# sim_iserdes_align

Fig. 1: sim_iserdes_align, selected gate families
Bar = 20 microns.
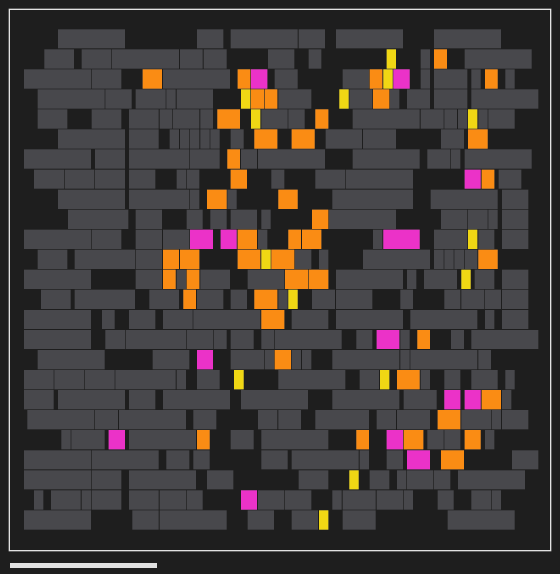
Fig. 2: sim_iserdes_align, placement by cell class
Bar = 20 microns.
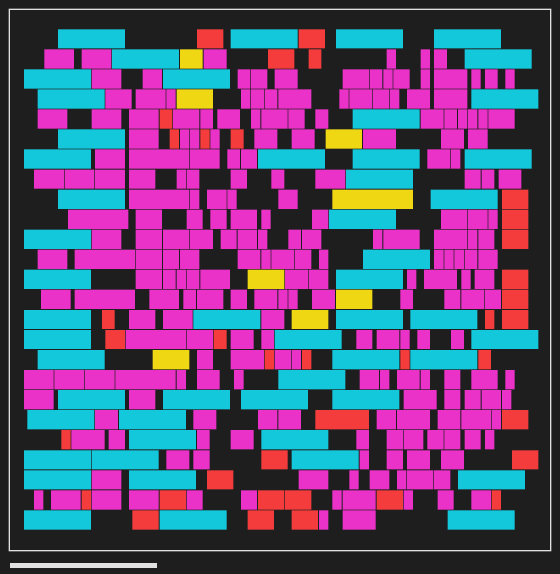
Fig. 3: sim_iserdes_align, clock distribution
Bar = 20 microns.
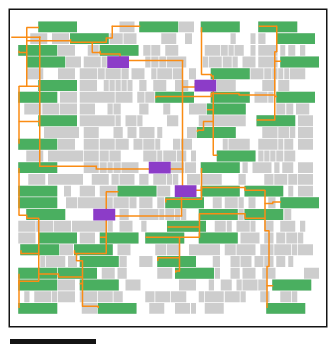
File: config.mk
export PLATFORM = sky130hd
export DESIGN_NAME = sim_iserdes_align
export DESIGN_NICKNAME = d
export VERILOG_FILES = /design/src/rtl/sim_serdes_pkg.sv /design/src/rtl/sim_iserdes_align_fsm.sv /design/src/rtl/sim_iserdes_align.sv
export SDC_FILE = /design/constraint.sdc
export NUM_CORES = 1
export LEC_CHECK = 0
export CAP_MARGIN = 20
export CORE_MARGIN = 1.5
export CORE_UTILIZATION = 64
export DETAILED_ROUTE_END_ITERATION = 12
export GPL_TIMING_DRIVEN = 0
export PLACE_DENSITY_LB_ADDON = 0.1
export SLEW_MARGIN = 20
export SYNTH_ARGS = -nofsm -noshare
export SYNTH_HDL_FRONTEND = slang
export SYNTH_SLANG_ARGS = --single-unit
File: constraint.sdc
create_clock -name clk_in -period 8 [get_ports clk_in]
set_input_delay 1.6 -clock clk_in [delete_from_list [all_inputs] [get_ports clk_in]]
set_output_delay 1.6 -clock clk_in [all_outputs]
set_load 0.05 [all_outputs]
File: src/rtl/sim_serdes_pkg.sv
// Shared types and constants for the simulation SERDES models.
package sim_serdes_pkg;

  localparam int unsigned WORD_W         = 8;
  localparam int unsigned PAIRS_PER_WORD = 4;
  localparam int unsigned OFF_W          = 3;
  localparam int unsigned HIST_W         = 2 * WORD_W;

  typedef enum logic [2:0] {
    ST_IDLE   = 3'd0,
    ST_HUNT   = 3'd1,
    ST_WAIT   = 3'd2,
    ST_LOCKED = 3'd3,
    ST_FAIL   = 3'd4
  } align_state_e;

  // Newest sample sits at hist[HIST_W-1]; offset o reaches o samples back.
  function automatic logic [WORD_W-1:0] word_at_offset(input logic [HIST_W-1:0] hist,
                                                       input logic [OFF_W-1:0]  off);
    return WORD_W'(hist >> (WORD_W - 32'(off)));
  endfunction

endpackage

File: src/rtl/sim_iserdes_align_fsm.sv
// Training-word aligner: match counter, slip generator and lock/fail status.
module sim_iserdes_align_fsm
  import sim_serdes_pkg::*;
#(
  parameter logic [WORD_W-1:0] TRAIN_WORD = 8'hA5,
  parameter int unsigned       LOCK_COUNT = 4,
  parameter int unsigned       SLIP_WAIT  = 2
) (
  input  logic              clk_i,
  input  logic              rst_i,
  input  logic              align_en_i,
  input  logic              word_valid_i,
  input  logic [WORD_W-1:0] word_i,
  output logic              slip_o,
  output logic              locked_o,
  output logic              align_fail_o
);

  align_state_e state_q, state_d;
  logic [3:0]   match_q, match_d;
  logic [3:0]   tries_q, tries_d;
  logic [2:0]   wait_q,  wait_d;
  logic         en_q;

  always_comb begin
    state_d = state_q;
    match_d = match_q;
    tries_d = tries_q;
    wait_d  = wait_q;
    slip_o  = 1'b0;
    if (!align_en_i) begin
      state_d = ST_IDLE;
    end else begin
      case (state_q)
        ST_IDLE: begin
          if (!en_q) begin
            state_d = ST_HUNT;
            match_d = '0;
            tries_d = '0;
          end
        end
        ST_HUNT: begin
          if (word_valid_i) begin
            if (word_i == TRAIN_WORD) begin
              match_d = match_q + 4'd1;
              if (match_d == 4'(LOCK_COUNT)) state_d = ST_LOCKED;
            end else begin
              match_d = '0;
              slip_o  = 1'b1;
              tries_d = tries_q + 4'd1;
              wait_d  = '0;
              // The slip that exhausts all offsets is still issued.
              state_d = (tries_d == 4'(WORD_W)) ? ST_FAIL : ST_WAIT;
            end
          end
        end
        ST_WAIT: begin
          if (word_valid_i) begin
            if (wait_q == 3'(SLIP_WAIT - 1)) state_d = ST_HUNT;
            else                              wait_d  = wait_q + 3'd1;
          end
        end
        default: ;
      endcase
    end
  end

  always_ff @(posedge clk_i or posedge rst_i) begin
    if (rst_i) begin
      state_q <= ST_IDLE;
      match_q <= '0;
      tries_q <= '0;
      wait_q  <= '0;
      en_q    <= 1'b0;
    end else begin
      state_q <= state_d;
      match_q <= match_d;
      tries_q <= tries_d;
      wait_q  <= wait_d;
      en_q    <= align_en_i;
    end
  end

  assign locked_o     = (state_q == ST_LOCKED);
  assign align_fail_o = (state_q == ST_FAIL);

endmodule

File: src/rtl/sim_iserdes_align.sv
// Simulation 1:8 DDR deserializer with manual bitslip and training-word aligner.
module sim_iserdes_align
  import sim_serdes_pkg::*;
#(
  parameter logic [WORD_W-1:0] TRAIN_WORD = 8'hA5,
  parameter int unsigned       LOCK_COUNT = 4,
  parameter int unsigned       SLIP_WAIT  = 2
) (
  input  logic              clk_in,
  input  logic              io_reset,
  input  logic              data_in_from_pins_p,
  input  logic              data_in_from_pins_n,
  input  logic              bitslip,
  input  logic              align_en,
  output logic [WORD_W-1:0] data_in_to_device,
  output logic              data_valid,
  output logic [OFF_W-1:0]  slip_offset,
  output logic              locked,
  output logic              align_fail,
  output logic              diff_err
);

  localparam int unsigned PH_W = $clog2(PAIRS_PER_WORD);

  logic              held_q;
  logic              started_q;
  logic              diff_n_q;
  logic              diff_p_q;
  logic [HIST_W-1:0] hist_q;
  logic [PH_W-1:0]   phase_q;
  logic              grp_done_q;
  logic              valid_q;
  logic [WORD_W-1:0] data_q;
  logic [OFF_W-1:0]  offset_q, offset_d;
  logic [1:0]        blk_q, blk_d;
  logic              fsm_slip;

  // Negedge sample is the earlier half of each pair; the first one starts numbering.
  always_ff @(negedge clk_in or posedge io_reset) begin
    if (io_reset) begin
      held_q    <= 1'b0;
      started_q <= 1'b0;
      diff_n_q  <= 1'b0;
    end else begin
      held_q    <= data_in_from_pins_p;
      started_q <= 1'b1;
      if (data_in_from_pins_p == data_in_from_pins_n) diff_n_q <= 1'b1;
    end
  end

  always_comb begin
    offset_d = offset_q;
    blk_d    = blk_q;
    if (!align_en && bitslip && (blk_q == '0)) begin
      offset_d = offset_q + 3'd1;
      blk_d    = 2'd2;
    end else if (grp_done_q && (blk_q != '0)) begin
      blk_d = blk_q - 2'd1;
    end
    if (align_en && fsm_slip) offset_d = offset_q + 3'd1;
  end

  always_ff @(posedge clk_in or posedge io_reset) begin
    if (io_reset) begin
      hist_q     <= '0;
      phase_q    <= '0;
      grp_done_q <= 1'b0;
      valid_q    <= 1'b0;
      data_q     <= '0;
      offset_q   <= '0;
      blk_q      <= '0;
      diff_p_q   <= 1'b0;
    end else begin
      if (started_q) begin
        hist_q  <= {data_in_from_pins_p, held_q, hist_q[HIST_W-1:2]};
        phase_q <= phase_q + 1'b1;
      end
      grp_done_q <= started_q && (phase_q == PH_W'(PAIRS_PER_WORD - 1));
      valid_q    <= grp_done_q;
      if (grp_done_q) data_q <= word_at_offset(hist_q, offset_q);
      offset_q <= offset_d;
      blk_q    <= blk_d;
      if (data_in_from_pins_p == data_in_from_pins_n) diff_p_q <= 1'b1;
    end
  end

  sim_iserdes_align_fsm #(
    .TRAIN_WORD (TRAIN_WORD),
    .LOCK_COUNT (LOCK_COUNT),
    .SLIP_WAIT  (SLIP_WAIT)
  ) u_fsm (
    .clk_i        (clk_in),
    .rst_i        (io_reset),
    .align_en_i   (align_en),
    .word_valid_i (valid_q),
    .word_i       (data_q),
    .slip_o       (fsm_slip),
    .locked_o     (locked),
    .align_fail_o (align_fail)
  );

  assign data_in_to_device = data_q;
  assign data_valid        = valid_q;
  assign slip_offset       = offset_q;
  assign diff_err          = diff_p_q | diff_n_q;

endmodule
==> summary.txt <==
Implementation summary

The run finished with clean final reports. For this run, the detailed router reports a per-instance via density of 6.12. The average detailed-routed wire length per instance is 17.3 microns. The number of gates resized after cts is 0. The clock-pin transition on the worst setup and hold timing paths is 60 ps.

The worst register-to-register path has a setup slack of 2240 ps. The total leakage power is between 1.5 and 2 nW. The peak fanout along the critical path is 2. The count of TritonRoute iterations in the first routing pass is 4.

The leading cell type by number of instances after synthesis is dfrtp_1. The top cell types in the final layout, fill and taps aside, are dfrtp_1 (49), mux2_2 (27), clkdlybuf4s50_1 (20). After Yosys synthesis, full adders, half adders and majority gates account for a little under 4% of the synthesized area. After the first detailed-routing iteration, the DRC count stood at 147.

Total global-route track usage over all layers is 27.6%. The CTS root buffer is clkbuf_8. STA reports the tightest min-delay check as being of type register to register. The endpoint of the worst hold path is diff_n_q$_DFFE_NP0N_. The startpoint of the worst setup timing path is diff_n_q$_DFFE_NP0N_.

The worst hold path begins at diff_n_q$_DFFE_NP0N_. Checking max transition, the worst relative margin is 53.1%. The end-of-flow timing check tallies setup violations at 0. The count of input and output buffers is 20. The net count after synthesis is 313. The largest net degree at the start of global routing is 29. Looking at the power breakdown, the clock network takes 13.3% of the total. The number of stages on the worst hold path is 1. STA shows the worst reg2reg path with a cell count of 3. The path length in cells of the critical path is 2.
About Fig. 1:
| family | color | cells | most used |
|---|---|---|---|
| inv cells | yellow | 14 | inv_1 |
| and/or cells | magenta | 14 | and2_1 |
| aoi and oai cells | orange | 44 | o21ai_0 |

About Fig. 2:
| class | color | cells |
|---|---|---|
| remaining buffers and delay cells | red | 37 |
| remaining logic cells | magenta | 229 |
| clock drivers and dummy loads | yellow | 8 |
| sequential cells | cyan | 52 |

About Fig. 3:
[clock wires] orange | length: 568 microns
[clock-net drivers] purple | count: 5
[flip-flops] green | count: 52
flops lie: spread over the die

power groups by stage:
| stage | registers [mW] | logic, mW | clock network [mW] |
|---|---|---|---|
| 2_1_floorplan | 0.483 | 0.523 | 0 |
| 3_3_place_gp | 0.403 | 0.786 | 0 |
| 3_5_place_dp | 0.408 | 0.796 | 0 |
| 4_1_cts | 0.403 | 0.802 | 0.190 |
| 5_1_grt | 0.413 | 0.869 | 0.199 |
| 6_report | 0.405 | 0.811 | 0.187 |
final cells by class:
class / instances / area, sq um / area share, %
clock inverters: 2 / 38.8 / 1.08
well taps: 67 / 83.8 / 2.34
inverters: 14 / 52.6 / 1.47
multi-input cells: 215 / 1740 / 48.4
clock buffers: 6 / 82.6 / 2.30
flip-flops and latches: 52 / 1300 / 36.3
repair buffers: 21 / 220 / 6.14
plain buffers: 16 / 71.3 / 1.99
routing by layer:
layer	part of all wire, %	vias to the layer above	global-route usage, %
met5	0	-	0
met4	3.6	0	12.4
met3	4.0	18	4.53
met2	48	71	46.0
met1	44	1171	35.4
li1	-	1146	-
per-stage QoR:
stage               setup WS [ps]  std cells
finish                        759        393
global route                  713        393
CTS                           742        393
detailed placement           1080        385
global placement              338        384
floorplan                    1240        297

# rvfi_revert_history

$ cat config.mk
export PLATFORM = sky130hd
export DESIGN_NAME = rvfi_revert_history
export DESIGN_NICKNAME = d
export VERILOG_FILES = /design/src/rtl/rvfi_revert_history.sv
export SDC_FILE = /design/constraint.sdc
export NUM_CORES = 1
export LEC_CHECK = 0
export CORE_ASPECT_RATIO = 2
export CORE_MARGIN = 2
export CORE_UTILIZATION = 45
export CTS_CLUSTER_DIAMETER = 200
export DETAILED_ROUTE_END_ITERATION = 16
export MAX_ROUTING_LAYER = met4
export PLACE_DENSITY_LB_ADDON = 0.1
export SLEW_MARGIN = 5
export SYNTH_ARGS = -nofsm -noshare
export SYNTH_HDL_FRONTEND = slang
export SYNTH_SLANG_ARGS = --single-unit
$ cat constraint.sdc
create_clock -name clk_i -period 11.3 [get_ports clk_i]
set_clock_uncertainty 0.15 [all_clocks]
set_input_delay 2.26 -clock clk_i [delete_from_list [all_inputs] [get_ports clk_i]]
set_output_delay 2.26 -clock clk_i [all_outputs]
set_load 0.01 [all_outputs]
$ cat src/rtl/rvfi_revert_history.sv
// History buffer between the RVFI monitor and the scoreboard: keeps the youngest
// REVERT_MAX retired entries revertable and releases older ones in order.
//
// state | meaning
// RUN   | accept retires and reverts, release entries older than REVERT_MAX
// FLUSH | no retires, reverts rejected, drain every held entry, then back to RUN
module rvfi_revert_history #(
  parameter int NRET       = 2,
  parameter int DATA_W     = 64,
  parameter int DEPTH      = 16,
  parameter int REVERT_MAX = 4,
  localparam int RW = $clog2(REVERT_MAX + 1),
  localparam int CW = $clog2(DEPTH + 1),
  localparam int PW = $clog2(DEPTH)
) (
  input  logic                   clk_i,
  input  logic                   rst_i,
  input  logic [NRET-1:0]        in_valid_i,
  input  logic [NRET*DATA_W-1:0] in_data_i,
  output logic                   in_ready_o,
  input  logic                   revert_req_i,
  input  logic [RW-1:0]          revert_steps_i,
  output logic                   revert_done_o,
  output logic                   revert_err_o,
  input  logic                   flush_i,
  output logic                   out_valid_o,
  output logic [DATA_W-1:0]      out_data_o,
  input  logic                   out_ready_i,
  output logic [CW-1:0]          count_o,
  output logic                   overflow_o
);

  typedef enum logic {RUN, FLUSH} state_t;

  state_t            state;
  logic [DATA_W-1:0] mem [DEPTH];
  logic [PW-1:0]     rd_ptr, wr_ptr;
  logic [CW-1:0]     count;

  logic              pop, rev_ok, steps_ok;
  logic [CW-1:0]     avail, rev_amt, n_wr, count_next;
  logic [PW-1:0]     wr_base, wr_next, rd_next;
  logic [PW-1:0]     slot [NRET];
  logic [NRET-1:0]   we;

  // Same-cycle order: pop on the old state, then revert, then append the new retires.
  always_comb begin
    out_valid_o = (state == RUN) ? (count > CW'(REVERT_MAX)) : (count != '0);
    in_ready_o  = (state == RUN) && (count <= CW'(DEPTH - NRET));
    pop         = out_valid_o && out_ready_i;
    avail       = count - CW'(pop);
    steps_ok    = (revert_steps_i != '0) &&
                  (revert_steps_i <= RW'(REVERT_MAX)) &&
                  (CW'(revert_steps_i) <= avail);
    rev_ok      = revert_req_i && (state == RUN) && steps_ok;
    rev_amt     = rev_ok ? CW'(revert_steps_i) : '0;
    wr_base     = wr_ptr - rev_amt[PW-1:0];
    n_wr        = '0;
    for (int c = 0; c < NRET; c++) begin
      we[c]   = 1'b0;
      slot[c] = wr_base + n_wr[PW-1:0];
      if (in_ready_o && in_valid_i[c]) begin
        we[c] = 1'b1;
        n_wr  = n_wr + CW'(1);
      end
    end
    count_next = count - CW'(pop) - rev_amt + n_wr;
    wr_next    = wr_base + n_wr[PW-1:0];
    rd_next    = rd_ptr + PW'(pop);
  end

  always_ff @(posedge clk_i or posedge rst_i) begin
    if (rst_i) begin
      state         <= RUN;
      rd_ptr        <= '0;
      wr_ptr        <= '0;
      count         <= '0;
      revert_done_o <= 1'b0;
      revert_err_o  <= 1'b0;
      overflow_o    <= 1'b0;
    end else begin
      rd_ptr        <= rd_next;
      wr_ptr        <= wr_next;
      count         <= count_next;
      revert_done_o <= rev_ok;
      revert_err_o  <= revert_req_i && !rev_ok;
      if (!in_ready_o && (|in_valid_i))
        overflow_o <= 1'b1;
      case (state)
        RUN:     if (flush_i) state <= FLUSH;
        FLUSH:   if (count_next == '0) state <= RUN;
        default: state <= RUN;
      endcase
    end
  end

  // Storage carries no reset; occupancy is tracked entirely by the pointers and count.
  always_ff @(posedge clk_i) begin
    for (int c = 0; c < NRET; c++)
      if (we[c])
        mem[slot[c]] <= in_data_i[c*DATA_W +: DATA_W];
  end

  assign out_data_o = mem[rd_ptr];
  assign count_o    = count;

endmodule

Fig. 4: rvfi_revert_history, placement by cell class
Bar = 50 microns.
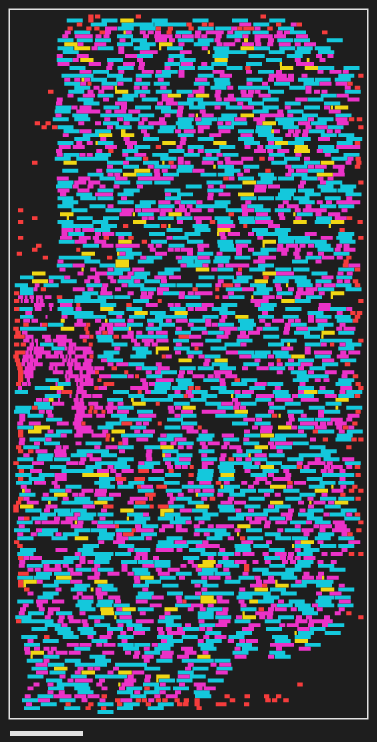
| class | color | cells |
|---|---|---|
| sequential cells | cyan | 1041 |
| remaining buffers and delay cells | red | 269 |
| clock drivers and dummy loads | yellow | 174 |
| remaining logic cells | magenta | 1511 |

==> summary.txt <==
Implementation summary

Per the post-synthesis report, the nets total 3028. Per the STA report, the cell with the highest stage delay on the worst path is nor3_1. During placement, the flow inserted port buffers numbering approximately 210. In the final layout, flip-flops and latches take up a little over half of the cell area.

The final critical-path setup slack is 3000 ps. The pin closest to its max-slew limit shows a slew of 1340 ps. The largest net degree at the start of global routing is 98. The leading cell type by number of instances after synthesis is edfxtp_1. The path length in cells of the critical path is 20.

The design draws about 11 mW. The headroom to the max-slew limit is 10.4%. The total leakage power is approximately 19 nW. The cell taking the most area after synthesis is edfxtp_1. The startpoint identified for the worst register-to-register timing path is count_o[1]$_DFF_PP0_.

In the final layout, excluding clock inverters the inverter count is 14. STA lists the maximum fanout along the critical path as roughly 46. The final hold slack is 330 ps.

The post-synthesis cell count from yosys is 2864. The via count of the first global-routing pass is 31300. The buffer and inverter count on the worst path is 4. The final count of negative-setup-slack endpoints is 0. The summed standard-cell area reported by yosys is between 0.05 and 0.06 sq mm. Counting the fill cells in the layout gives between 9000 and 10000. The number of nets at the end of the flow is roughly 3100. The flow ran to the end, and the final reports show no timing, DRC or antenna violations. The post-synthesis instance area is 0.0526 sq mm. The time the worst path needs with I/O delays and setup is roughly 8300 ps. The fraction of met3 tracks used by global routing is 4.31%. Summing over every cut layer, the via total after detailed routing is about 28000.
Fig. 5: rvfi_revert_history, clock distribution
Bar = 50 microns.
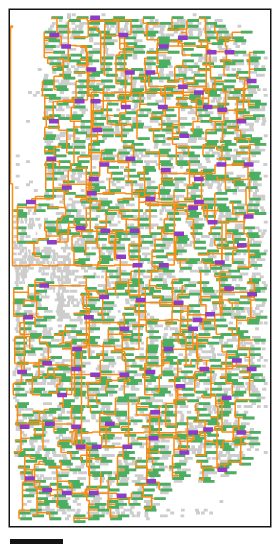
[flip-flops] green | count: 1041
[clock wires] orange | length: 13600 microns
[clock-net drivers] purple | count: 96
flops lie: spread over the die

power breakdown:
part	switching (mW)	internal, mW	total (mW)
registers	0.136	4.32	4.46
logic	1.82	1.89	3.72
clock network	1.47	1.84	3.31
worst min path at each step:
stage,start,end
after floorplan,rd_ptr[1]$_DFF_PP0_,rd_ptr[1]$_DFF_PP0_
after global placement,overflow_o$_DFFE_PP0P_,overflow_o$_DFFE_PP0P_
after detailed placement,overflow_o$_DFFE_PP0P_,overflow_o$_DFFE_PP0P_
after CTS,overflow_o$_DFFE_PP0P_,overflow_o$_DFFE_PP0P_
after global routing,overflow_o$_DFFE_PP0P_,overflow_o$_DFFE_PP0P_
final,overflow_o$_DFFE_PP0P_,overflow_o$_DFFE_PP0P_
cells by family after synthesis:
group                      Yosys count  share of synthesized area, %
xor gates and xnor gates            12                         0.214
adders and majority gates           27                         0.695
DFF                               1041                          59.3
and+or+nand+nor                     59                         0.650
buffers and inverters              326                          2.81
muxes                             1344                          35.7
AOI/OAI and AO/OA                   55                         0.671
state kept, by name (all words and copies together) (netlist names):
name and cells:
count_o 5, overflow_o 1, state 1, mem 1024, wr_ptr 4, revert_err_o 1, revert_done_o 1, rd_ptr 4

# uart_tx_fifo

`config.mk`:
```
export PLATFORM = sky130hd
export DESIGN_NAME = uart_tx_fifo
export DESIGN_NICKNAME = d
export VERILOG_FILES = /design/src/rtl/uart_pkg.sv /design/src/rtl/uart_fifo.sv /design/src/rtl/uart_tx_fifo.sv
export SDC_FILE = /design/constraint.sdc
export NUM_CORES = 1
export LEC_CHECK = 0
export ABC_CLOCK_PERIOD_IN_PS = 4200
export CAP_MARGIN = 20
export CORE_UTILIZATION = 43
export CTS_CLUSTER_SIZE = 14
export DETAILED_ROUTE_END_ITERATION = 10
export GPL_ROUTABILITY_DRIVEN = 0
export GPL_TIMING_DRIVEN = 0
export HOLD_SLACK_MARGIN = 0.06
export SETUP_SLACK_MARGIN = 0.02
export SLEW_MARGIN = 20
export SYNTH_ARGS = -nofsm -noshare
export SYNTH_HDL_FRONTEND = slang
export SYNTH_HIERARCHICAL = 1
export SYNTH_SLANG_ARGS = --single-unit
export TNS_END_PERCENT = 50
```
`constraint.sdc`:
```
create_clock -name clk -period 4.2 [get_ports clk]
set_input_delay 0.84 -clock clk [delete_from_list [all_inputs] [get_ports clk]]
set_output_delay 0.84 -clock clk [all_outputs]
set_load 0.01 [all_outputs]
```
`src/rtl/uart_pkg.sv`:
```
// Shared types and constants for the buffered UART transmitter.
// Holds the FSM state encoding, parity-mode codes and a frame-length helper.
package uart_pkg;

    typedef enum logic [2:0] {
        StIdle,
        StStart,
        StData,
        StPar,
        StStop
    } tx_state_e;

    localparam int unsigned PAR_NONE = 0;
    localparam int unsigned PAR_ODD  = 1;
    localparam int unsigned PAR_EVEN = 2;

    // Bits on the line for one frame: start + data + optional parity + stop.
    function automatic int unsigned frame_bits(input int unsigned data_bits,
                                               input int unsigned parity,
                                               input int unsigned stop_bits);
        return 1 + data_bits + ((parity != PAR_NONE) ? 1 : 0) + stop_bits;
    endfunction

endpackage

```
`src/rtl/uart_fifo.sv`:
```
// Synchronous single-clock FIFO with extra-MSB pointers for full/empty detection.
// Push while full and pop while empty are ignored; a simultaneous push and pop both happen.
module uart_fifo #(
    parameter int unsigned Width = 8,
    parameter int unsigned Depth = 8
) (
    input  logic                     clk,
    input  logic                     rst,
    input  logic                     push,
    input  logic                     pop,
    input  logic [Width-1:0]         din,
    output logic [Width-1:0]         dout,
    output logic                     full,
    output logic                     empty,
    output logic [$clog2(Depth):0]   level
);

    localparam int unsigned AddrW = $clog2(Depth);

    logic [Width-1:0] mem_q [Depth];
    logic [AddrW:0]   wr_ptr_q, wr_ptr_d;
    logic [AddrW:0]   rd_ptr_q, rd_ptr_d;
    logic             do_push;
    logic             do_pop;

    // Same index with differing wrap bits means the write pointer is a full lap ahead.
    assign full  = (wr_ptr_q[AddrW] != rd_ptr_q[AddrW]) &&
                   (wr_ptr_q[AddrW-1:0] == rd_ptr_q[AddrW-1:0]);
    assign empty = (wr_ptr_q == rd_ptr_q);
    assign level = wr_ptr_q - rd_ptr_q;
    assign dout  = mem_q[rd_ptr_q[AddrW-1:0]];

    always_comb begin
        do_push  = push && !full;
        do_pop   = pop && !empty;
        wr_ptr_d = wr_ptr_q;
        rd_ptr_d = rd_ptr_q;
        if (do_push) begin
            wr_ptr_d = wr_ptr_q + (AddrW + 1)'(1);
        end
        if (do_pop) begin
            rd_ptr_d = rd_ptr_q + (AddrW + 1)'(1);
        end
    end

    always_ff @(posedge clk) begin
        if (rst) begin
            wr_ptr_q <= '0;
            rd_ptr_q <= '0;
        end else begin
            wr_ptr_q <= wr_ptr_d;
            rd_ptr_q <= rd_ptr_d;
        end
    end

    always_ff @(posedge clk) begin
        if (do_push && !rst) begin
            mem_q[wr_ptr_q[AddrW-1:0]] <= din;
        end
    end

endmodule

```
`src/rtl/uart_tx_fifo.sv`:
```
// UART transmitter fed by a FIFO: frames are start, LSB-first data, optional parity, stop bits.
// Frames run back to back while words are queued; txd is driven from a register.
module uart_tx_fifo
    import uart_pkg::*;
#(
    parameter int unsigned CLKS_PER_BIT = 16,
    parameter int unsigned DATA_BITS    = 8,
    parameter int unsigned PARITY       = 0,
    parameter int unsigned STOP_BITS    = 1,
    parameter int unsigned FIFO_DEPTH   = 8
) (
    input  logic                          clk,
    input  logic                          rst,
    input  logic [DATA_BITS-1:0]          din,
    input  logic                          enable,
    output logic                          full,
    output logic [$clog2(FIFO_DEPTH):0]   level,
    output logic                          txd,
    output logic                          busy,
    output logic                          done,
    output logic                          overflow
);

    localparam int unsigned TimerW  = $clog2(CLKS_PER_BIT);
    localparam int unsigned BitCntW = 4;

    tx_state_e              state_q, state_d;
    logic [TimerW-1:0]      timer_q, timer_d;
    logic [BitCntW-1:0]     bit_cnt_q, bit_cnt_d;
    logic [DATA_BITS-1:0]   shift_q, shift_d;
    logic                   par_q, par_d;
    logic                   txd_q, txd_d;
    logic                   done_q, done_d;
    logic                   overflow_q, overflow_d;

    logic                   fifo_pop;
    logic                   fifo_empty;
    logic [DATA_BITS-1:0]   fifo_dout;
    logic                   par_bit;
    logic                   tick;

    uart_fifo #(
        .Width (DATA_BITS),
        .Depth (FIFO_DEPTH)
    ) u_fifo (
        .clk   (clk),
        .rst   (rst),
        .push  (enable),
        .pop   (fifo_pop),
        .din   (din),
        .dout  (fifo_dout),
        .full  (full),
        .empty (fifo_empty),
        .level (level)
    );

    assign tick     = (timer_q == TimerW'(CLKS_PER_BIT - 1));
    assign txd      = txd_q;
    assign busy     = (state_q != StIdle);
    assign done     = done_q;
    assign overflow = overflow_q;

    always_comb begin
        state_d    = state_q;
        timer_d    = timer_q + TimerW'(1);
        bit_cnt_d  = bit_cnt_q;
        shift_d    = shift_q;
        par_d      = par_q;
        done_d     = 1'b0;
        fifo_pop   = 1'b0;
        overflow_d = overflow_q | (enable & full);
        par_bit    = ^fifo_dout;
        if (PARITY == PAR_ODD) begin
            par_bit = ~par_bit;
        end

        unique case (state_q)
            StIdle: begin
                timer_d = '0;
                if (!fifo_empty) begin
                    fifo_pop  = 1'b1;
                    shift_d   = fifo_dout;
                    par_d     = par_bit;
                    bit_cnt_d = '0;
                    state_d   = StStart;
                end
            end
            StStart: begin
                if (tick) begin
                    timer_d   = '0;
                    bit_cnt_d = '0;
                    state_d   = StData;
                end
            end
            StData: begin
                if (tick) begin
                    timer_d = '0;
                    if (bit_cnt_q == BitCntW'(DATA_BITS - 1)) begin
                        bit_cnt_d = '0;
                        state_d   = (PARITY != PAR_NONE) ? StPar : StStop;
                    end else begin
                        bit_cnt_d = bit_cnt_q + BitCntW'(1);
                        shift_d   = shift_q >> 1;
                    end
                end
            end
            StPar: begin
                if (tick) begin
                    timer_d   = '0;
                    bit_cnt_d = '0;
                    state_d   = StStop;
                end
            end
            StStop: begin
                if (tick) begin
                    timer_d = '0;
                    if (bit_cnt_q == BitCntW'(STOP_BITS - 1)) begin
                        done_d    = 1'b1;
                        bit_cnt_d = '0;
                        // Chain straight into the next start bit when a word is waiting.
                        if (!fifo_empty) begin
                            fifo_pop = 1'b1;
                            shift_d  = fifo_dout;
                            par_d    = par_bit;
                            state_d  = StStart;
                        end else begin
                            state_d  = StIdle;
                        end
                    end else begin
                        bit_cnt_d = bit_cnt_q + BitCntW'(1);
                    end
                end
            end
            default: begin
                timer_d = '0;
                state_d = StIdle;
            end
        endcase

        // Line level follows the state being entered, so txd changes on the same edge.
        unique case (state_d)
            StStart: txd_d = 1'b0;
            StData:  txd_d = shift_d[0];
            StPar:   txd_d = par_d;
            default: txd_d = 1'b1;
        endcase
    end

    always_ff @(posedge clk) begin
        if (rst) begin
            state_q    <= StIdle;
            timer_q    <= '0;
            bit_cnt_q  <= '0;
            shift_q    <= '0;
            par_q      <= 1'b0;
            txd_q      <= 1'b1;
            done_q     <= 1'b0;
            overflow_q <= 1'b0;
        end else begin
            state_q    <= state_d;
            timer_q    <= timer_d;
            bit_cnt_q  <= bit_cnt_d;
            shift_q    <= shift_d;
            par_q      <= par_d;
            txd_q      <= txd_d;
            done_q     <= done_d;
            overflow_q <= overflow_d;
        end
    end

endmodule

```
Fig. 6: uart_tx_fifo, clock wiring as the flow saved it
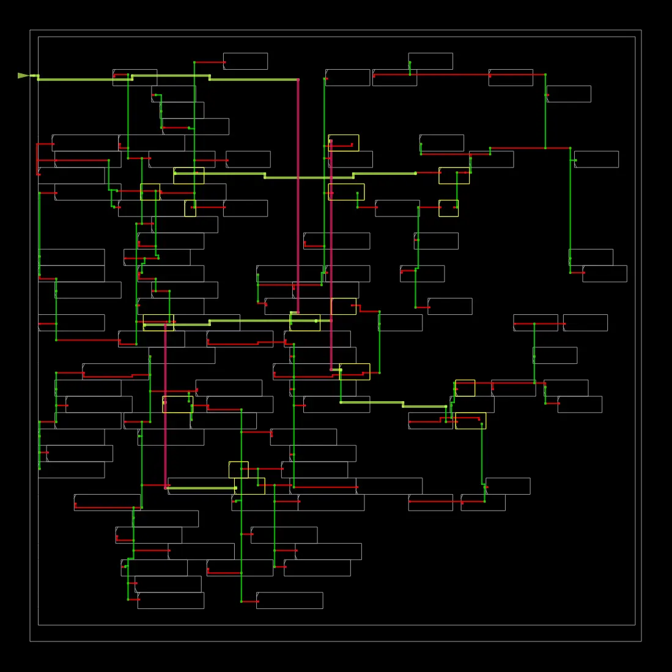
clock group power: 588 uW
number of clock-tree buffers in the layout: 9

Fig. 7: uart_tx_fifo, selected gate families
Bar = 20 microns.
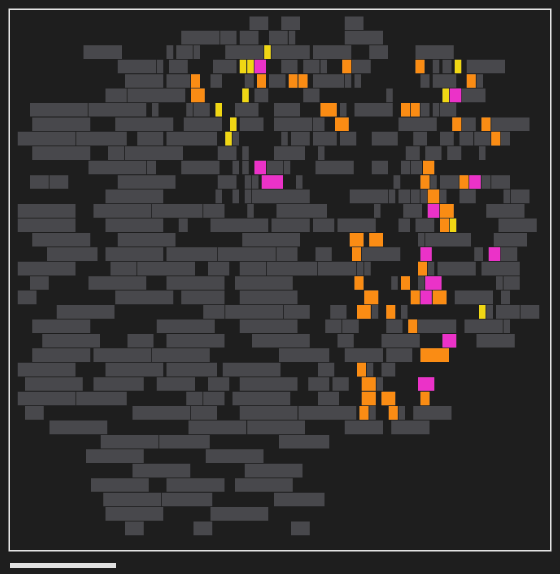
| family | color | cells |
|---|---|---|
| aoi and oai cells | orange | 41 |
| inv cells | yellow | 11 |
| and/or cells | magenta | 12 |

==> summary.txt <==
Implementation summary

The total CTS buffers is 9. The flow ran to the end, and the final reports show no timing, DRC or antenna violations. During tapcell insertion the tool placed ~130 well taps.

Before placement the cells fill a little over two fifths of the core. Entering global routing, the biggest net connects 20 pins. In this run, the number of DRC markers left after iteration 0 of detailed routing was 97. The count of plain and timing-repair buffers in the layout is 30. IR analysis of the VDD net gives a maximum drop of 0.258 mV. The internal portion of the total power is between 1.5 and 2 mW. The non-clock buffering overhead in the final layout is about 5.4%. The number of multi-input combinational cells in the layout is 183. The total met2 wirelength after detailed routing is ~3700 microns.

The area fraction of the dominant cell type after synthesis is 44.9%. The CTS root buffer is clkbuf_8. The fraction of synthesis flops using an asynchronous set or reset pin is 0%.
Fig. 8: uart_tx_fifo, placement by cell class
Bar = 20 microns.
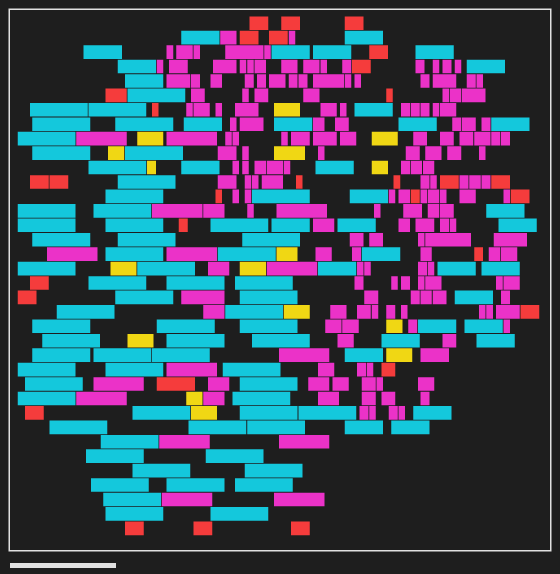
| class | color | cells |
|---|---|---|
| remaining logic cells | magenta | 194 |
| clock drivers and dummy loads | yellow | 16 |
| sequential cells | cyan | 98 |
| remaining buffers and delay cells | red | 30 |
cell row count: 36
final core utilization: 49.7%
Core ar.: 0.00973 sq mm
sequential cell area share: 53.8%
area of all placed cells without fillers: 0.00483 sq mm

-- logic make-up after synthesis --
| kind of cell | after synthesis |
|---|---|
| buf+inv | 22 |
| compound gates | 47 |
| xor+xnor | 19 |
| mux | 26 |
| fa+ha+maj | 9 |
| flops | 98 |
| simple gates | 82 |
-- cells in the final DEF, fill, tap and decap left out, types with 2 or more instances in the layout --
| cell type | count |
|---|---|
| a211oi_1 | 2 |
| a21o_1 | 2 |
| a21oi_1 | 23 |
| a22oi_1 | 6 |
| and3_1 | 3 |
| buf_2 | 3 |
| clkbuf_1 | 4 |
| clkbuf_8 | 9 |
| clkdlybuf4s50_1 | 19 |
| dfxtp_1 | 34 |
| edfxtp_1 | 64 |
| ha_1 | 8 |
| inv_1 | 11 |
| inv_6 | 4 |
| mux2_2 | 8 |
| mux2i_1 | 2 |
| mux4_1 | 15 |
| nand2_1 | 16 |
| nand2b_1 | 3 |
| nand3_1 | 5 |
| nand3b_1 | 3 |
| nand4_1 | 2 |
| nor2_1 | 30 |
| nor3_1 | 3 |
| nor3_2 | 2 |
| nor4b_1 | 2 |
| o211ai_1 | 3 |
| o21ai_0 | 3 |
| or2_2 | 2 |
| or3_1 | 3 |
| xnor2_1 | 14 |
| xor2_1 | 4 |

# sar_adc_multi_flat

Fig. 9: sar_adc_multi_flat, placement by cell class
Bar = 20 microns.
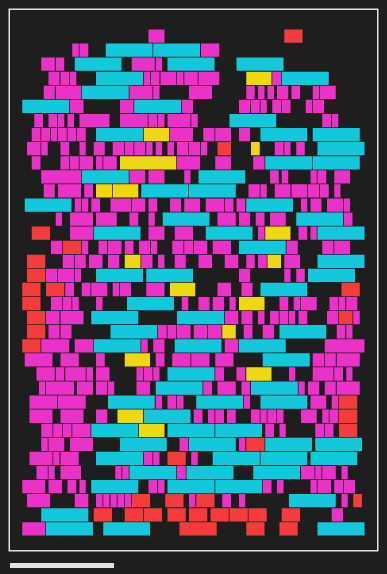
<file path="config.mk">
export PLATFORM = sky130hd
export DESIGN_NAME = sar_adc_multi_flat
export DESIGN_NICKNAME = d
export VERILOG_FILES = /design/src/rtl/sar_adc_multi_pkg.sv /design/src/rtl/sar_adc_multi_if.sv /design/src/rtl/sar_adc_multi_dac_shifter.sv /design/src/rtl/sar_adc_multi.sv /design/src/flat_wrapper.sv
export SDC_FILE = /design/constraint.sdc
export NUM_CORES = 1
export LEC_CHECK = 0
export ABC_AREA = 0
export CAP_MARGIN = 20
export CORE_ASPECT_RATIO = 1.5
export CORE_MARGIN = 2
export CORE_UTILIZATION = 60
export CTS_BUF_LIST = sky130_fd_sc_hd__clkbuf_4 sky130_fd_sc_hd__clkbuf_8 sky130_fd_sc_hd__clkbuf_16
export DETAILED_ROUTE_END_ITERATION = 12
export PLACE_DENSITY = 0.79
export SLEW_MARGIN = 20
export SYNTH_ARGS = -nofsm -noshare
export SYNTH_HDL_FRONTEND = slang
export SYNTH_HIERARCHICAL = 1
export SYNTH_SLANG_ARGS = --single-unit
</file>
<file path="constraint.sdc">
create_clock -name clk_i -period 3.6 [get_ports clk_i]
set_input_delay 0.72 -clock clk_i [delete_from_list [all_inputs] [get_ports clk_i]]
set_output_delay 0.72 -clock clk_i [all_outputs]
set_load 0.02 [all_outputs]
</file>
<file path="src/rtl/sar_adc_multi_pkg.sv">
// Shared types and helpers for the multi-channel SAR ADC controller.
// Provides the FSM state type, width helpers and the round-robin channel picker.
// No ports; imported by the interface, the top and the DAC serialiser.
package sar_adc_pkg;

  typedef enum logic [2:0] {IDLE, SAMPLE, SETTLE, BIT, DONE} state_t;

  // Select-field width; a single channel still needs one bit.
  function automatic int calc_cw(input int n);
    return (n > 1) ? $clog2(n) : 1;
  endfunction

  // Width of a counter that must count 0..max(a,b,c)-1.
  function automatic int cnt_w(input int a, input int b, input int c);
    int m;
    m = a;
    if (b > m) m = b;
    if (c > m) m = c;
    return (m > 1) ? $clog2(m) : 1;
  endfunction

  // First enabled channel at or after ptr, wrapping at n (n <= 16).
  // Walks downwards so the last hit is the nearest one to ptr.
  function automatic logic [3:0] next_chan(input logic [15:0] mask,
                                           input logic [3:0]  ptr,
                                           input int          n);
    logic [3:0] sel;
    int         idx;
    sel = '0;
    for (int i = 15; i >= 0; i--) begin
      if (i < n) begin
        idx = int'(ptr) + i;
        if (idx >= n) idx = idx - n;
        if (mask[idx[3:0]]) sel = idx[3:0];
      end
    end
    return sel;
  endfunction

endpackage

</file>
<file path="src/rtl/sar_adc_multi_if.sv">
// Bundles the ADC controller's trigger/config inputs, analog front-end pins and the
// tagged sample output. master = controller side, slave = front end / data consumer.
// Pure wiring, no latency; no backpressure on the sample path (one-cycle valid pulse).
interface sar_adc_multi_if #(
  parameter int RES_BITS = 14,
  parameter int CHANNELS = 4
);
  import sar_adc_pkg::*;
  localparam int CW = calc_cw(CHANNELS);

  logic                start_i;
  logic                continuous_i;
  logic [CHANNELS-1:0] chan_mask_i;
  logic                comp_i;
  logic                sh_o;
  logic [CW-1:0]       mux_sel_o;
  logic                ser_o;
  logic                sclk_o;
  logic                lclk_o;
  logic [RES_BITS-1:0] data_o;
  logic [CW-1:0]       chan_o;
  logic                data_valid_o;
  logic                busy_o;

  modport master (
    input  start_i, continuous_i, chan_mask_i, comp_i,
    output sh_o, mux_sel_o, ser_o, sclk_o, lclk_o, data_o, chan_o, data_valid_o, busy_o
  );

  modport slave (
    output start_i, continuous_i, chan_mask_i, comp_i,
    input  sh_o, mux_sel_o, ser_o, sclk_o, lclk_o, data_o, chan_o, data_valid_o, busy_o
  );
endinterface

</file>
<file path="src/rtl/sar_adc_multi_dac_shifter.sv">
// Serialises one DAC code per load pulse: per bit, sclk low then high, MSB first, then lclk.
// Latency: frame starts the cycle after load_i and lasts 2*DAC_BITS+1 cycles.
// No backpressure: caller must not load while busy_o is high.
// Ports: clk_i/reset_ni, load_i + data_i in; ser_o, sclk_o, lclk_o, busy_o out.
module dac_shifter #(
  parameter int DAC_BITS = 16
) (
  input  logic                clk_i,
  input  logic                reset_ni,
  input  logic                load_i,
  input  logic [DAC_BITS-1:0] data_i,
  output logic                ser_o,
  output logic                sclk_o,
  output logic                lclk_o,
  output logic                busy_o
);
  localparam int FW = $clog2(2 * DAC_BITS + 1);

  logic [DAC_BITS-1:0] r_sr;
  logic [FW-1:0]       r_cnt;
  logic                r_busy;
  logic                w_last;

  assign w_last = (r_cnt == FW'(2 * DAC_BITS));

  always_ff @(posedge clk_i or negedge reset_ni) begin
    if (!reset_ni) begin
      r_sr   <= '0;
      r_cnt  <= '0;
      r_busy <= 1'b0;
    end else if (load_i) begin
      r_sr   <= data_i;
      r_cnt  <= '0;
      r_busy <= 1'b1;
    end else if (r_busy) begin
      if (w_last) begin
        r_busy <= 1'b0;
        r_cnt  <= '0;
      end else begin
        r_cnt <= r_cnt + 1'b1;
        // Odd count is the sclk-high half; advance to the next bit after it.
        if (r_cnt[0]) r_sr <= r_sr << 1;
      end
    end
  end

  assign ser_o  = r_busy & ~w_last & r_sr[DAC_BITS-1];
  assign sclk_o = r_busy & ~w_last & r_cnt[0];
  assign lclk_o = r_busy & w_last;
  assign busy_o = r_busy;
endmodule

</file>
<file path="src/rtl/sar_adc_multi.sv">
// SAR ADC controller: round-robin channel scan, sample/settle/bit-trial sequencing, tagged result.
// Latency: SAMPLE_CYCLES+SETTLE_CYCLES+RES_BITS*BIT_CYCLES from trigger edge to the DONE cycle.
// No backpressure: data_valid_o is a one-cycle pulse; data_o/chan_o hold until the next one.
// Ports: clk_i, reset_ni (async, active-low); bus (master) carries triggers, mask, comparator,
// sample-and-hold, mux select, DAC serial pins and the result/valid/busy outputs.
module sar_adc_multi
  import sar_adc_pkg::*;
#(
  parameter int RES_BITS      = 14,
  parameter int DAC_BITS      = 16,
  parameter int CHANNELS      = 4,
  parameter int SAMPLE_CYCLES = 200,
  parameter int SETTLE_CYCLES = 30,
  parameter int BIT_CYCLES    = 45
) (
  input  logic             clk_i,
  input  logic             reset_ni,
  sar_adc_multi_if.master  bus
);
  localparam int CW   = calc_cw(CHANNELS);
  localparam int CNTW = cnt_w(SAMPLE_CYCLES, SETTLE_CYCLES, BIT_CYCLES);
  localparam int KW   = calc_cw(RES_BITS);

  state_t              r_state, w_state_nxt;
  logic [CNTW-1:0]     r_cnt, w_cnt_nxt;
  logic [KW-1:0]       r_bit, w_bit_nxt;
  logic [RES_BITS-1:0] r_det, w_det_nxt, r_data, w_data_nxt, w_trial;
  logic [CW-1:0]       r_ptr, w_ptr_nxt, r_mux, w_mux_nxt, r_chan, w_chan_nxt, w_sel;
  logic                w_mask_nz, w_start_conv, w_load, w_dac_busy;

  assign w_mask_nz = |bus.chan_mask_i;
  assign w_sel     = CW'(next_chan(16'(bus.chan_mask_i), 4'(r_ptr), CHANNELS));
  assign w_trial   = r_det | (RES_BITS'(1) << (RES_BITS - 1 - int'(r_bit)));
  assign w_load    = (r_state == BIT) && (r_cnt == '0);

  always_ff @(posedge clk_i or negedge reset_ni) begin
    if (!reset_ni) begin
      r_state <= IDLE;
      r_cnt   <= '0;
      r_bit   <= '0;
      r_det   <= '0;
      r_data  <= '0;
      r_ptr   <= '0;
      r_mux   <= '0;
      r_chan  <= '0;
    end else begin
      r_state <= w_state_nxt;
      r_cnt   <= w_cnt_nxt;
      r_bit   <= w_bit_nxt;
      r_det   <= w_det_nxt;
      r_data  <= w_data_nxt;
      r_ptr   <= w_ptr_nxt;
      r_mux   <= w_mux_nxt;
      r_chan  <= w_chan_nxt;
    end
  end

  always_comb begin
    w_state_nxt  = r_state;
    w_cnt_nxt    = r_cnt;
    w_bit_nxt    = r_bit;
    w_det_nxt    = r_det;
    w_data_nxt   = r_data;
    w_ptr_nxt    = r_ptr;
    w_mux_nxt    = r_mux;
    w_chan_nxt   = r_chan;
    w_start_conv = 1'b0;
    case (r_state)
      IDLE:   w_start_conv = (bus.start_i | bus.continuous_i) & w_mask_nz;
      SAMPLE: begin
        if (r_cnt == CNTW'(SAMPLE_CYCLES - 1)) begin
          w_state_nxt = SETTLE;
          w_cnt_nxt   = '0;
        end else begin
          w_cnt_nxt = r_cnt + 1'b1;
        end
      end
      SETTLE: begin
        if (r_cnt == CNTW'(SETTLE_CYCLES - 1)) begin
          w_state_nxt = BIT;
          w_cnt_nxt   = '0;
          w_bit_nxt   = '0;
        end else begin
          w_cnt_nxt = r_cnt + 1'b1;
        end
      end
      BIT: begin
        if (r_cnt == CNTW'(BIT_CYCLES - 1)) begin
          w_cnt_nxt = '0;
          if (bus.comp_i) w_det_nxt = w_trial;
          if (r_bit == KW'(RES_BITS - 1)) begin
            // Result and tag are registered on entry so they line up with the valid pulse.
            w_state_nxt = DONE;
            w_data_nxt  = bus.comp_i ? w_trial : r_det;
            w_chan_nxt  = r_mux;
          end else begin
            w_bit_nxt = r_bit + 1'b1;
          end
        end else begin
          w_cnt_nxt = r_cnt + 1'b1;
        end
      end
      DONE: begin
        w_state_nxt  = IDLE;
        w_start_conv = bus.continuous_i & w_mask_nz;
      end
      default: w_state_nxt = IDLE;
    endcase
    // Channel selection happens only here, so mask changes apply at the next pick.
    if (w_start_conv) begin
      w_state_nxt = SAMPLE;
      w_cnt_nxt   = '0;
      w_det_nxt   = '0;
      w_mux_nxt   = w_sel;
      w_ptr_nxt   = (w_sel == CW'(CHANNELS - 1)) ? '0 : w_sel + 1'b1;
    end
  end

  dac_shifter #(.DAC_BITS(DAC_BITS)) u_dac (
    .clk_i    (clk_i),
    .reset_ni (reset_ni),
    .load_i   (w_load),
    .data_i   (DAC_BITS'(w_trial)),
    .ser_o    (bus.ser_o),
    .sclk_o   (bus.sclk_o),
    .lclk_o   (bus.lclk_o),
    .busy_o   (w_dac_busy)
  );

  assign bus.sh_o         = (r_state == SAMPLE);
  assign bus.busy_o       = (r_state != IDLE);
  assign bus.data_valid_o = (r_state == DONE);
  assign bus.mux_sel_o    = r_mux;
  assign bus.data_o       = r_data;
  assign bus.chan_o       = r_chan;

  // A bit period must fit a whole DAC frame, and the frame must hold the code.
  a_params: assert property (@(posedge clk_i)
    (BIT_CYCLES >= 2 * DAC_BITS + 2) && (DAC_BITS >= RES_BITS));
  a_no_overlap: assert property (@(posedge clk_i) disable iff (!reset_ni)
    w_load |-> !w_dac_busy);
endmodule
</file>
<file path="src/flat_wrapper.sv">
// flat-port wrapper written by rule: the top's interface ports become plain ports
module sar_adc_multi_flat import sar_adc_pkg::*;
#(
  parameter int RES_BITS      = 14,
  parameter int DAC_BITS      = 16,
  parameter int CHANNELS      = 4,
  parameter int SAMPLE_CYCLES = 200,
  parameter int SETTLE_CYCLES = 30,
  parameter int BIT_CYCLES    = 45
)
  (clk_i, reset_ni, bus_start_i, bus_continuous_i, bus_chan_mask_i, bus_comp_i, bus_sh_o, bus_mux_sel_o, bus_ser_o, bus_sclk_o, bus_lclk_o, bus_data_o, bus_chan_o, bus_data_valid_o, bus_busy_o);
  sar_adc_multi_if #(.RES_BITS(RES_BITS), .CHANNELS(CHANNELS)) bus_i ();
  input  logic clk_i;
  input  logic reset_ni;
  input wire logic [$bits(bus_i.start_i)-1:0] bus_start_i;
  input wire logic [$bits(bus_i.continuous_i)-1:0] bus_continuous_i;
  input wire logic [$bits(bus_i.chan_mask_i)-1:0] bus_chan_mask_i;
  input wire logic [$bits(bus_i.comp_i)-1:0] bus_comp_i;
  output wire logic [$bits(bus_i.sh_o)-1:0] bus_sh_o;
  output wire logic [$bits(bus_i.mux_sel_o)-1:0] bus_mux_sel_o;
  output wire logic [$bits(bus_i.ser_o)-1:0] bus_ser_o;
  output wire logic [$bits(bus_i.sclk_o)-1:0] bus_sclk_o;
  output wire logic [$bits(bus_i.lclk_o)-1:0] bus_lclk_o;
  output wire logic [$bits(bus_i.data_o)-1:0] bus_data_o;
  output wire logic [$bits(bus_i.chan_o)-1:0] bus_chan_o;
  output wire logic [$bits(bus_i.data_valid_o)-1:0] bus_data_valid_o;
  output wire logic [$bits(bus_i.busy_o)-1:0] bus_busy_o;
  assign bus_i.start_i = bus_start_i;
  assign bus_i.continuous_i = bus_continuous_i;
  assign bus_i.chan_mask_i = bus_chan_mask_i;
  assign bus_i.comp_i = bus_comp_i;
  assign bus_sh_o = bus_i.sh_o;
  assign bus_mux_sel_o = bus_i.mux_sel_o;
  assign bus_ser_o = bus_i.ser_o;
  assign bus_sclk_o = bus_i.sclk_o;
  assign bus_lclk_o = bus_i.lclk_o;
  assign bus_data_o = bus_i.data_o;
  assign bus_chan_o = bus_i.chan_o;
  assign bus_data_valid_o = bus_i.data_valid_o;
  assign bus_busy_o = bus_i.busy_o;
  sar_adc_multi #(.RES_BITS(RES_BITS), .DAC_BITS(DAC_BITS), .CHANNELS(CHANNELS), .SAMPLE_CYCLES(SAMPLE_CYCLES), .SETTLE_CYCLES(SETTLE_CYCLES), .BIT_CYCLES(BIT_CYCLES)) u_core (.clk_i(clk_i), .reset_ni(reset_ni), .bus(bus_i));
endmodule
</file>
==> summary.txt <==
Implementation summary

Clock tree buffers and inverters occupy under 10% of the routed design's cell area. In the Yosys report, the sequential cells make up 44.8% of the chip area. The most common logic cells in the final layout are dfrtp_1 (72), nand2_1 (58), clkdlybuf4s50_1 (31). For this design the ratio of total power to cell area is 329 mW/mm^2. The flow ran to the end, and the final reports show no timing, DRC or antenna violations. The flip-flop and latch count is between 70 and 80. The tap cell count is 76. The critical path goes through inv_1, ha_1, nand2_1, or2_2, and3_1, clkdlybuf4s50_1. The final max-slew violation count recorded for this run is 0. The remaining antenna violation count is 0. The switching part of the total power is between 20% and 30%. The global-route congestion overflow total is 0. Summed over all failing endpoints, the final setup total negative slack is 0 ps. For reference, the critical path is launched at u_core/u_dac/r_cnt[0]$_DFFE_PN0P_. After detailed routing, the number of remaining DRC violations is 0.

The fmax is approximately 340 MHz. The routed layout has 3222 vias.
Notes on Fig. 9 above:
| class | color | cells |
|---|---|---|
| remaining buffers and delay cells | red | 35 |
| sequential cells | cyan | 72 |
| clock drivers and dummy loads | yellow | 16 |
| remaining logic cells | magenta | 333 |
Core ar.: 0.00649 sq mm
cell row count: 36
final core utilization: 70.8%
sequential cell area share: 39.2%

## cell usage after synthesis (4+ instances only)
| cell | instances | area share (%) |
|---|---|---|
| dfrtp_1 | 72 | 45 |
| nand2_1 | 58 | 5.4 |
| a21oi_1 | 30 | 3.7 |
| o21ai_0 | 26 | 3.2 |
| nor2b_1 | 22 | 3.4 |
| nor2_1 | 21 | 2.0 |
| ha_1 | 16 | 5.0 |
| o21ai_1 | 14 | 1.7 |
| clkbuf_1 | 13 | 1.2 |
| inv_1 | 13 | 1.2 |
| o211a_1 | 11 | 2.7 |
| a21o_1 | 10 | 1.9 |
| nand3_1 | 10 | 1.2 |
| a21oi_2 | 9 | 2.0 |
| a31oi_1 | 7 | 1.1 |
| nor3_1 | 5 | 0.62 |
| nor4_1 | 5 | 0.78 |
| and3_1 | 4 | 0.62 |
| mux2i_1 | 4 | 0.99 |
| nand3b_1 | 4 | 0.75 |
| o31ai_1 | 4 | 0.75 |
## cells by family after synthesis
kind of cell	Yosys count	synth area share, %
buffers and inverters	33	3.73
xor gates and xnor gates	4	0.871
muxes	9	2.67
DFF	72	44.8
adders and majority gates	16	4.97
other	1	0.0932
AOI/OAI and AO/OA	134	23.2
and+or+nand+nor	154	19.7

# peak_readout_serializer_flat

`src/rtl/peak_readout_serializer_if.sv`:
```
`default_nettype none
// ---------------------------------------------------------------------------
// peak_readout_serializer_if: valid/ready stream carrying one pixel peak per beat.
// Revision: 1.0
// ---------------------------------------------------------------------------
interface peak_readout_serializer_if #(
  parameter int NP          = 10,
  parameter int PIX_NUM     = 3,
  parameter int FRAME_CNT_W = 8
);
  localparam int PW = (PIX_NUM > 1) ? $clog2(PIX_NUM) : 1;

  logic                   outValid;
  logic                   outReady;
  logic [NP-1:0]          outPeak;
  logic [PW-1:0]          outPixel;
  logic                   outLast;
  logic                   outNoHit;
  logic [FRAME_CNT_W-1:0] outFrame;

  modport master (
    output outValid, outPeak, outPixel, outLast, outNoHit, outFrame,
    input  outReady
  );

  modport slave (
    input  outValid, outPeak, outPixel, outLast, outNoHit, outFrame,
    output outReady
  );
endinterface
`default_nettype wire

```
`src/rtl/peak_readout_serializer.sv`:
```
`default_nettype none
// ---------------------------------------------------------------------------
// peak_readout_serializer: snapshots per-frame peak bins, streams one pixel per beat.
// Optional TEMPORAL_AVG_EN: averages each nonzero pixel with its last sent raw value.
// Revision: 1.0
// ---------------------------------------------------------------------------
module peak_readout_serializer #(
  parameter int NP          = 10,
  parameter int PIX_NUM     = 3,
  parameter int FRAME_CNT_W = 8
) (
  input  logic                      clk,
  input  logic                      res,
  input  logic                      peakValid,
  input  logic [NP*PIX_NUM-1:0]     peakIn,
  peak_readout_serializer_if.master stream,
  output logic                      overrun,
  output logic                      busy
);
  localparam int PW = (PIX_NUM > 1) ? $clog2(PIX_NUM) : 1;
  localparam logic [PW-1:0] LAST_PIX = PW'(PIX_NUM - 1);

  typedef enum logic [1:0] {
    IDLE = 2'd0,
    SEND = 2'd1,
    NEXT = 2'd2
  } state_t;

  state_t                 state;
  logic [NP-1:0]          in_pix   [PIX_NUM];
  logic [NP-1:0]          act_buf  [PIX_NUM];
  logic [NP-1:0]          pend_buf [PIX_NUM];
  logic                   pend_full;
  logic [PW-1:0]          pixel;
  logic [FRAME_CNT_W-1:0] frame_cnt;
  logic                   out_valid;
  logic                   out_last;
  logic [NP-1:0]          out_peak;

  logic                   accept;
  logic                   reload;
  logic [PW-1:0]          nxt_idx;
  logic [NP-1:0]          first_in;
  logic [NP-1:0]          first_pend;
  logic [NP-1:0]          next_act;

  for (genvar k = 0; k < PIX_NUM; k++) begin : g_unpack
    assign in_pix[k] = peakIn[k*NP +: NP];
  end

  assign accept  = out_valid & stream.outReady;
  assign reload  = (state == NEXT) && pend_full;
  assign nxt_idx = (pixel == LAST_PIX) ? LAST_PIX : pixel + 1'b1;

`ifdef TEMPORAL_AVG_EN
  logic [NP-1:0]      hist [PIX_NUM];
  logic [PIX_NUM-1:0] hist_valid;

  function automatic logic [NP-1:0] shape(input logic [NP-1:0] cur,
                                          input logic [NP-1:0] h,
                                          input logic          hv);
    logic [NP:0] sum;
    sum = {1'b0, h} + {1'b0, cur} + {{NP{1'b0}}, 1'b1};
    if (cur == '0) return '0;
    if (!hv)       return cur;
    return sum[NP:1];
  endfunction

  assign first_in   = shape(in_pix[0],         hist[0],       hist_valid[0]);
  assign first_pend = shape(pend_buf[0],       hist[0],       hist_valid[0]);
  assign next_act   = shape(act_buf[nxt_idx],  hist[nxt_idx], hist_valid[nxt_idx]);

  // History holds the raw value of the last accepted nonzero beat per pixel.
  always_ff @(posedge clk or negedge res) begin
    if (!res) begin
      hist_valid <= '0;
      for (int k = 0; k < PIX_NUM; k++) hist[k] <= '0;
    end else if (state == SEND && accept && act_buf[pixel] != '0) begin
      hist[pixel]       <= act_buf[pixel];
      hist_valid[pixel] <= 1'b1;
    end
  end
`else
  assign first_in   = in_pix[0];
  assign first_pend = pend_buf[0];
  assign next_act   = act_buf[nxt_idx];
`endif

  always_ff @(posedge clk or negedge res) begin
    if (!res) begin
      state     <= IDLE;
      out_valid <= 1'b0;
      out_peak  <= '0;
      out_last  <= 1'b0;
      pixel     <= '0;
      frame_cnt <= '0;
      pend_full <= 1'b0;
      overrun   <= 1'b0;
      for (int k = 0; k < PIX_NUM; k++) begin
        act_buf[k]  <= '0;
        pend_buf[k] <= '0;
      end
    end else begin
      // NEXT with nothing pending loads a new frame straight into the active slot.
      if (peakValid && state != IDLE && !(state == NEXT && !pend_full)) begin
        if (!pend_full || reload) begin
          pend_buf  <= in_pix;
          pend_full <= 1'b1;
        end else begin
          overrun <= 1'b1;
        end
      end

      case (state)
        IDLE: begin
          if (peakValid) begin
            act_buf   <= in_pix;
            out_peak  <= first_in;
            pixel     <= '0;
            out_last  <= (PIX_NUM == 1);
            out_valid <= 1'b1;
            state     <= SEND;
          end
        end
        SEND: begin
          if (accept) begin
            if (pixel != LAST_PIX) begin
              pixel    <= nxt_idx;
              out_peak <= next_act;
              out_last <= (nxt_idx == LAST_PIX);
            end else begin
              frame_cnt <= frame_cnt + 1'b1;
              out_valid <= 1'b0;
              out_last  <= 1'b0;
              state     <= NEXT;
            end
          end
        end
        NEXT: begin
          if (pend_full) begin
            act_buf   <= pend_buf;
            out_peak  <= first_pend;
            pixel     <= '0;
            out_last  <= (PIX_NUM == 1);
            out_valid <= 1'b1;
            state     <= SEND;
            if (!peakValid) pend_full <= 1'b0;
          end else if (peakValid) begin
            act_buf   <= in_pix;
            out_peak  <= first_in;
            pixel     <= '0;
            out_last  <= (PIX_NUM == 1);
            out_valid <= 1'b1;
            state     <= SEND;
          end else begin
            state <= IDLE;
          end
        end
        default: state <= IDLE;
      endcase
    end
  end

  assign stream.outValid = out_valid;
  assign stream.outPeak  = out_peak;
  assign stream.outPixel = pixel;
  assign stream.outLast  = out_last;
  assign stream.outNoHit = out_valid & (out_peak == '0);
  assign stream.outFrame = frame_cnt;
  assign busy            = (state != IDLE) | pend_full;
endmodule
`default_nettype wire
```
`src/flat_wrapper.sv`:
```
// flat-port wrapper written by rule: the top's interface ports become plain ports
module peak_readout_serializer_flat 
#(
  parameter int NP          = 10,
  parameter int PIX_NUM     = 3,
  parameter int FRAME_CNT_W = 8
)
  (clk, res, peakValid, peakIn, overrun, busy, stream_outValid, stream_outPeak, stream_outPixel, stream_outLast, stream_outNoHit, stream_outFrame, stream_outReady);
  peak_readout_serializer_if #(.NP(NP), .PIX_NUM(PIX_NUM), .FRAME_CNT_W(FRAME_CNT_W)) stream_i ();
  input  logic clk;
  input  logic res;
  input  logic peakValid;
  input  logic [NP*PIX_NUM-1:0] peakIn;
  output logic overrun;
  output logic busy;
  output wire logic [$bits(stream_i.outValid)-1:0] stream_outValid;
  output wire logic [$bits(stream_i.outPeak)-1:0] stream_outPeak;
  output wire logic [$bits(stream_i.outPixel)-1:0] stream_outPixel;
  output wire logic [$bits(stream_i.outLast)-1:0] stream_outLast;
  output wire logic [$bits(stream_i.outNoHit)-1:0] stream_outNoHit;
  output wire logic [$bits(stream_i.outFrame)-1:0] stream_outFrame;
  input wire logic [$bits(stream_i.outReady)-1:0] stream_outReady;
  assign stream_outValid = stream_i.outValid;
  assign stream_outPeak = stream_i.outPeak;
  assign stream_outPixel = stream_i.outPixel;
  assign stream_outLast = stream_i.outLast;
  assign stream_outNoHit = stream_i.outNoHit;
  assign stream_outFrame = stream_i.outFrame;
  assign stream_i.outReady = stream_outReady;
  peak_readout_serializer #(.NP(NP), .PIX_NUM(PIX_NUM), .FRAME_CNT_W(FRAME_CNT_W)) u_core (.clk(clk), .res(res), .peakValid(peakValid), .peakIn(peakIn), .stream(stream_i), .overrun(overrun), .busy(busy));
endmodule
```
`config.mk`:
```
export PLATFORM = sky130hd
export DESIGN_NAME = peak_readout_serializer_flat
export DESIGN_NICKNAME = d
export VERILOG_FILES = /design/src/rtl/peak_readout_serializer_if.sv /design/src/rtl/peak_readout_serializer.sv /design/src/flat_wrapper.sv
export SDC_FILE = /design/constraint.sdc
export NUM_CORES = 1
export LEC_CHECK = 0
export CAP_MARGIN = 20
export CORE_UTILIZATION = 58
export DETAILED_ROUTE_END_ITERATION = 8
export PLACE_DENSITY = 0.85
export SLEW_MARGIN = 25
export SYNTH_ARGS = -nofsm -noshare
export SYNTH_HDL_FRONTEND = slang
export SYNTH_SLANG_ARGS = --single-unit
```
`constraint.sdc`:
```
create_clock -name clk -period 3.7 [get_ports clk]
set_input_delay 1.11 -clock clk [delete_from_list [all_inputs] [get_ports clk]]
set_output_delay 1.11 -clock clk [all_outputs]
set_load 0.05 [all_outputs]
```
Fig. 10: peak_readout_serializer_flat, PDN straps and rails
Pins as bars on the die edge. Tap cells in gray.
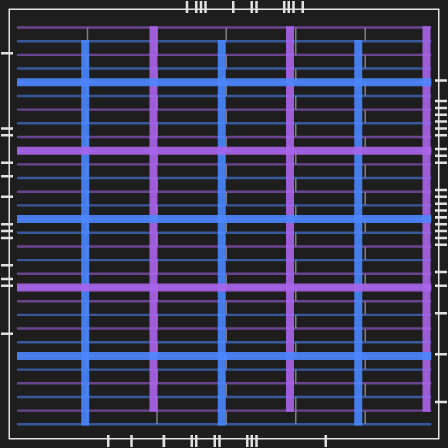
| net | color |
|---|---|
| VSS | blue |
| VDD | purple |
signal pins: 59
met5 straps: 5
rows: 29

Fig. 11: peak_readout_serializer_flat, clock wiring as the flow saved it
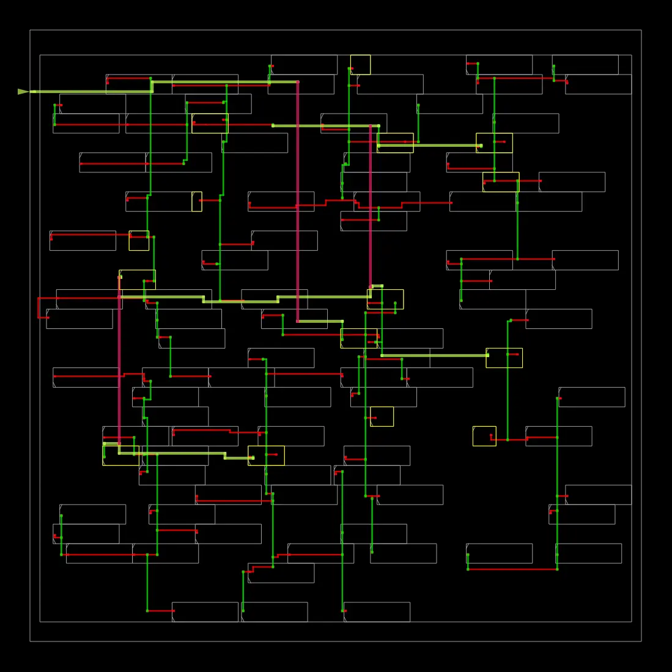
Sink Count: 86
worst clock skew: 7.07 ps
FF+latch count: 86

==> summary.txt <==
Implementation summary

Post-synth the commonest register cell is dfrtp_1. The insertion delay to the later sink of the worst-skew pair is 360 ps. STA classifies the critical path startpoint as a register. Ranked by instance count, the synthesized netlist is headed by dfrtp_1 (86), a21oi_1 (44), mux2_2 (37), nor2_1 (35), o22ai_1 (31).

The final cycle utilization of the critical path is between 80 and 90%. The tally of max-capacitance violations is 0. The routed layout has about 3100 vias. The number of nets at the end of the flow is 461. Setup violations remaining at the end of the flow were counted as 0. The proportion of synthesized chip area in sequential cells is about 54%. The HPWL reported at the end of detailed placement is 6190 microns. Counting only logic cells after layout, the most numerous master is dfrtp_1.

The first global-routing pass estimated between 15000 and 20000 microns of wire. STA classifies the critical path endpoint as an output port. The time the worst path needs with I/O delays and setup is 3230 ps. For this run, asynchronously set or reset flops after synthesis account for 100%. The run finished with clean final reports. The number of synthesis warnings is 0. In this run the register-to-register setup slack is 1340 ps.

Setup slack closes at 468 ps. In this run the VDD rail shows a maximum IR drop of 0.435 mV. The top-level port count is 59. Once iteration 0 of detailed routing completed, the report listed 263 DRC markers.

The flip-flop count of the largest register, all copies and words added is 30. The flow reported a cell area power density of 813 mW/mm^2. More flip-flops sit in one register than any other, and that register is u_core.act_buf. Summed over all layers, the routed wires come to 9330 microns. The vertical die dimension is 85.1 microns. The remaining antenna violation count is 0.
[report_power, final]
group	switching, mW	leakage, nW	total [mW]	internal, mW
clock	0.336	0.0820	0.598	0.262
sequential	0.283	1.06	1.63	1.34
combinational	0.974	0.908	1.67	0.697
[kinds of logic after synthesis]
family,synth area share (%)
buf+inv,3.34
fa+ha+maj,3.13
mux,11.2
compound gates,17.5
flops,53.7
simple gates,9.47
xor+xnor,1.53
[final cells by class]
| class | count | area, sq um | share of cell area, % |
|---|---|---|---|
| multi-input cells | 250 | 1720 | 36.0 |
| clock buffers | 11 | 141 | 2.95 |
| clock inverters | 4 | 32.5 | 0.679 |
| repair buffers | 63 | 619 | 12.9 |
| flip-flops and latches | 86 | 2150 | 44.9 |
| well taps | 77 | 96.3 | 2.01 |
| inverters | 7 | 26.3 | 0.548 |
[per-layer routing]
metal	up-vias	track usage [%]	routed length (microns)
li1	1437	-	-
met3	29	8.27	663
met2	126	45.8	4470
met1	1535	35.5	3880
met5	-	0	0
met4	0	12.0	325
[worst max-delay path, stage by stage, from the launching register on]
cell	delay, ps
dfrtp_1	410
nor4_1	310
and4_1	240
clkdlybuf4s50_1	800

# ms_mul_arbiter_flat

Fig. 12: ms_mul_arbiter_flat, clock wiring as the flow saved it
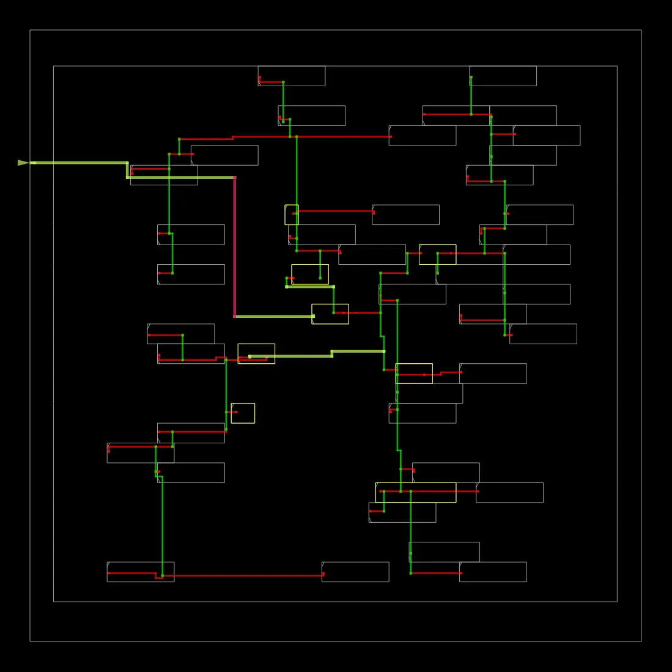
**src/rtl/ms_mul_arbiter_if.sv**
```systemverilog
// Requester-side bus of ms_mul_arbiter: operand request and product response
// handshakes, one lane per requester.
interface ms_mul_arbiter_if #(
   parameter int NREQ = 4,
   parameter int DW   = 8
);
   logic [NREQ-1:0]    req_valid;
   logic [NREQ*DW-1:0] req_a;
   logic [NREQ*DW-1:0] req_b;
   logic [NREQ-1:0]    req_ready;
   logic [NREQ-1:0]    rsp_valid;
   logic [NREQ-1:0]    rsp_ready;
   logic [2*DW-1:0]    rsp_product;
   logic               rsp_err;

   modport master (
      output req_valid, req_a, req_b, rsp_ready,
      input  req_ready, rsp_valid, rsp_product, rsp_err
   );

   modport slave (
      input  req_valid, req_a, req_b, rsp_ready,
      output req_ready, rsp_valid, rsp_product, rsp_err
   );
endinterface

```
**src/rtl/ms_mul_arbiter.sv**
```systemverilog
// Round-robin sequencer sharing one shift-add multiplier among NREQ requesters.
// Optional RUN timeout abort enabled by defining MS_ARB_TIMEOUT_EN.
module ms_mul_arbiter #(
   parameter int NREQ    = 4,
   parameter int DW      = 8,
   parameter int TIMEOUT = 2*DW+4
) (
   input  logic            clk,
   input  logic            rst,
   ms_mul_arbiter_if.slave bus,
   output logic            mul_clr_n,
   output logic            mul_ls,
   output logic [DW-1:0]   mul_a,
   output logic [DW-1:0]   mul_b,
   input  logic            mul_done,
   input  logic [2*DW-1:0] mul_product
);
   localparam int PW = (NREQ > 1) ? $clog2(NREQ) : 1;

   localparam logic [2:0] S_IDLE  = 3'd0;
   localparam logic [2:0] S_CLEAR = 3'd1;
   localparam logic [2:0] S_LOAD  = 3'd2;
   localparam logic [2:0] S_RUN   = 3'd3;
   localparam logic [2:0] S_RESP  = 3'd4;

   if (NREQ < 2 || NREQ > 8 || DW < 1 || TIMEOUT < 1) begin : g_bad_cfg
      $error("ms_mul_arbiter: unsupported parameter set");
   end

   logic [2:0]      state_q, state_d;
   logic [PW-1:0]   ptr_q, ptr_d;
   logic [PW-1:0]   win_q, win_d;
   logic [PW-1:0]   gnt, idx;
   logic            found;
   logic [DW-1:0]   a_q, a_d;
   logic [DW-1:0]   b_q, b_d;
   logic [2*DW-1:0] prod_q, prod_d;

`ifdef MS_ARB_TIMEOUT_EN
   localparam int CW = $clog2(TIMEOUT+1);
   logic [CW-1:0] cnt_q, cnt_d;
   logic          err_q, err_d;
`endif

   // First valid requester at or above the pointer, wrapping modulo NREQ.
   always_comb begin
      found = 1'b0;
      gnt   = '0;
      idx   = '0;
      for (int k = 0; k < NREQ; k++) begin
         idx = PW'((int'(ptr_q) + k) % NREQ);
         if (!found && bus.req_valid[idx]) begin
            found = 1'b1;
            gnt   = idx;
         end
      end
   end

   always_comb begin
      state_d = state_q;
      ptr_d   = ptr_q;
      win_d   = win_q;
      a_d     = a_q;
      b_d     = b_q;
      prod_d  = prod_q;
`ifdef MS_ARB_TIMEOUT_EN
      cnt_d   = cnt_q;
      err_d   = err_q;
`endif
      unique case (state_q)
         S_IDLE: begin
            if (found) begin
               win_d   = gnt;
               a_d     = bus.req_a[int'(gnt)*DW +: DW];
               b_d     = bus.req_b[int'(gnt)*DW +: DW];
               state_d = S_CLEAR;
            end
         end
         S_CLEAR: state_d = S_LOAD;
         S_LOAD: begin
            state_d = S_RUN;
`ifdef MS_ARB_TIMEOUT_EN
            cnt_d   = '0;
            err_d   = 1'b0;
`endif
         end
         S_RUN: begin
            if (mul_done) begin
               prod_d  = mul_product;
               state_d = S_RESP;
`ifdef MS_ARB_TIMEOUT_EN
            end else if (cnt_q == CW'(TIMEOUT-1)) begin
               prod_d  = '0;
               err_d   = 1'b1;
               state_d = S_RESP;
            end else begin
               cnt_d   = cnt_q + 1'b1;
`endif
            end
         end
         S_RESP: begin
            if (bus.rsp_ready[win_q]) begin
               state_d = S_IDLE;
               ptr_d   = (win_q == PW'(NREQ-1)) ? '0 : win_q + 1'b1;
            end
         end
         default: state_d = S_IDLE;
      endcase
   end

   always_ff @(posedge clk or negedge rst) begin
      if (!rst) begin
         state_q <= S_IDLE;
         ptr_q   <= '0;
         win_q   <= '0;
         a_q     <= '0;
         b_q     <= '0;
         prod_q  <= '0;
      end else begin
         state_q <= state_d;
         ptr_q   <= ptr_d;
         win_q   <= win_d;
         a_q     <= a_d;
         b_q     <= b_d;
         prod_q  <= prod_d;
      end
   end

`ifdef MS_ARB_TIMEOUT_EN
   always_ff @(posedge clk or negedge rst) begin
      if (!rst) begin
         cnt_q <= '0;
         err_q <= 1'b0;
      end else begin
         cnt_q <= cnt_d;
         err_q <= err_d;
      end
   end

   assign bus.rsp_err = err_q;
`else
   assign bus.rsp_err = 1'b0;
`endif

   // Grant is combinational in IDLE; held off while reset is asserted.
   assign bus.req_ready = (state_q == S_IDLE && found && rst)
                        ? (NREQ'(1) << gnt) : '0;
   assign bus.rsp_valid = (state_q == S_RESP)
                        ? (NREQ'(1) << win_q) : '0;
   assign bus.rsp_product = prod_q;

   assign mul_clr_n = (state_q != S_CLEAR);
   assign mul_ls    = (state_q == S_LOAD);
   assign mul_a     = a_q;
   assign mul_b     = b_q;
endmodule
```
**src/flat_wrapper.sv**
```systemverilog
// flat-port wrapper written by rule: the top's interface ports become plain ports
module ms_mul_arbiter_flat 
#(
   parameter int NREQ    = 4,
   parameter int DW      = 8,
   parameter int TIMEOUT = 2*DW+4
)
  (clk, rst, mul_clr_n, mul_ls, mul_a, mul_b, mul_done, mul_product, bus_req_valid, bus_req_a, bus_req_b, bus_rsp_ready, bus_req_ready, bus_rsp_valid, bus_rsp_product, bus_rsp_err);
  ms_mul_arbiter_if #(.NREQ(NREQ), .DW(DW)) bus_i ();
  input  logic clk;
  input  logic rst;
  output logic mul_clr_n;
  output logic mul_ls;
  output logic [DW-1:0] mul_a;
  output logic [DW-1:0] mul_b;
  input  logic mul_done;
  input  logic [2*DW-1:0] mul_product;
  input wire logic [$bits(bus_i.req_valid)-1:0] bus_req_valid;
  input wire logic [$bits(bus_i.req_a)-1:0] bus_req_a;
  input wire logic [$bits(bus_i.req_b)-1:0] bus_req_b;
  input wire logic [$bits(bus_i.rsp_ready)-1:0] bus_rsp_ready;
  output wire logic [$bits(bus_i.req_ready)-1:0] bus_req_ready;
  output wire logic [$bits(bus_i.rsp_valid)-1:0] bus_rsp_valid;
  output wire logic [$bits(bus_i.rsp_product)-1:0] bus_rsp_product;
  output wire logic [$bits(bus_i.rsp_err)-1:0] bus_rsp_err;
  assign bus_i.req_valid = bus_req_valid;
  assign bus_i.req_a = bus_req_a;
  assign bus_i.req_b = bus_req_b;
  assign bus_i.rsp_ready = bus_rsp_ready;
  assign bus_req_ready = bus_i.req_ready;
  assign bus_rsp_valid = bus_i.rsp_valid;
  assign bus_rsp_product = bus_i.rsp_product;
  assign bus_rsp_err = bus_i.rsp_err;
  ms_mul_arbiter #(.NREQ(NREQ), .DW(DW), .TIMEOUT(TIMEOUT)) u_core (.clk(clk), .rst(rst), .bus(bus_i), .mul_clr_n(mul_clr_n), .mul_ls(mul_ls), .mul_a(mul_a), .mul_b(mul_b), .mul_done(mul_done), .mul_product(mul_product));
endmodule
```
**config.mk**
```make
export PLATFORM = sky130hd
export DESIGN_NAME = ms_mul_arbiter_flat
export DESIGN_NICKNAME = d
export VERILOG_FILES = /design/src/rtl/ms_mul_arbiter_if.sv /design/src/rtl/ms_mul_arbiter.sv /design/src/flat_wrapper.sv
export SDC_FILE = /design/constraint.sdc
export NUM_CORES = 1
export LEC_CHECK = 0
export CORE_MARGIN = 3
export CORE_UTILIZATION = 39
export DETAILED_ROUTE_END_ITERATION = 8
export GPL_ROUTABILITY_DRIVEN = 0
export PLACE_DENSITY = 0.9
export REMOVE_ABC_BUFFERS = 1
export SYNTH_ARGS = -nofsm -noshare
export SYNTH_HDL_FRONTEND = slang
export SYNTH_SLANG_ARGS = --single-unit
```
**constraint.sdc**
```tcl
create_clock -name clk -period 2.3 [get_ports clk]
set_input_delay 0.46 -clock clk [delete_from_list [all_inputs] [get_ports clk]]
set_output_delay 0.46 -clock clk [all_outputs]
set_load 0.1 [all_outputs]
```
==> summary.txt <==
Implementation summary

Per the detailed placement report, the placed cell area equals 0.00384 sq mm. The critical path runs through a total of 6 cells. The cell taking the most area after synthesis is dfrtp_1. Grouping stages by cell kind, the critical path spends the most delay in buffers and inverters. Logic depth along the worst register-to-register path is recorded as 4. The chip occupies 0.00703 sq mm.

The data arrival time reported for the critical path is about 1800 ps. Per the timing report, the biggest fanout along the worst path comes to 5. The DRC violations left is 0. Cells fill between 70% and 80% of the core in the end.

The script logs the mean routed wire length per placed instance as about 18 microns. The run finished with clean final reports. The share of the core area taken by cells at floorplan is a little over two fifths.

Once placement completed, the tool counted placed cells totaling 436. The clock-pin transition on the worst setup and hold timing paths is 80 ps. The final hold slack is between 500 and 600 ps. The final wirelength is approximately 7800 microns.

The worst reg2reg path startpoint is u_core.state_q[2]$_DFFE_PN0P_. Per STA, the endpoint of the critical path is bus_req_ready[2]. The endpoint of the worst hold path is u_core.bus.rsp_product[14]$_DFFE_PN0P_.

The number of stages on the worst hold path is 1. For this run, the total global-route usage over all layers was measured as 22.7%.
## Picture notes: Fig. 12
worst clock skew: 8.97 ps
clock latency on the worst-skew pair: 290 ps
total clock buffers created by CTS: 5
clock group power: 574 uW

## report_power, final
group	internal [mW]	leakage [nW]	switching, mW
Combinational	1.30	1.19	3.24
Sequential	1.03	0.453	0.272
Clock	0.323	0.0581	0.251
## layer usage
metal	share of wire (%)	GRT usage [%]	wire length (microns)
met1	42	29.2	3270
met2	51	39.7	3970
met3	6.6	4.84	514
met4	1.1	3.51	85
met5	0	0	0
## sequential cells by signal (all words and copies together) (netlist names)
register,cells
u_core.bus.rsp_product,16
u_core.mul_a,8
u_core.mul_b,8
u_core.state_q,3
u_core.ptr_q,2
u_core.win_q,2
## cells by family after synthesis
logic type | Yosys count | share of synthesized area (%)
AOI/OAI and AO/OA | 66 | 23.1
adders and majority gates | 4 | 2.12
buffers and inverters | 25 | 6.57
DFF | 39 | 41.3
muxes | 18 | 9.06
other | 1 | 0.159
and+or+nand+nor | 74 | 17.7
## final cells by class
cell class / instances / area [sq um] / area share (%)
Inverter: 3 / 11.3 / 0.282
Multi-Input combinational cell: 163 / 1270 / 31.7
Clock buffer: 5 / 68.8 / 1.72
Sequential cell: 39 / 977 / 24.5
Clock inverter: 3 / 43.8 / 1.10
Tap cell: 72 / 90.1 / 2.25
Timing Repair Buffer: 161 / 1540 / 38.5

# count_enable_ctrl

## src/rtl/count_enable_ctrl.sv

```systemverilog
// count_enable_ctrl: prescaler plus burst FSM that generates one-cycle enable
//   strobes for the downstream 8-bit counter, every (div_q+1) clocks while running.
// Ports: clk/reset (async, active-high); start/stop requests; divisor/burst_len
//   (latched at start); enable strobe, busy (RUN state), done (one-cycle pulse).
// Option: define COUNT_ENABLE_CTRL_SYNC_EN to pass start/stop through 2-flop
//   synchronisers (adds 2 cycles from pin to effect); otherwise used directly.
module count_enable_ctrl #(
   parameter int PRESCALE_W = 8,
   parameter int BURST_W    = 8
) (
   input  logic                  clk,
   input  logic                  reset,
   input  logic                  start,
   input  logic                  stop,
   input  logic [PRESCALE_W-1:0] divisor,
   input  logic [BURST_W-1:0]    burst_len,
   output logic                  enable,
   output logic                  busy,
   output logic                  done
);

   typedef enum logic [1:0] {
      IDLE = 2'd0,
      RUN  = 2'd1,
      DONE = 2'd2
   } state_t;

   localparam logic [PRESCALE_W-1:0] PRESC_ONE = PRESCALE_W'(1);
   localparam logic [BURST_W-1:0]    BURST_ONE = BURST_W'(1);

   logic start_s;
   logic stop_s;

`ifdef COUNT_ENABLE_CTRL_SYNC_EN
   logic [1:0] start_sync_q, start_sync_d;
   logic [1:0] stop_sync_q,  stop_sync_d;

   always_comb begin
      start_sync_d = {start_sync_q[0], start};
      stop_sync_d  = {stop_sync_q[0], stop};
   end

   always_ff @(posedge clk or posedge reset) begin
      if (reset) begin
         start_sync_q <= '0;
         stop_sync_q  <= '0;
      end else begin
         start_sync_q <= start_sync_d;
         stop_sync_q  <= stop_sync_d;
      end
   end

   assign start_s = start_sync_q[1];
   assign stop_s  = stop_sync_q[1];
`else
   assign start_s = start;
   assign stop_s  = stop;
`endif

   state_t                state_q, state_d;
   logic [PRESCALE_W-1:0] presc_q, presc_d;
   logic [BURST_W-1:0]    cnt_q,   cnt_d;
   logic [PRESCALE_W-1:0] div_q,   div_d;
   logic [BURST_W-1:0]    burst_q, burst_d;

   // Outputs depend only on flops (plus stop for the gate), so an async reset
   // drops them immediately without a clock.
   assign enable = (state_q == RUN) && (presc_q == div_q) && !stop_s;
   assign busy   = (state_q == RUN);
   assign done   = (state_q == DONE);

   always_comb begin
      state_d = state_q;
      presc_d = presc_q;
      cnt_d   = cnt_q;
      div_d   = div_q;
      burst_d = burst_q;
      case (state_q)
         IDLE: begin
            // stop has priority over a simultaneous start
            if (start_s && !stop_s) begin
               div_d   = divisor;
               burst_d = burst_len;
               presc_d = '0;
               cnt_d   = '0;
               state_d = RUN;
            end
         end
         RUN: begin
            if (stop_s) begin
               presc_d = '0;
               cnt_d   = '0;
               state_d = IDLE;
            end else begin
               presc_d = (presc_q == div_q) ? '0 : presc_q + PRESC_ONE;
               // burst_q == 0 means continuous: strobe count stays frozen
               if (enable && (burst_q != '0)) begin
                  if (cnt_q == burst_q - BURST_ONE) begin
                     cnt_d   = '0;
                     state_d = DONE;
                  end else begin
                     cnt_d = cnt_q + BURST_ONE;
                  end
               end
            end
         end
         DONE: begin
            state_d = IDLE;
         end
         default: begin
            state_d = IDLE;
         end
      endcase
   end

   always_ff @(posedge clk or posedge reset) begin
      if (reset) begin
         state_q <= IDLE;
         presc_q <= '0;
         cnt_q   <= '0;
         div_q   <= '0;
         burst_q <= '0;
      end else begin
         state_q <= state_d;
         presc_q <= presc_d;
         cnt_q   <= cnt_d;
         div_q   <= div_d;
         burst_q <= burst_d;
      end
   end

endmodule
```

## config.mk

```make
export PLATFORM = sky130hd
export DESIGN_NAME = count_enable_ctrl
export DESIGN_NICKNAME = d
export VERILOG_FILES = /design/src/rtl/count_enable_ctrl.sv
export SDC_FILE = /design/constraint.sdc
export NUM_CORES = 1
export LEC_CHECK = 0
export CAP_MARGIN = 20
export CORE_ASPECT_RATIO = 1.4
export CORE_MARGIN = 2
export CORE_UTILIZATION = 36
export CTS_BUF_LIST = sky130_fd_sc_hd__clkbuf_2
export CTS_CLUSTER_SIZE = 28
export DETAILED_ROUTE_END_ITERATION = 7
export PLACE_DENSITY = 0.56
export SLEW_MARGIN = 25
export SYNTH_ARGS = -nofsm -noshare
export SYNTH_HDL_FRONTEND = slang
export SYNTH_SLANG_ARGS = --single-unit
export TNS_END_PERCENT = 1
```

## constraint.sdc

```tcl
create_clock -name clk -period 4.3 [get_ports clk]
set_input_delay 0.86 -clock clk [delete_from_list [all_inputs] [get_ports clk]]
set_output_delay 0.86 -clock clk [all_outputs]
set_load 0.02 [all_outputs]
```

Fig. 13: count_enable_ctrl, PDN straps and rails
Pins as bars on the die edge. Tap cells in gray.
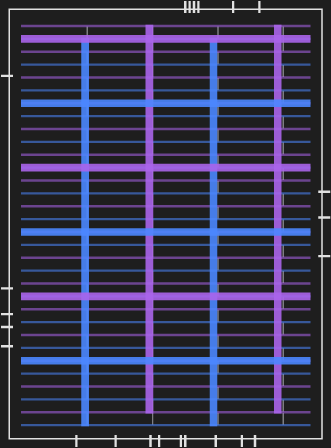
| net | color |
|---|---|
| VDD | purple |
| VSS | blue |
met4 straps: 4
tap cells: 66
signal pins: 23
met5 straps: 6
Core ar.: 0.00516 sq mm
floorplan die width: 65.7 microns
IR drop worst, VDD: 0.239 mV

Fig. 14: count_enable_ctrl, clock wiring as the flow saved it
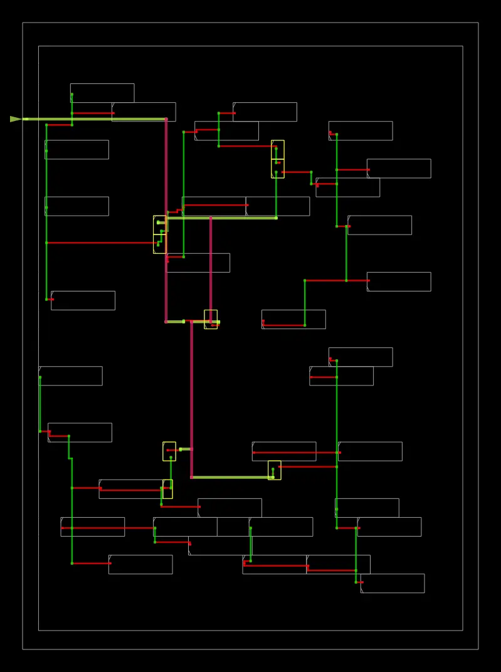
clock group power: 149 uW
FF+latch count: 34
number of clock-tree buffers in the layout: 6
worst clock skew: 21.7 ps

==> cells by family (layout without fill, tap and decap cells) <==
kind of cell,Yosys count,after routing,share of synthesized area [%]
and+or+nand+nor,67,67,17.6
AOI/OAI and AO/OA,40,40,14.8
DFF,34,34,44.3
xor gates and xnor gates,21,21,9.58
muxes,14,14,8.21
buffers and inverters,14,41,2.93
adders and majority gates,4,4,2.61
==> layer usage <==
layer | wire [microns] | part of all wire, % | global-route usage, % | vias to the layer above
met3 | 96 | 2.4 | 2.99 | 13
met1 | 1620 | 41 | 17.0 | 723
met4 | 121 | 3.1 | 7.29 | 0
li1 | - | - | - | 741
met5 | 0 | 0 | 0 | -
met2 | 2130 | 54 | 27.4 | 21
==> critical path: stages (launching register included) <==
cell             delay (ps)
dfrtp_1                 480
xnor2_1                 160
nand2_1                 120
or4_1                   570
nor2_1                  120
clkdlybuf4s50_1         610
==> flip-flops by register name, indices dropped and copies added, names as in the netlist <==
register,flops
cnt_q,8
presc_q,8
state_q,2
burst_q,8
div_q,8
==> power breakdown <==
part	internal, mW	switching (mW)	leakage (nW)
clock network	0.0400	0.109	0.0304
logic	0.263	0.280	0.432
registers	0.418	0.113	0.437
==> summary.txt <==
Implementation summary

STA reports a reg2reg setup slack of 1780 ps. Of all the cell area in the finished design, the clock network holds under 10%. The DRC violations left is 0. The clock tree from TritonCTS is done.

The non-clock inverter total of the final layout is 9. The flow ran to the end, and the final reports show no timing, DRC or antenna violations. The iteration count recorded for the first detailed-route pass is 4. Once the floorplan was initialized, standard cells occupied between 30 and 40% of the core. Global routing used 15.4% of the available tracks. The analysis attributes to cell leakage a power of approximately 0.90 nW.

The final weighted congestion in routability-driven placement is 0.847. For this design the top-level I/O count stands at 23. The sort of element at the end of the critical path is an output port. Registers take 851 sq um. The non-clock buffering overhead in the final layout is 10.4%. The total number of clock tree sinks is 34.

# lsu_mem

Fig. 15: lsu_mem, clock wiring as the flow saved it
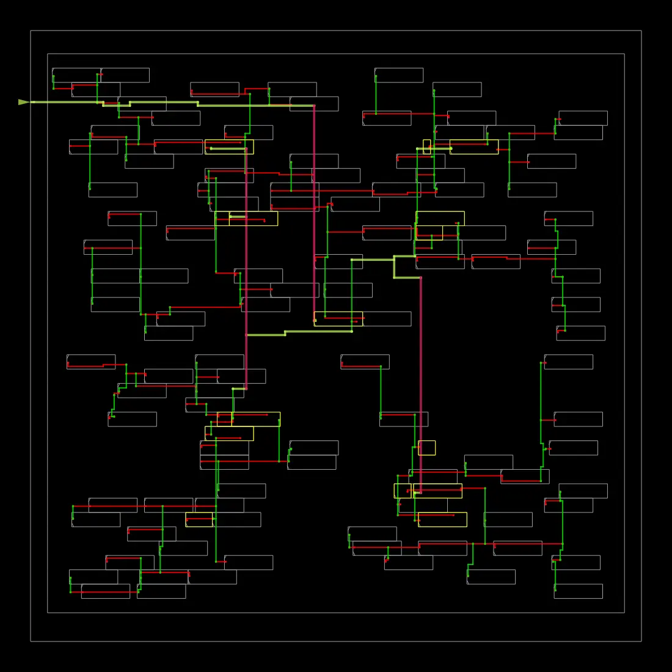
Fig. 16: lsu_mem, clock distribution
Bar = 20 microns.
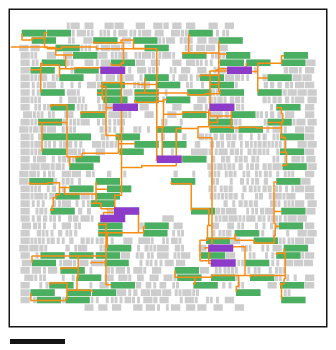
**config.mk**
```make
export PLATFORM = sky130hd
export DESIGN_NAME = lsu_mem
export DESIGN_NICKNAME = d
export VERILOG_FILES = /design/src/rtl/lsu_mem.sv
export SDC_FILE = /design/constraint.sdc
export NUM_CORES = 1
export LEC_CHECK = 0
export ABC_AREA = 1
export ABC_CLOCK_PERIOD_IN_PS = 4000
export CORE_MARGIN = 3
export CORE_UTILIZATION = 44
export CTS_CLUSTER_SIZE = 40
export DETAILED_ROUTE_END_ITERATION = 8
export GPL_TIMING_DRIVEN = 1
export HOLD_SLACK_MARGIN = 0.15
export PLACE_DENSITY = 0.89
export SLEW_MARGIN = 15
export SYNTH_ARGS = -nofsm -noshare
export SYNTH_HDL_FRONTEND = slang
export SYNTH_SLANG_ARGS = --single-unit
```
**constraint.sdc**
```tcl
create_clock -name clk -period 4 [get_ports clk]
set_clock_uncertainty 0.05 [all_clocks]
set_input_delay 0.8 -clock clk [delete_from_list [all_inputs] [get_ports clk]]
set_output_delay 0.8 -clock clk [all_outputs]
set_load 0.05 [all_outputs]
```
**src/rtl/lsu_mem.sv**
```systemverilog
// lsu_mem: MEM-stage load/store unit running one valid/ready data-memory transaction per memory instruction.
//   clk, rst                      clock, async active-high reset
//   mem_valid, mem_alu_result     instruction present in MEM, effective byte address
//   mem_store_data                store source; low bytes replicated into lanes
//   mem_mem_wen/ren/type/unsigned memory control (type 0 byte, 1 half, else word)
//   dmem_req_*                    request channel, held stable until ready
//   dmem_resp_valid/rdata         one response per accepted request
//   lsu_stall                     freeze IF..MEM this cycle
//   lsu_done, lsu_misaligned      one-cycle completion pulses
//   load_data                     formatted load result, held until the next load completes
module lsu_mem (
  input  logic        clk,
  input  logic        rst,
  input  logic        mem_valid,
  input  logic [31:0] mem_alu_result,
  input  logic [31:0] mem_store_data,
  input  logic        mem_mem_wen,
  input  logic        mem_mem_ren,
  input  logic [2:0]  mem_mem_type,
  input  logic        mem_mem_unsigned,
  output logic        dmem_req_valid,
  input  logic        dmem_req_ready,
  output logic [31:0] dmem_req_addr,
  output logic        dmem_req_wen,
  output logic [31:0] dmem_req_wdata,
  output logic [3:0]  dmem_req_wmask,
  input  logic        dmem_resp_valid,
  input  logic [31:0] dmem_resp_rdata,
  output logic        lsu_stall,
  output logic        lsu_done,
  output logic [31:0] load_data,
  output logic        lsu_misaligned
);
  typedef enum logic [1:0] {S_IDLE, S_REQ, S_WAIT, S_DONE} state_t;
  state_t      r_state, w_next;
  logic [31:0] r_addr, r_wdata, r_load;
  logic [3:0]  r_wmask;
  logic [1:0]  r_off, r_size;
  logic        r_uns, r_wen, r_mis;
  logic        w_start, w_byte, w_half, w_mis, w_take;
  logic [31:0] w_wdata, w_fmt;
  logic [3:0]  w_wmask;
  logic [15:0] w_shift;
  assign w_start = mem_valid & (mem_mem_ren | mem_mem_wen);
  assign w_byte  = mem_mem_type == 3'd0;
  assign w_half  = mem_mem_type == 3'd1;
  assign w_mis   = (w_half & mem_alu_result[0]) | (~w_byte & ~w_half & |mem_alu_result[1:0]);
  // A write wins when both ren and wen are set; reads carry no data and no strobes.
  assign w_wmask = ~mem_mem_wen ? 4'b0000 :
                   w_byte ? 4'b0001 << mem_alu_result[1:0] :
                   w_half ? (mem_alu_result[1] ? 4'b1100 : 4'b0011) : 4'b1111;
  assign w_wdata = ~mem_mem_wen ? 32'd0 :
                   w_byte ? {4{mem_store_data[7:0]}} :
                   w_half ? {2{mem_store_data[15:0]}} : mem_store_data;
  // Responses only count once the request has been accepted; anything else is stale.
  assign w_take  = (r_state == S_REQ && dmem_req_ready && dmem_resp_valid) ||
                   (r_state == S_WAIT && dmem_resp_valid);
  assign w_shift = 16'(dmem_resp_rdata >> {r_off, 3'b000});
  assign w_fmt   = r_size == 2'd0 ? {{24{~r_uns & w_shift[7]}}, w_shift[7:0]} :
                   r_size == 2'd1 ? {{16{~r_uns & w_shift[15]}}, w_shift[15:0]} : dmem_resp_rdata;
  always_comb begin
    w_next         = r_state;
    dmem_req_valid = 1'b0;
    lsu_stall      = 1'b0;
    lsu_done       = 1'b0;
    lsu_misaligned = 1'b0;
    case (r_state)
      S_IDLE: begin
        lsu_stall = w_start;
        if (w_start) w_next = w_mis ? S_DONE : S_REQ;
      end
      S_REQ: begin
        dmem_req_valid = 1'b1;
        lsu_stall      = 1'b1;
        if (dmem_req_ready) w_next = dmem_resp_valid ? S_DONE : S_WAIT;
      end
      S_WAIT: begin
        lsu_stall = 1'b1;
        if (dmem_resp_valid) w_next = S_DONE;
      end
      default: begin
        lsu_done       = 1'b1;
        lsu_misaligned = r_mis;
        w_next         = S_IDLE;
      end
    endcase
  end
  always_ff @(posedge clk or posedge rst) begin
    if (rst) begin
      r_state <= S_IDLE;
      r_addr  <= 32'd0;
      r_wdata <= 32'd0;
      r_wmask <= 4'd0;
      r_load  <= 32'd0;
      r_off   <= 2'd0;
      r_size  <= 2'd0;
      r_uns   <= 1'b0;
      r_wen   <= 1'b0;
      r_mis   <= 1'b0;
    end else begin
      r_state <= w_next;
      if (r_state == S_IDLE && w_start) begin
        r_mis <= w_mis;
        if (!w_mis) begin
          r_addr  <= {mem_alu_result[31:2], 2'b00};
          r_off   <= mem_alu_result[1:0];
          r_size  <= {~w_byte & ~w_half, w_half};
          r_uns   <= mem_mem_unsigned;
          r_wen   <= mem_mem_wen;
          r_wdata <= w_wdata;
          r_wmask <= w_wmask;
        end
      end
      if (w_take && !r_wen) r_load <= w_fmt;
    end
  end
  assign dmem_req_addr  = r_addr;
  assign dmem_req_wen   = r_wen;
  assign dmem_req_wdata = r_wdata;
  assign dmem_req_wmask = r_wmask;
  assign load_data      = r_load;
endmodule
```
==> summary.txt <==
Implementation summary

The run finished with clean final reports. The count of TritonRoute iterations in the first routing pass is 6. The relative contribution of the clock network to total power is 12.4%. At the placement stage, the worst setup path has a slack of between 500 and 600 ps. The most numerous cell type found on the critical path is clkdlybuf4s50_1. The tally of max-capacitance violations is 0. The terminus of the critical flop-to-flop path is load_data[6]$_DFFE_PP0P_.

The tap cell count is 143. The number of setup buffers added after CTS is 0. The timing report gives the biggest stage delay along the critical path as 820 ps. The final antenna diode tally reported by the flow is 0.

The total length of routed met3 wires is 1330 microns. The final hold slack is 429 ps. Among cell families on the critical path, the largest total delay comes from buffers and inverters. The remaining antenna violation count is 0. In this run, post-CTS repair resized a total of 0 instances. STA classifies the critical path endpoint as an output port.
About Fig. 15:
total clock buffers created by CTS: 9
number of clock-tree buffers in the layout: 12

About Fig. 16:
[clock-net drivers] purple | count: 9
[clock wires] orange | length: 1330 microns
[flip-flops] green | count: 107
flops lie: spread over the die

-- cell usage after synthesis --
cell	n	share of area [%]
nand2_1	321	23
nand3_1	21	2.0
buf_2	14	1.3
conb_1	1	0.071
ha_1	4	0.94
inv_2	3	0.21
buf_4	3	0.42
buf_6	5	1.1
nand3_2	1	0.19
nor2_2	4	0.47
o22ai_1	4	0.47
dfrtp_1	107	50
nor2_1	69	4.9
o21ai_0	47	4.4
a21oi_1	38	3.6
nand2_4	2	0.42
o21ai_1	3	0.28
clkbuf_1	12	0.85
nor3_1	1	0.094
or2_2	5	0.59
o211ai_1	1	0.14
inv_4	2	0.24
nand3_4	1	0.33
o21a_1	1	0.14
nand2_2	3	0.35
inv_1	50	3.5
-- state kept, by name, indices dropped and copies added, names as in the netlist --
signal          count
r_uns               1
dmem_req_addr      30
dmem_req_wmask      4
r_mis               1
load_data          32
dmem_req_wdata     32
r_size              2
dmem_req_wen        1
r_state             2
r_off               2
-- cell families after synthesis --
kind of cell    after synthesis  synth area share [%]
fa+ha+maj                     4                 0.941
simple gates                428                  32.0
buf+inv                      89                  7.63
compound gates               94                  9.04
other cells                   1                0.0705
flops                       107                  50.4

# l2_request_responder

Fig. 17: l2_request_responder, clock distribution
Bar = 50 microns.
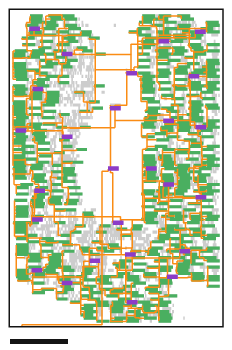
Fig. 18: l2_request_responder, placement by cell class
Bar = 50 microns.
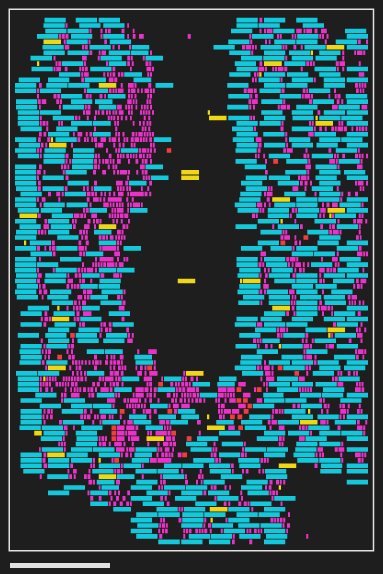
===== src/rtl/l2_request_responder.sv =====
// L2 request responder: queued single/burst read and write requests serviced in order against a
// single-port backing memory. Define L2_RESPONDER_RESERVATION_EN to add LR/SC reservation support.

module l2_responder_fifo #(
    parameter int WIDTH = 8,
    parameter int DEPTH = 4
) (
    input  logic             clk,
    input  logic             rst,
    input  logic             push,
    input  logic [WIDTH-1:0] push_data,
    input  logic             pop,
    output logic [WIDTH-1:0] head,
    output logic             empty,
    output logic             full
);
    localparam int AW = $clog2(DEPTH);
    localparam logic [AW:0]   CNT_ONE  = (AW+1)'(1);
    localparam logic [AW:0]   CNT_FULL = (AW+1)'(DEPTH);
    localparam logic [AW-1:0] PTR_ONE  = AW'(1);

    logic [WIDTH-1:0] storage [DEPTH];
    logic [AW-1:0]    wr_ptr;
    logic [AW-1:0]    rd_ptr;
    logic [AW:0]      count;
    logic [AW:0]      count_next;
    logic             do_push;
    logic             do_pop;

    assign do_push = push && !full;
    assign do_pop  = pop && !empty;
    assign empty   = (count == '0);
    assign head    = storage[rd_ptr];

    // NOTE: every variable assigned in always_comb gets a default first, so no latch is inferred.
    always_comb begin
        count_next = count;
        if (do_push && !do_pop) begin
            count_next = count + CNT_ONE;
        end else if (do_pop && !do_push) begin
            count_next = count - CNT_ONE;
        end
    end

    always_ff @(posedge clk or posedge rst) begin
        if (rst) begin
            wr_ptr <= '0;
            rd_ptr <= '0;
            count  <= '0;
            full   <= 1'b0;
        end else begin
            if (do_push) wr_ptr <= wr_ptr + PTR_ONE;
            if (do_pop)  rd_ptr <= rd_ptr + PTR_ONE;
            count <= count_next;
            full  <= (count_next == CNT_FULL);
        end
    end

    // NOTE: storage arrays are not reset; occupancy is tracked by the reset pointers and count.
    always_ff @(posedge clk) begin
        if (do_push) storage[wr_ptr] <= push_data;
    end
endmodule

module l2_request_responder #(
    parameter int REQ_FIFO_DEPTH   = 4,
    parameter int WDATA_FIFO_DEPTH = 8
) (
    input  logic        clk,
    input  logic        rst,
    input  logic [29:0] addr,
    input  logic [3:0]  be,
    input  logic        rnw,
    input  logic        is_amo,
    input  logic [4:0]  amo_type_or_burst_size,
    input  logic [1:0]  sub_id,
    input  logic        request_push,
    output logic        request_full,
    input  logic [31:0] wr_data,
    input  logic        wr_data_push,
    output logic        data_full,
    output logic [31:0] rd_data,
    output logic [1:0]  rd_sub_id,
    output logic        rd_data_valid,
    input  logic        rd_data_ack,
    output logic        con_result,
    output logic        con_valid,
    output logic        mem_en,
    output logic        mem_we,
    output logic [29:0] mem_addr,
    output logic [3:0]  mem_be,
    output logic [31:0] mem_wdata,
    input  logic [31:0] mem_rdata
);
    typedef struct packed {
        logic [29:0] addr;
        logic [3:0]  be;
        logic        rnw;
        logic        is_amo;
        logic [4:0]  amo_type_or_burst_size;
        logic [1:0]  sub_id;
    } req_t;

    typedef enum logic [1:0] {IDLE, READ, WRITE} state_t;

    state_t      state;
    req_t        req_in;
    req_t        req_head;
    logic        req_empty;
    logic        req_pop;
    logic [31:0] wd_head;
    logic        wd_empty;
    logic        wd_pop;

    logic [29:0] cur_addr;
    logic [3:0]  cur_be;
    logic [1:0]  cur_sub_id;
    logic        cur_single;
    logic [5:0]  beats_left;
    logic [5:0]  head_len;
    logic        rd_pending;
    logic        rd_issue;
    logic        wr_issue;

    logic [31:0] obuf_data [2];
    logic [1:0]  obuf_sub  [2];
    logic        obuf_wr;
    logic        obuf_rd;
    logic [1:0]  obuf_count;
    logic        obuf_pop;
    logic [2:0]  rd_load;

    assign req_in = '{addr: addr, be: be, rnw: rnw, is_amo: is_amo,
                      amo_type_or_burst_size: amo_type_or_burst_size, sub_id: sub_id};

    l2_responder_fifo #(.WIDTH($bits(req_t)), .DEPTH(REQ_FIFO_DEPTH)) u_req_fifo (
        .clk       (clk),
        .rst       (rst),
        .push      (request_push),
        .push_data (req_in),
        .pop       (req_pop),
        .head      (req_head),
        .empty     (req_empty),
        .full      (request_full)
    );

    l2_responder_fifo #(.WIDTH(32), .DEPTH(WDATA_FIFO_DEPTH)) u_wdata_fifo (
        .clk       (clk),
        .rst       (rst),
        .push      (wr_data_push),
        .push_data (wr_data),
        .pop       (wd_pop),
        .head      (wd_head),
        .empty     (wd_empty),
        .full      (data_full)
    );

    // Atomic requests are always a single beat regardless of the shared type/size field.
    assign head_len = req_head.is_amo ? 6'd1 : ({1'b0, req_head.amo_type_or_burst_size} + 6'd1);
    assign req_pop  = (state == IDLE) && !req_empty;
    assign wd_pop   = (state == WRITE) && !wd_empty;

    // Reads may run ahead only while the captured-plus-in-flight words fit the 2-entry buffer.
    assign obuf_pop = (obuf_count != 2'd0) && rd_data_ack;
    assign rd_load  = {1'b0, obuf_count} + {2'b00, rd_pending} - {2'b00, obuf_pop};
    assign rd_issue = (state == READ) && (beats_left != 6'd0) && (rd_load < 3'd2);

`ifdef L2_RESPONDER_RESERVATION_EN
    logic        res_valid;
    logic [29:0] res_addr;
    logic        cur_sc;
    logic        sc_match;
    logic        head_lr;
    logic        head_sc;

    assign head_lr  = req_head.is_amo && req_head.rnw && (req_head.amo_type_or_burst_size == 5'b00010);
    assign head_sc  = req_head.is_amo && !req_head.rnw && (req_head.amo_type_or_burst_size == 5'b00011);
    assign sc_match = res_valid && (res_addr == cur_addr);
    // A failing store-conditional still consumes its data word but never reaches memory.
    assign wr_issue = wd_pop && (!cur_sc || sc_match);
`else
    assign wr_issue   = wd_pop;
    assign con_valid  = 1'b0;
    assign con_result = 1'b0;
`endif

    assign mem_en    = rd_issue || wr_issue;
    assign mem_we    = wr_issue;
    assign mem_addr  = cur_addr;
    assign mem_be    = wr_issue ? (cur_single ? cur_be : 4'hF) : 4'h0;
    assign mem_wdata = wr_issue ? wd_head : 32'h0;

    always_ff @(posedge clk or posedge rst) begin
        if (rst) begin
            state      <= IDLE;
            cur_addr   <= '0;
            cur_be     <= '0;
            cur_sub_id <= '0;
            cur_single <= 1'b0;
            beats_left <= '0;
            rd_pending <= 1'b0;
`ifdef L2_RESPONDER_RESERVATION_EN
            res_valid  <= 1'b0;
            res_addr   <= '0;
            cur_sc     <= 1'b0;
            con_valid  <= 1'b0;
            con_result <= 1'b0;
`endif
        end else begin
            rd_pending <= rd_issue;
`ifdef L2_RESPONDER_RESERVATION_EN
            con_valid  <= 1'b0;
`endif
            case (state)
                IDLE: begin
                    if (!req_empty) begin
                        cur_addr   <= req_head.addr;
                        cur_be     <= req_head.be;
                        cur_sub_id <= req_head.sub_id;
                        cur_single <= (head_len == 6'd1);
                        beats_left <= head_len;
                        state      <= req_head.rnw ? READ : WRITE;
`ifdef L2_RESPONDER_RESERVATION_EN
                        cur_sc     <= head_sc;
                        if (head_lr) begin
                            res_valid <= 1'b1;
                            res_addr  <= req_head.addr;
                        end
`endif
                    end
                end
                READ: begin
                    if (rd_issue) begin
                        cur_addr   <= cur_addr + 30'd1;
                        beats_left <= beats_left - 6'd1;
                    end else if (beats_left == 6'd0 && rd_pending) begin
                        // The final word is captured into the buffer on this same edge.
                        state <= IDLE;
                    end
                end
                WRITE: begin
                    if (wd_pop) begin
                        cur_addr   <= cur_addr + 30'd1;
                        beats_left <= beats_left - 6'd1;
                        if (beats_left == 6'd1) state <= IDLE;
`ifdef L2_RESPONDER_RESERVATION_EN
                        if (cur_sc) begin
                            con_valid  <= 1'b1;
                            con_result <= sc_match;
                            res_valid  <= 1'b0;
                        end else if (res_valid && res_addr == cur_addr) begin
                            res_valid  <= 1'b0;
                        end
`endif
                    end
                end
                default: state <= IDLE;
            endcase
        end
    end

    always_ff @(posedge clk or posedge rst) begin
        if (rst) begin
            obuf_wr    <= 1'b0;
            obuf_rd    <= 1'b0;
            obuf_count <= 2'd0;
        end else begin
            if (rd_pending) obuf_wr <= !obuf_wr;
            if (obuf_pop)   obuf_rd <= !obuf_rd;
            case ({rd_pending, obuf_pop})
                2'b10:   obuf_count <= obuf_count + 2'd1;
                2'b01:   obuf_count <= obuf_count - 2'd1;
                default: obuf_count <= obuf_count;
            endcase
        end
    end

    always_ff @(posedge clk) begin
        if (rd_pending) begin
            obuf_data[obuf_wr] <= mem_rdata;
            obuf_sub[obuf_wr]  <= cur_sub_id;
        end
    end

    assign rd_data_valid = (obuf_count != 2'd0);
    assign rd_data       = rd_data_valid ? obuf_data[obuf_rd] : 32'h0;
    assign rd_sub_id     = rd_data_valid ? obuf_sub[obuf_rd] : 2'd0;
endmodule


===== config.mk =====
export PLATFORM = sky130hd
export DESIGN_NAME = l2_request_responder
export DESIGN_NICKNAME = d
export VERILOG_FILES = /design/src/rtl/l2_request_responder.sv
export SDC_FILE = /design/constraint.sdc
export NUM_CORES = 1
export LEC_CHECK = 0
export ABC_AREA = 1
export CORE_ASPECT_RATIO = 1.5
export CORE_MARGIN = 2
export CORE_UTILIZATION = 50
export CTS_CLUSTER_DIAMETER = 200
export CTS_CLUSTER_SIZE = 25
export DETAILED_ROUTE_END_ITERATION = 6
export DONT_BUFFER_PORTS = 1
export PLACE_DENSITY = 0.71
export SETUP_SLACK_MARGIN = 0.02
export SYNTH_ARGS = -nofsm -noshare
export SYNTH_HDL_FRONTEND = slang
export SYNTH_SLANG_ARGS = --single-unit

===== constraint.sdc =====
create_clock -name clk -period 10.02 [get_ports clk]
set_input_delay 2.004 -clock clk [delete_from_list [all_inputs] [get_ports clk]]
set_output_delay 2.004 -clock clk [all_outputs]
set_load 0.05 [all_outputs]

==> summary.txt <==
Implementation summary

The combinational gate area is 0.00628 sq mm. Clock buffers in the final layout number 46. The count of tool warnings is 40. The routed layout reports a DRC error count of 0. The largest register by flop count is u_wdata_fifo.storage.

Multi-input logic gates represent a cell area share of about a quarter. Setup repair after global routing left no endpoint under its margin. The path category of the worst min-delay check is register to register. In the final design, more cell area goes to registers than to any other class. The average detailed-routed wire length per instance is 19.7 microns.

After detailed placement, the design holds a cell count of 2549. Net switching is 44.8% of the power. The peak fanout along the critical path is 4. The area of the placeable core is 0.0467 sq mm. The number of hold-slack violations in the final timing report is 0. The most common logic cells in the final layout are edfxtp_1 (496), nor2_1 (418), nand2_1 (342).

The layout report lists the combined flip-flop and latch area as between 0.015 and 0.02 sq mm. The proportion of power drawn by flip-flops and latches is 45.6%. The run finished with clean final reports. For reference, the most critical setup path is categorized as primary input to output port.

Looking at the clock tree report, the H-tree level count equals 1. Final hold analysis gives a worst-case slack of around 490 ps. The total overflow left after global routing is 0.
Notes on Fig. 17 above:
[clock-net drivers] purple | count: 26
[clock wires] orange | length: 5510 microns
[flip-flops] green | count: 565
routed clock nets: 27
flops lie: spread over the die
clock group power: 1.20 mW
worst clock skew: 19.5 ps

Notes on Fig. 18 above:
| class | color | cells |
|---|---|---|
| sequential cells | cyan | 565 |
| clock drivers and dummy loads | yellow | 47 |
| remaining logic cells | magenta | 1362 |
| remaining buffers and delay cells | red | 28 |

[worst max-delay path, stage by stage]
cell and delay (ps):
inv_1 40, nor3_1 290, o21bai_1 200, nand2_1 100, fa_1 490, o21ai_1 60
nor2_1 130, nand3_2 140, nand2_1 450
[power groups by stage]
| stage | sequential [mW] | combinational (mW) | clock [mW] |
|---|---|---|---|
| after global placement | 3.65 | 3.04 | 0 |
| after CTS | 3.62 | 3.14 | 1.23 |
| after detailed placement | 3.68 | 3.13 | 0 |
| after floorplan | 3.53 | 2.54 | 0 |
| final | 3.62 | 3.12 | 1.20 |
| after global routing | 3.68 | 3.44 | 1.30 |
[kinds of logic (layout without fill, tap and decap cells)]
| group | after synthesis | count (layout) | synth area share (%) |
|---|---|---|---|
| simple gates | 866 | 866 | 14.9 |
| other cells | 1 | 2 | 0.0159 |
| flops | 565 | 565 | 70.3 |
| compound gates | 378 | 378 | 9.40 |
| fa+ha+maj | 20 | 20 | 1.09 |
| xor+xnor | 21 | 21 | 0.778 |
| buf+inv | 186 | 150 | 3.50 |

# uart_event_parser

Fig. 19: uart_event_parser, selected gate families
Bar = 50 microns.
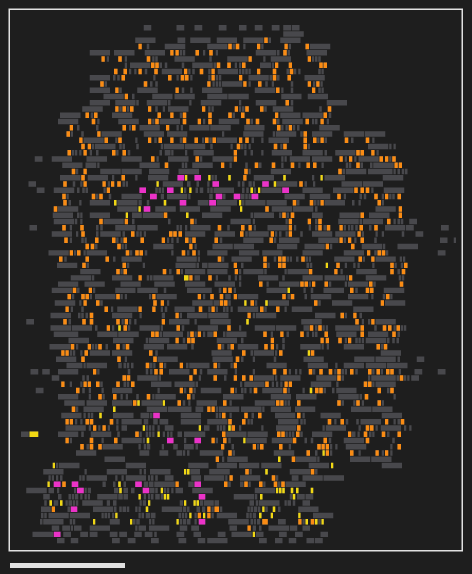
Fig. 20: uart_event_parser, clock wiring as the flow saved it
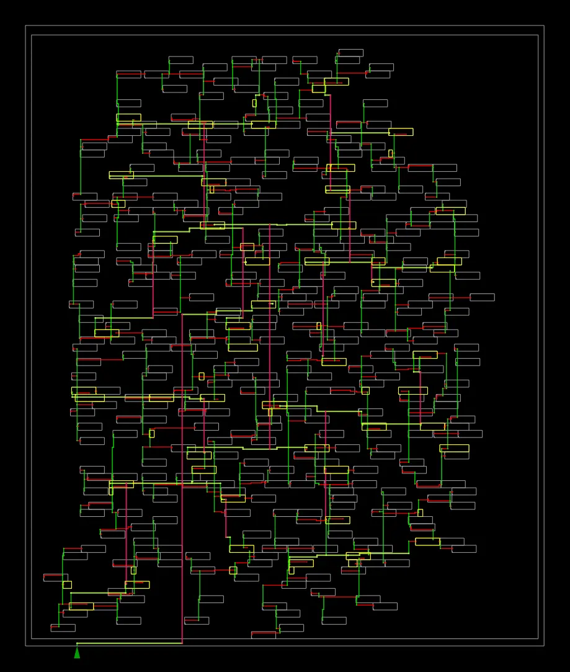
**src/rtl/uart_event_parser.sv**
```systemverilog
// uart_event_parser: turns a UART byte stream into DVS events.
// Five-byte packets (X_HI, X_LO, Y_HI, Y_LO, POL) are range-checked,
// timestamped and pushed into a first-word-fall-through FIFO that drives
// a valid/ready event port. Bytes 0xFC-0xFF at a packet boundary are
// diverted as one-cycle command strobes.
// Optional feature: define EVT_PARSER_TIMEOUT_EN to abandon a partial
// packet after TIMEOUT_CYCLES idle cycles (sync_lost pulses once).
//
// Event port handshake: event_valid is high while the FIFO holds an entry
// and the head entry sits on event_x/y/polarity/ts; an entry is consumed on
// every rising clock edge where event_valid && event_ready, and the next
// entry (if any) is presented in the following cycle.
module uart_event_parser #(
    parameter int SENSOR_RES     = 320,
    parameter int FIFO_DEPTH     = 8,
    parameter int TIMEOUT_CYCLES = 2080
) (
    input  logic                          clk,
    input  logic                          rst,
    input  logic [7:0]                    rx_data,
    input  logic                          rx_valid,
    output logic                          event_valid,
    output logic [8:0]                    event_x,
    output logic [8:0]                    event_y,
    output logic                          event_polarity,
    output logic [15:0]                   event_ts,
    input  logic                          event_ready,
    output logic                          cmd_valid,
    output logic [1:0]                    cmd_code,
    output logic                          sync_lost,
    output logic [7:0]                    drop_count,
    output logic [7:0]                    range_err_count,
    output logic [$clog2(FIFO_DEPTH):0]   fifo_level
);

    localparam int AW = $clog2(FIFO_DEPTH);
    localparam logic [AW:0] DEPTH_L = FIFO_DEPTH[AW:0];
    localparam logic [9:0]  RES_L   = SENSOR_RES[9:0];

    typedef enum logic [2:0] {
        S_X_HI,
        S_X_LO,
        S_Y_HI,
        S_Y_LO,
        S_POL
    } state_t;

    state_t        state;
    logic [8:0]    x_q;
    logic [8:0]    y_q;
    logic [15:0]   ts_counter;
    logic [34:0]   mem [FIFO_DEPTH];
    logic [AW-1:0] wr_ptr;
    logic [AW-1:0] rd_ptr;
    logic [AW:0]   level;
    logic          timeout_hit;

    // Completion decisions are made on the POL byte using the already captured X/Y.
    logic pol_byte;
    logic in_range;
    logic full;
    logic pop;
    logic push;
    logic drop;
    logic range_err;

    assign pol_byte  = rx_valid && (state == S_POL);
    assign in_range  = ({1'b0, x_q} < RES_L) && ({1'b0, y_q} < RES_L);
    assign full      = (level == DEPTH_L);
    assign pop       = event_valid && event_ready;
    assign push      = pol_byte && in_range && (!full || pop);
    assign drop      = pol_byte && in_range && full && !pop;
    assign range_err = pol_byte && !in_range;

    assign event_valid = (level != '0);
    assign fifo_level  = level;
    assign {event_x, event_y, event_polarity, event_ts} = mem[rd_ptr];

    // Parser FSM: field capture and command detection with registered strobe.
    always_ff @(posedge clk or posedge rst) begin
        if (rst) begin
            state     <= S_X_HI;
            x_q       <= '0;
            y_q       <= '0;
            cmd_valid <= 1'b0;
            cmd_code  <= 2'd0;
        end else begin
            cmd_valid <= 1'b0;
            if (rx_valid) begin
                case (state)
                    S_X_HI: begin
                        if (rx_data >= 8'hFC) begin
                            cmd_valid <= 1'b1;
                            cmd_code  <= rx_data[1:0];
                        end else begin
                            x_q[8] <= rx_data[0];
                            state  <= S_X_LO;
                        end
                    end
                    S_X_LO: begin
                        x_q[7:0] <= rx_data;
                        state    <= S_Y_HI;
                    end
                    S_Y_HI: begin
                        y_q[8] <= rx_data[0];
                        state  <= S_Y_LO;
                    end
                    S_Y_LO: begin
                        y_q[7:0] <= rx_data;
                        state    <= S_POL;
                    end
                    S_POL:   state <= S_X_HI;
                    default: state <= S_X_HI;
                endcase
            end else if (timeout_hit) begin
                state <= S_X_HI;
            end
        end
    end

    // Event FIFO, timestamp counter and saturating discard counters.
    always_ff @(posedge clk or posedge rst) begin
        if (rst) begin
            for (int i = 0; i < FIFO_DEPTH; i++) begin
                mem[i] <= '0;
            end
            wr_ptr          <= '0;
            rd_ptr          <= '0;
            level           <= '0;
            ts_counter      <= '0;
            drop_count      <= '0;
            range_err_count <= '0;
        end else begin
            ts_counter <= ts_counter + 16'd1;
            if (push) begin
                mem[wr_ptr] <= {x_q, y_q, rx_data[0], ts_counter};
                wr_ptr      <= wr_ptr + 1'b1;
            end
            if (pop) begin
                rd_ptr <= rd_ptr + 1'b1;
            end
            case ({push, pop})
                2'b10:   level <= level + 1'b1;
                2'b01:   level <= level - 1'b1;
                default: level <= level;
            endcase
            if (drop && (drop_count != 8'hFF)) begin
                drop_count <= drop_count + 8'd1;
            end
            if (range_err && (range_err_count != 8'hFF)) begin
                range_err_count <= range_err_count + 8'd1;
            end
        end
    end

`ifdef EVT_PARSER_TIMEOUT_EN
    localparam int TW = $clog2(TIMEOUT_CYCLES);
    localparam logic [TW-1:0] TO_LAST = TW'(TIMEOUT_CYCLES - 1);

    logic [TW-1:0] idle_cnt;

    // A received byte wins over an expiring timeout in the same cycle.
    assign timeout_hit = (state != S_X_HI) && !rx_valid && (idle_cnt == TO_LAST);

    // Idle counter: cleared by any byte, held at zero while waiting for a packet start.
    always_ff @(posedge clk or posedge rst) begin
        if (rst) begin
            idle_cnt <= '0;
        end else if (rx_valid || (state == S_X_HI) || timeout_hit) begin
            idle_cnt <= '0;
        end else begin
            idle_cnt <= idle_cnt + 1'b1;
        end
    end

    // One-cycle sync_lost pulse when a partial packet is abandoned.
    always_ff @(posedge clk or posedge rst) begin
        if (rst) begin
            sync_lost <= 1'b0;
        end else begin
            sync_lost <= timeout_hit;
        end
    end
`else
    assign timeout_hit = 1'b0;
    assign sync_lost   = 1'b0;
`endif

endmodule
```
**config.mk**
```make
export PLATFORM = sky130hd
export DESIGN_NAME = uart_event_parser
export DESIGN_NICKNAME = d
export VERILOG_FILES = /design/src/rtl/uart_event_parser.sv
export SDC_FILE = /design/constraint.sdc
export NUM_CORES = 1
export LEC_CHECK = 0
export ABC_AREA = 1
export CAP_MARGIN = 15
export CORE_ASPECT_RATIO = 1.2
export CORE_MARGIN = 2
export CORE_UTILIZATION = 35
export CTS_CLUSTER_SIZE = 30
export DETAILED_ROUTE_END_ITERATION = 10
export GPL_ROUTABILITY_DRIVEN = 0
export MAX_ROUTING_LAYER = met4
export PLACE_DENSITY = 0.56
export SYNTH_ARGS = -nofsm -noshare
export SYNTH_HDL_FRONTEND = slang
export SYNTH_SLANG_ARGS = --single-unit
```
**constraint.sdc**
```tcl
create_clock -name clk -period 12.95 [get_ports clk]
set_input_delay 2.59 -clock clk [delete_from_list [all_inputs] [get_ports clk]]
set_output_delay 2.59 -clock clk [all_outputs]
set_load 0.1 [all_outputs]
```
==> summary.txt <==
Implementation summary

According to the report, the first pass of detailed routing completed in 7 iterations. The time the worst path needs with I/O delays and setup is 7040 ps. In this run the worst setup path begins at rd_ptr[0]$_DFFE_PP0P_. The flow ran to the end, and the final reports show no timing, DRC or antenna violations.

The power per cell area is ~250 mW/mm^2. The DRC violations left is 0. The routed design uses 19000 microns of met2 wire. The number of rows in the core area is 84. The clock-pin transition on the worst setup and hold timing paths is 60 ps. The net count after synthesis is 1918. The portion of synthesized area spent on multiplexers is 0%. The vertical die dimension is 235 microns. Per STA, the endpoint of the critical path is event_x[1]. The top-level port count is 72. The horizontal die dimension is 196 microns. In this run, post-CTS hold repair placed 0 buffers. The clock passes through at most 3 buffers. The register with the most flip-flops in the layout has 280 of them.

Sequential cells make up 48.5% of the cell area. Along the worst hold path, the cell count comes to 2.
## Picture notes: Fig. 19
| family | color | cells | most used |
|---|---|---|---|
| aoi and oai cells | orange | 521 | o21ai_0 |
| inv cells | yellow | 82 | inv_1 |
| xor and xnor cells | magenta | 27 | xor2_1 |
top logic cell by instance count in the layout: nand2_1
count of non-filler cells in the finished layout: 2488
share of cell area taken by multi-input logic gates: 34.0%

## Picture notes: Fig. 20
total clock buffers created by CTS: 38
FF+latch count: 346
clock group power: 1.13 mW

## where the power goes
group          switching (mW)  internal [mW]
combinational            1.44          0.449
clock                   0.432          0.699
sequential              0.162           1.24
total                    2.04           2.39
## cells in the final DEF (no fill, tap or decap), types with 2 or more instances in the layout
| cell | netlist | final |
|---|---|---|
| a21oi_1 | 2 | 2 |
| buf_4 | 13 | 9 |
| bufinv_16 | 0 | 5 |
| clkbuf_1 | 72 | 7 |
| clkbuf_16 | 0 | 41 |
| clkbuf_8 | 0 | 4 |
| clkdlybuf4s50_1 | 0 | 70 |
| clkinv_1 | 3 | 3 |
| clkinv_2 | 0 | 5 |
| clkinvlp_4 | 0 | 2 |
| dfrtp_1 | 346 | 343 |
| dfrtp_4 | 0 | 2 |
| ha_1 | 8 | 8 |
| inv_1 | 78 | 76 |
| nand2_1 | 505 | 501 |
| nand2_2 | 1 | 4 |
| nand2_4 | 3 | 4 |
| nand3_1 | 20 | 20 |
| nand4_1 | 11 | 11 |
| nor2_1 | 243 | 243 |
| nor3_1 | 10 | 10 |
| o21ai_0 | 376 | 376 |
| o21ai_1 | 141 | 141 |
| xnor2_1 | 4 | 4 |
| xor2_1 | 23 | 23 |


==> screenshots <==
Selected gate families.
panel A
Bar = 20 microns.
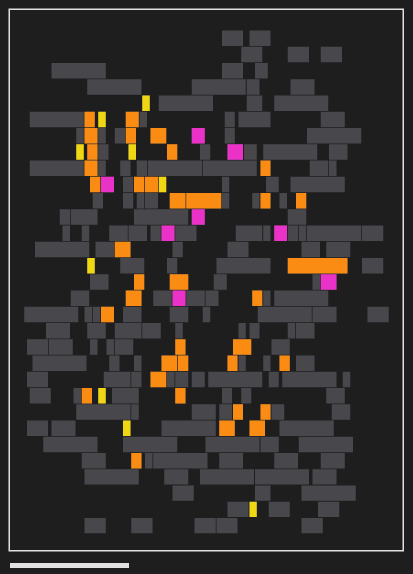
panel B
Bar = 20 microns.
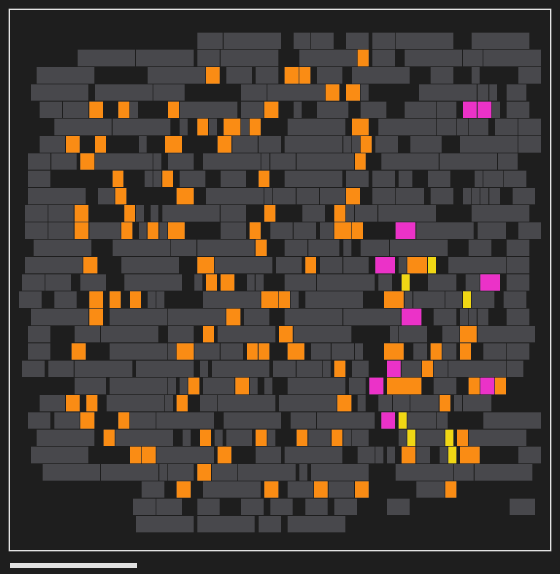
panel C
Bar = 20 microns.
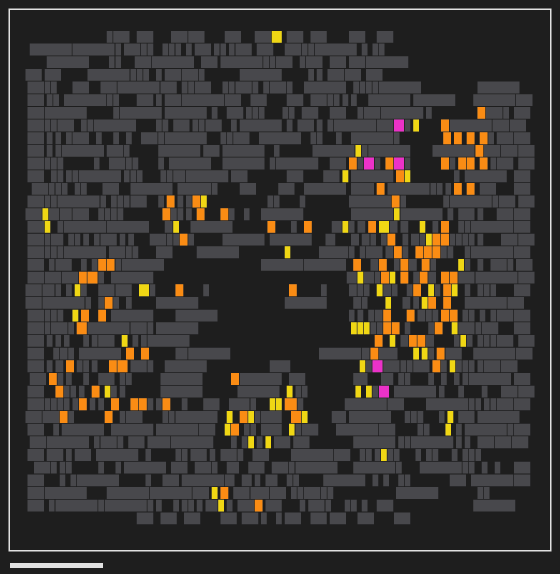
panel D
Bar = 20 microns.
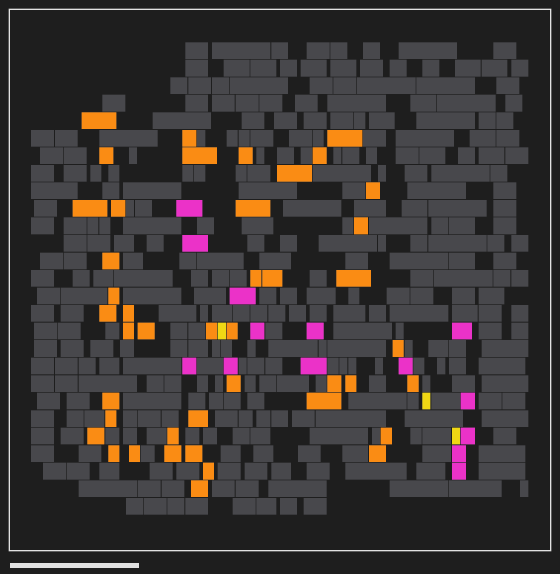
panel E
Bar = 50 microns.
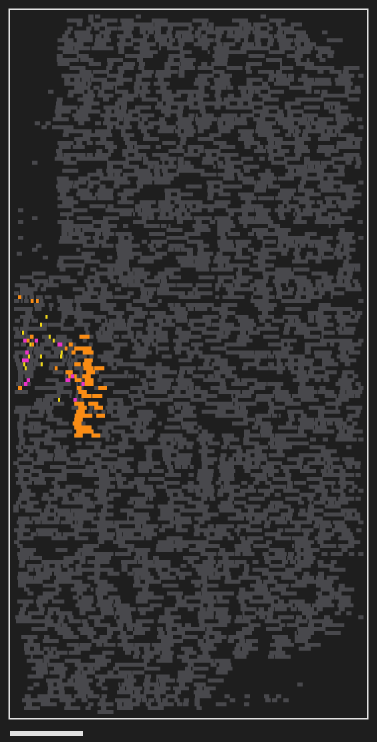
panel F
Bar = 20 microns.
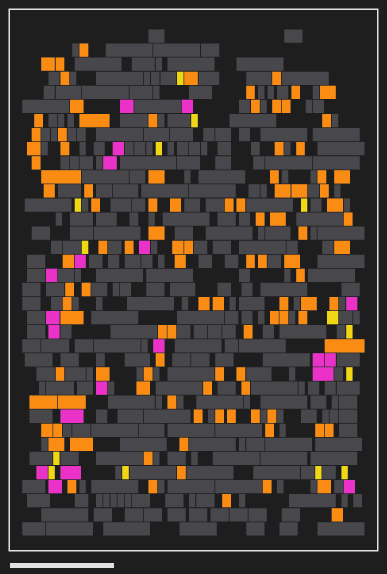
Of these, largest die: panel E
| picture | from |
|---|---|
| panel A | count_enable_ctrl |
| panel D | ms_mul_arbiter_flat |
| panel E | rvfi_revert_history |
| panel C | lsu_mem |
| panel F | sar_adc_multi_flat |
| panel B | peak_readout_serializer_flat |


==> gallery <==
Placement by cell class.
shot_01.png
Bar = 50 microns.
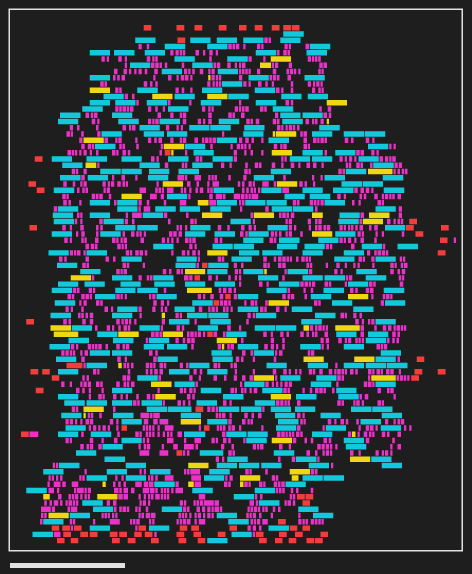
shot_02.png
Bar = 20 microns.
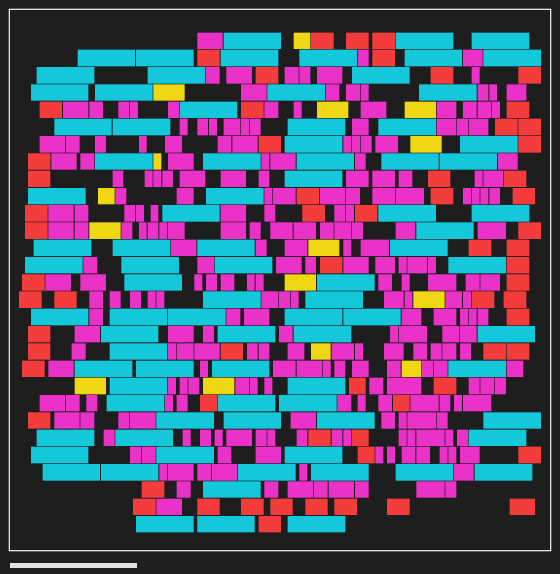
shot_03.png
Bar = 20 microns.
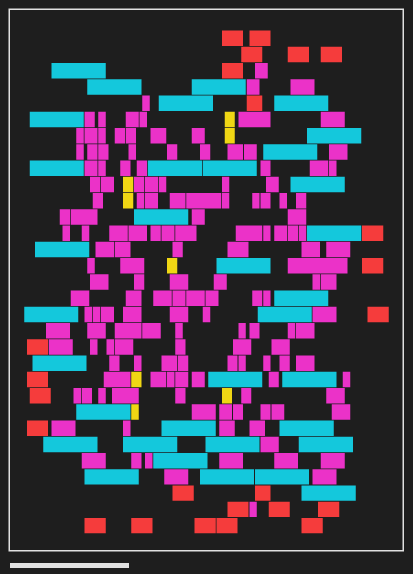
shot_04.png
Bar = 20 microns.
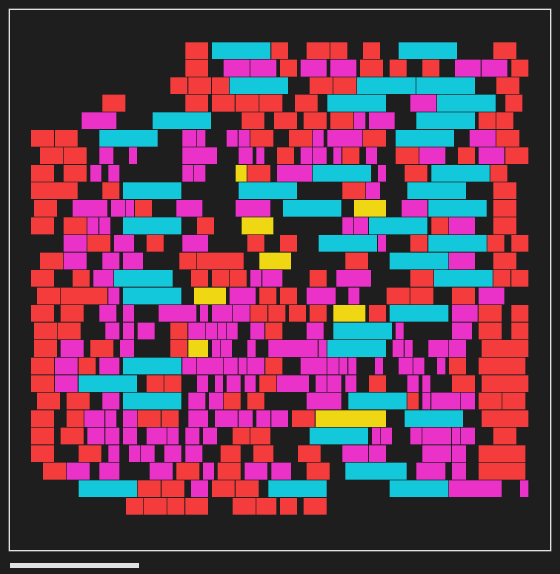
shot_05.png
Bar = 20 microns.
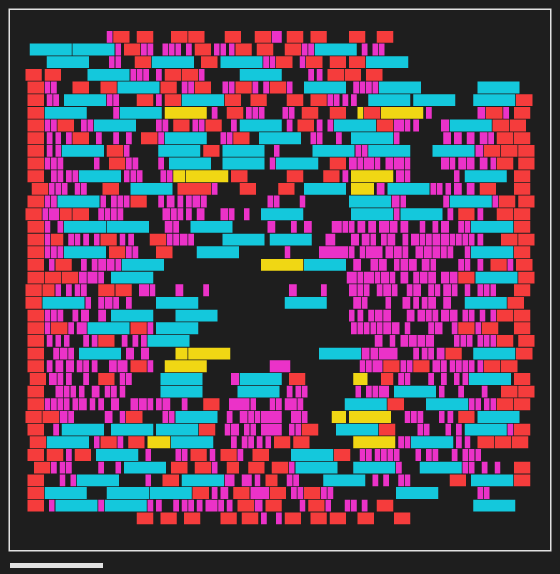
| from | picture |
|---|---|
| peak_readout_serializer_flat | shot_02.png |
| count_enable_ctrl | shot_03.png |
| ms_mul_arbiter_flat | shot_04.png |
| uart_event_parser | shot_01.png |
| lsu_mem | shot_05.png |
- fewest cells: shot_03.png

Key to shot_01.png:
| class | color | cells |
|---|---|---|
| clock drivers and dummy loads | yellow | 66 |
| remaining logic cells | magenta | 1437 |
| sequential cells | cyan | 346 |
| remaining buffers and delay cells | red | 80 |

Power is estimated from default activity; no workload was simulated.
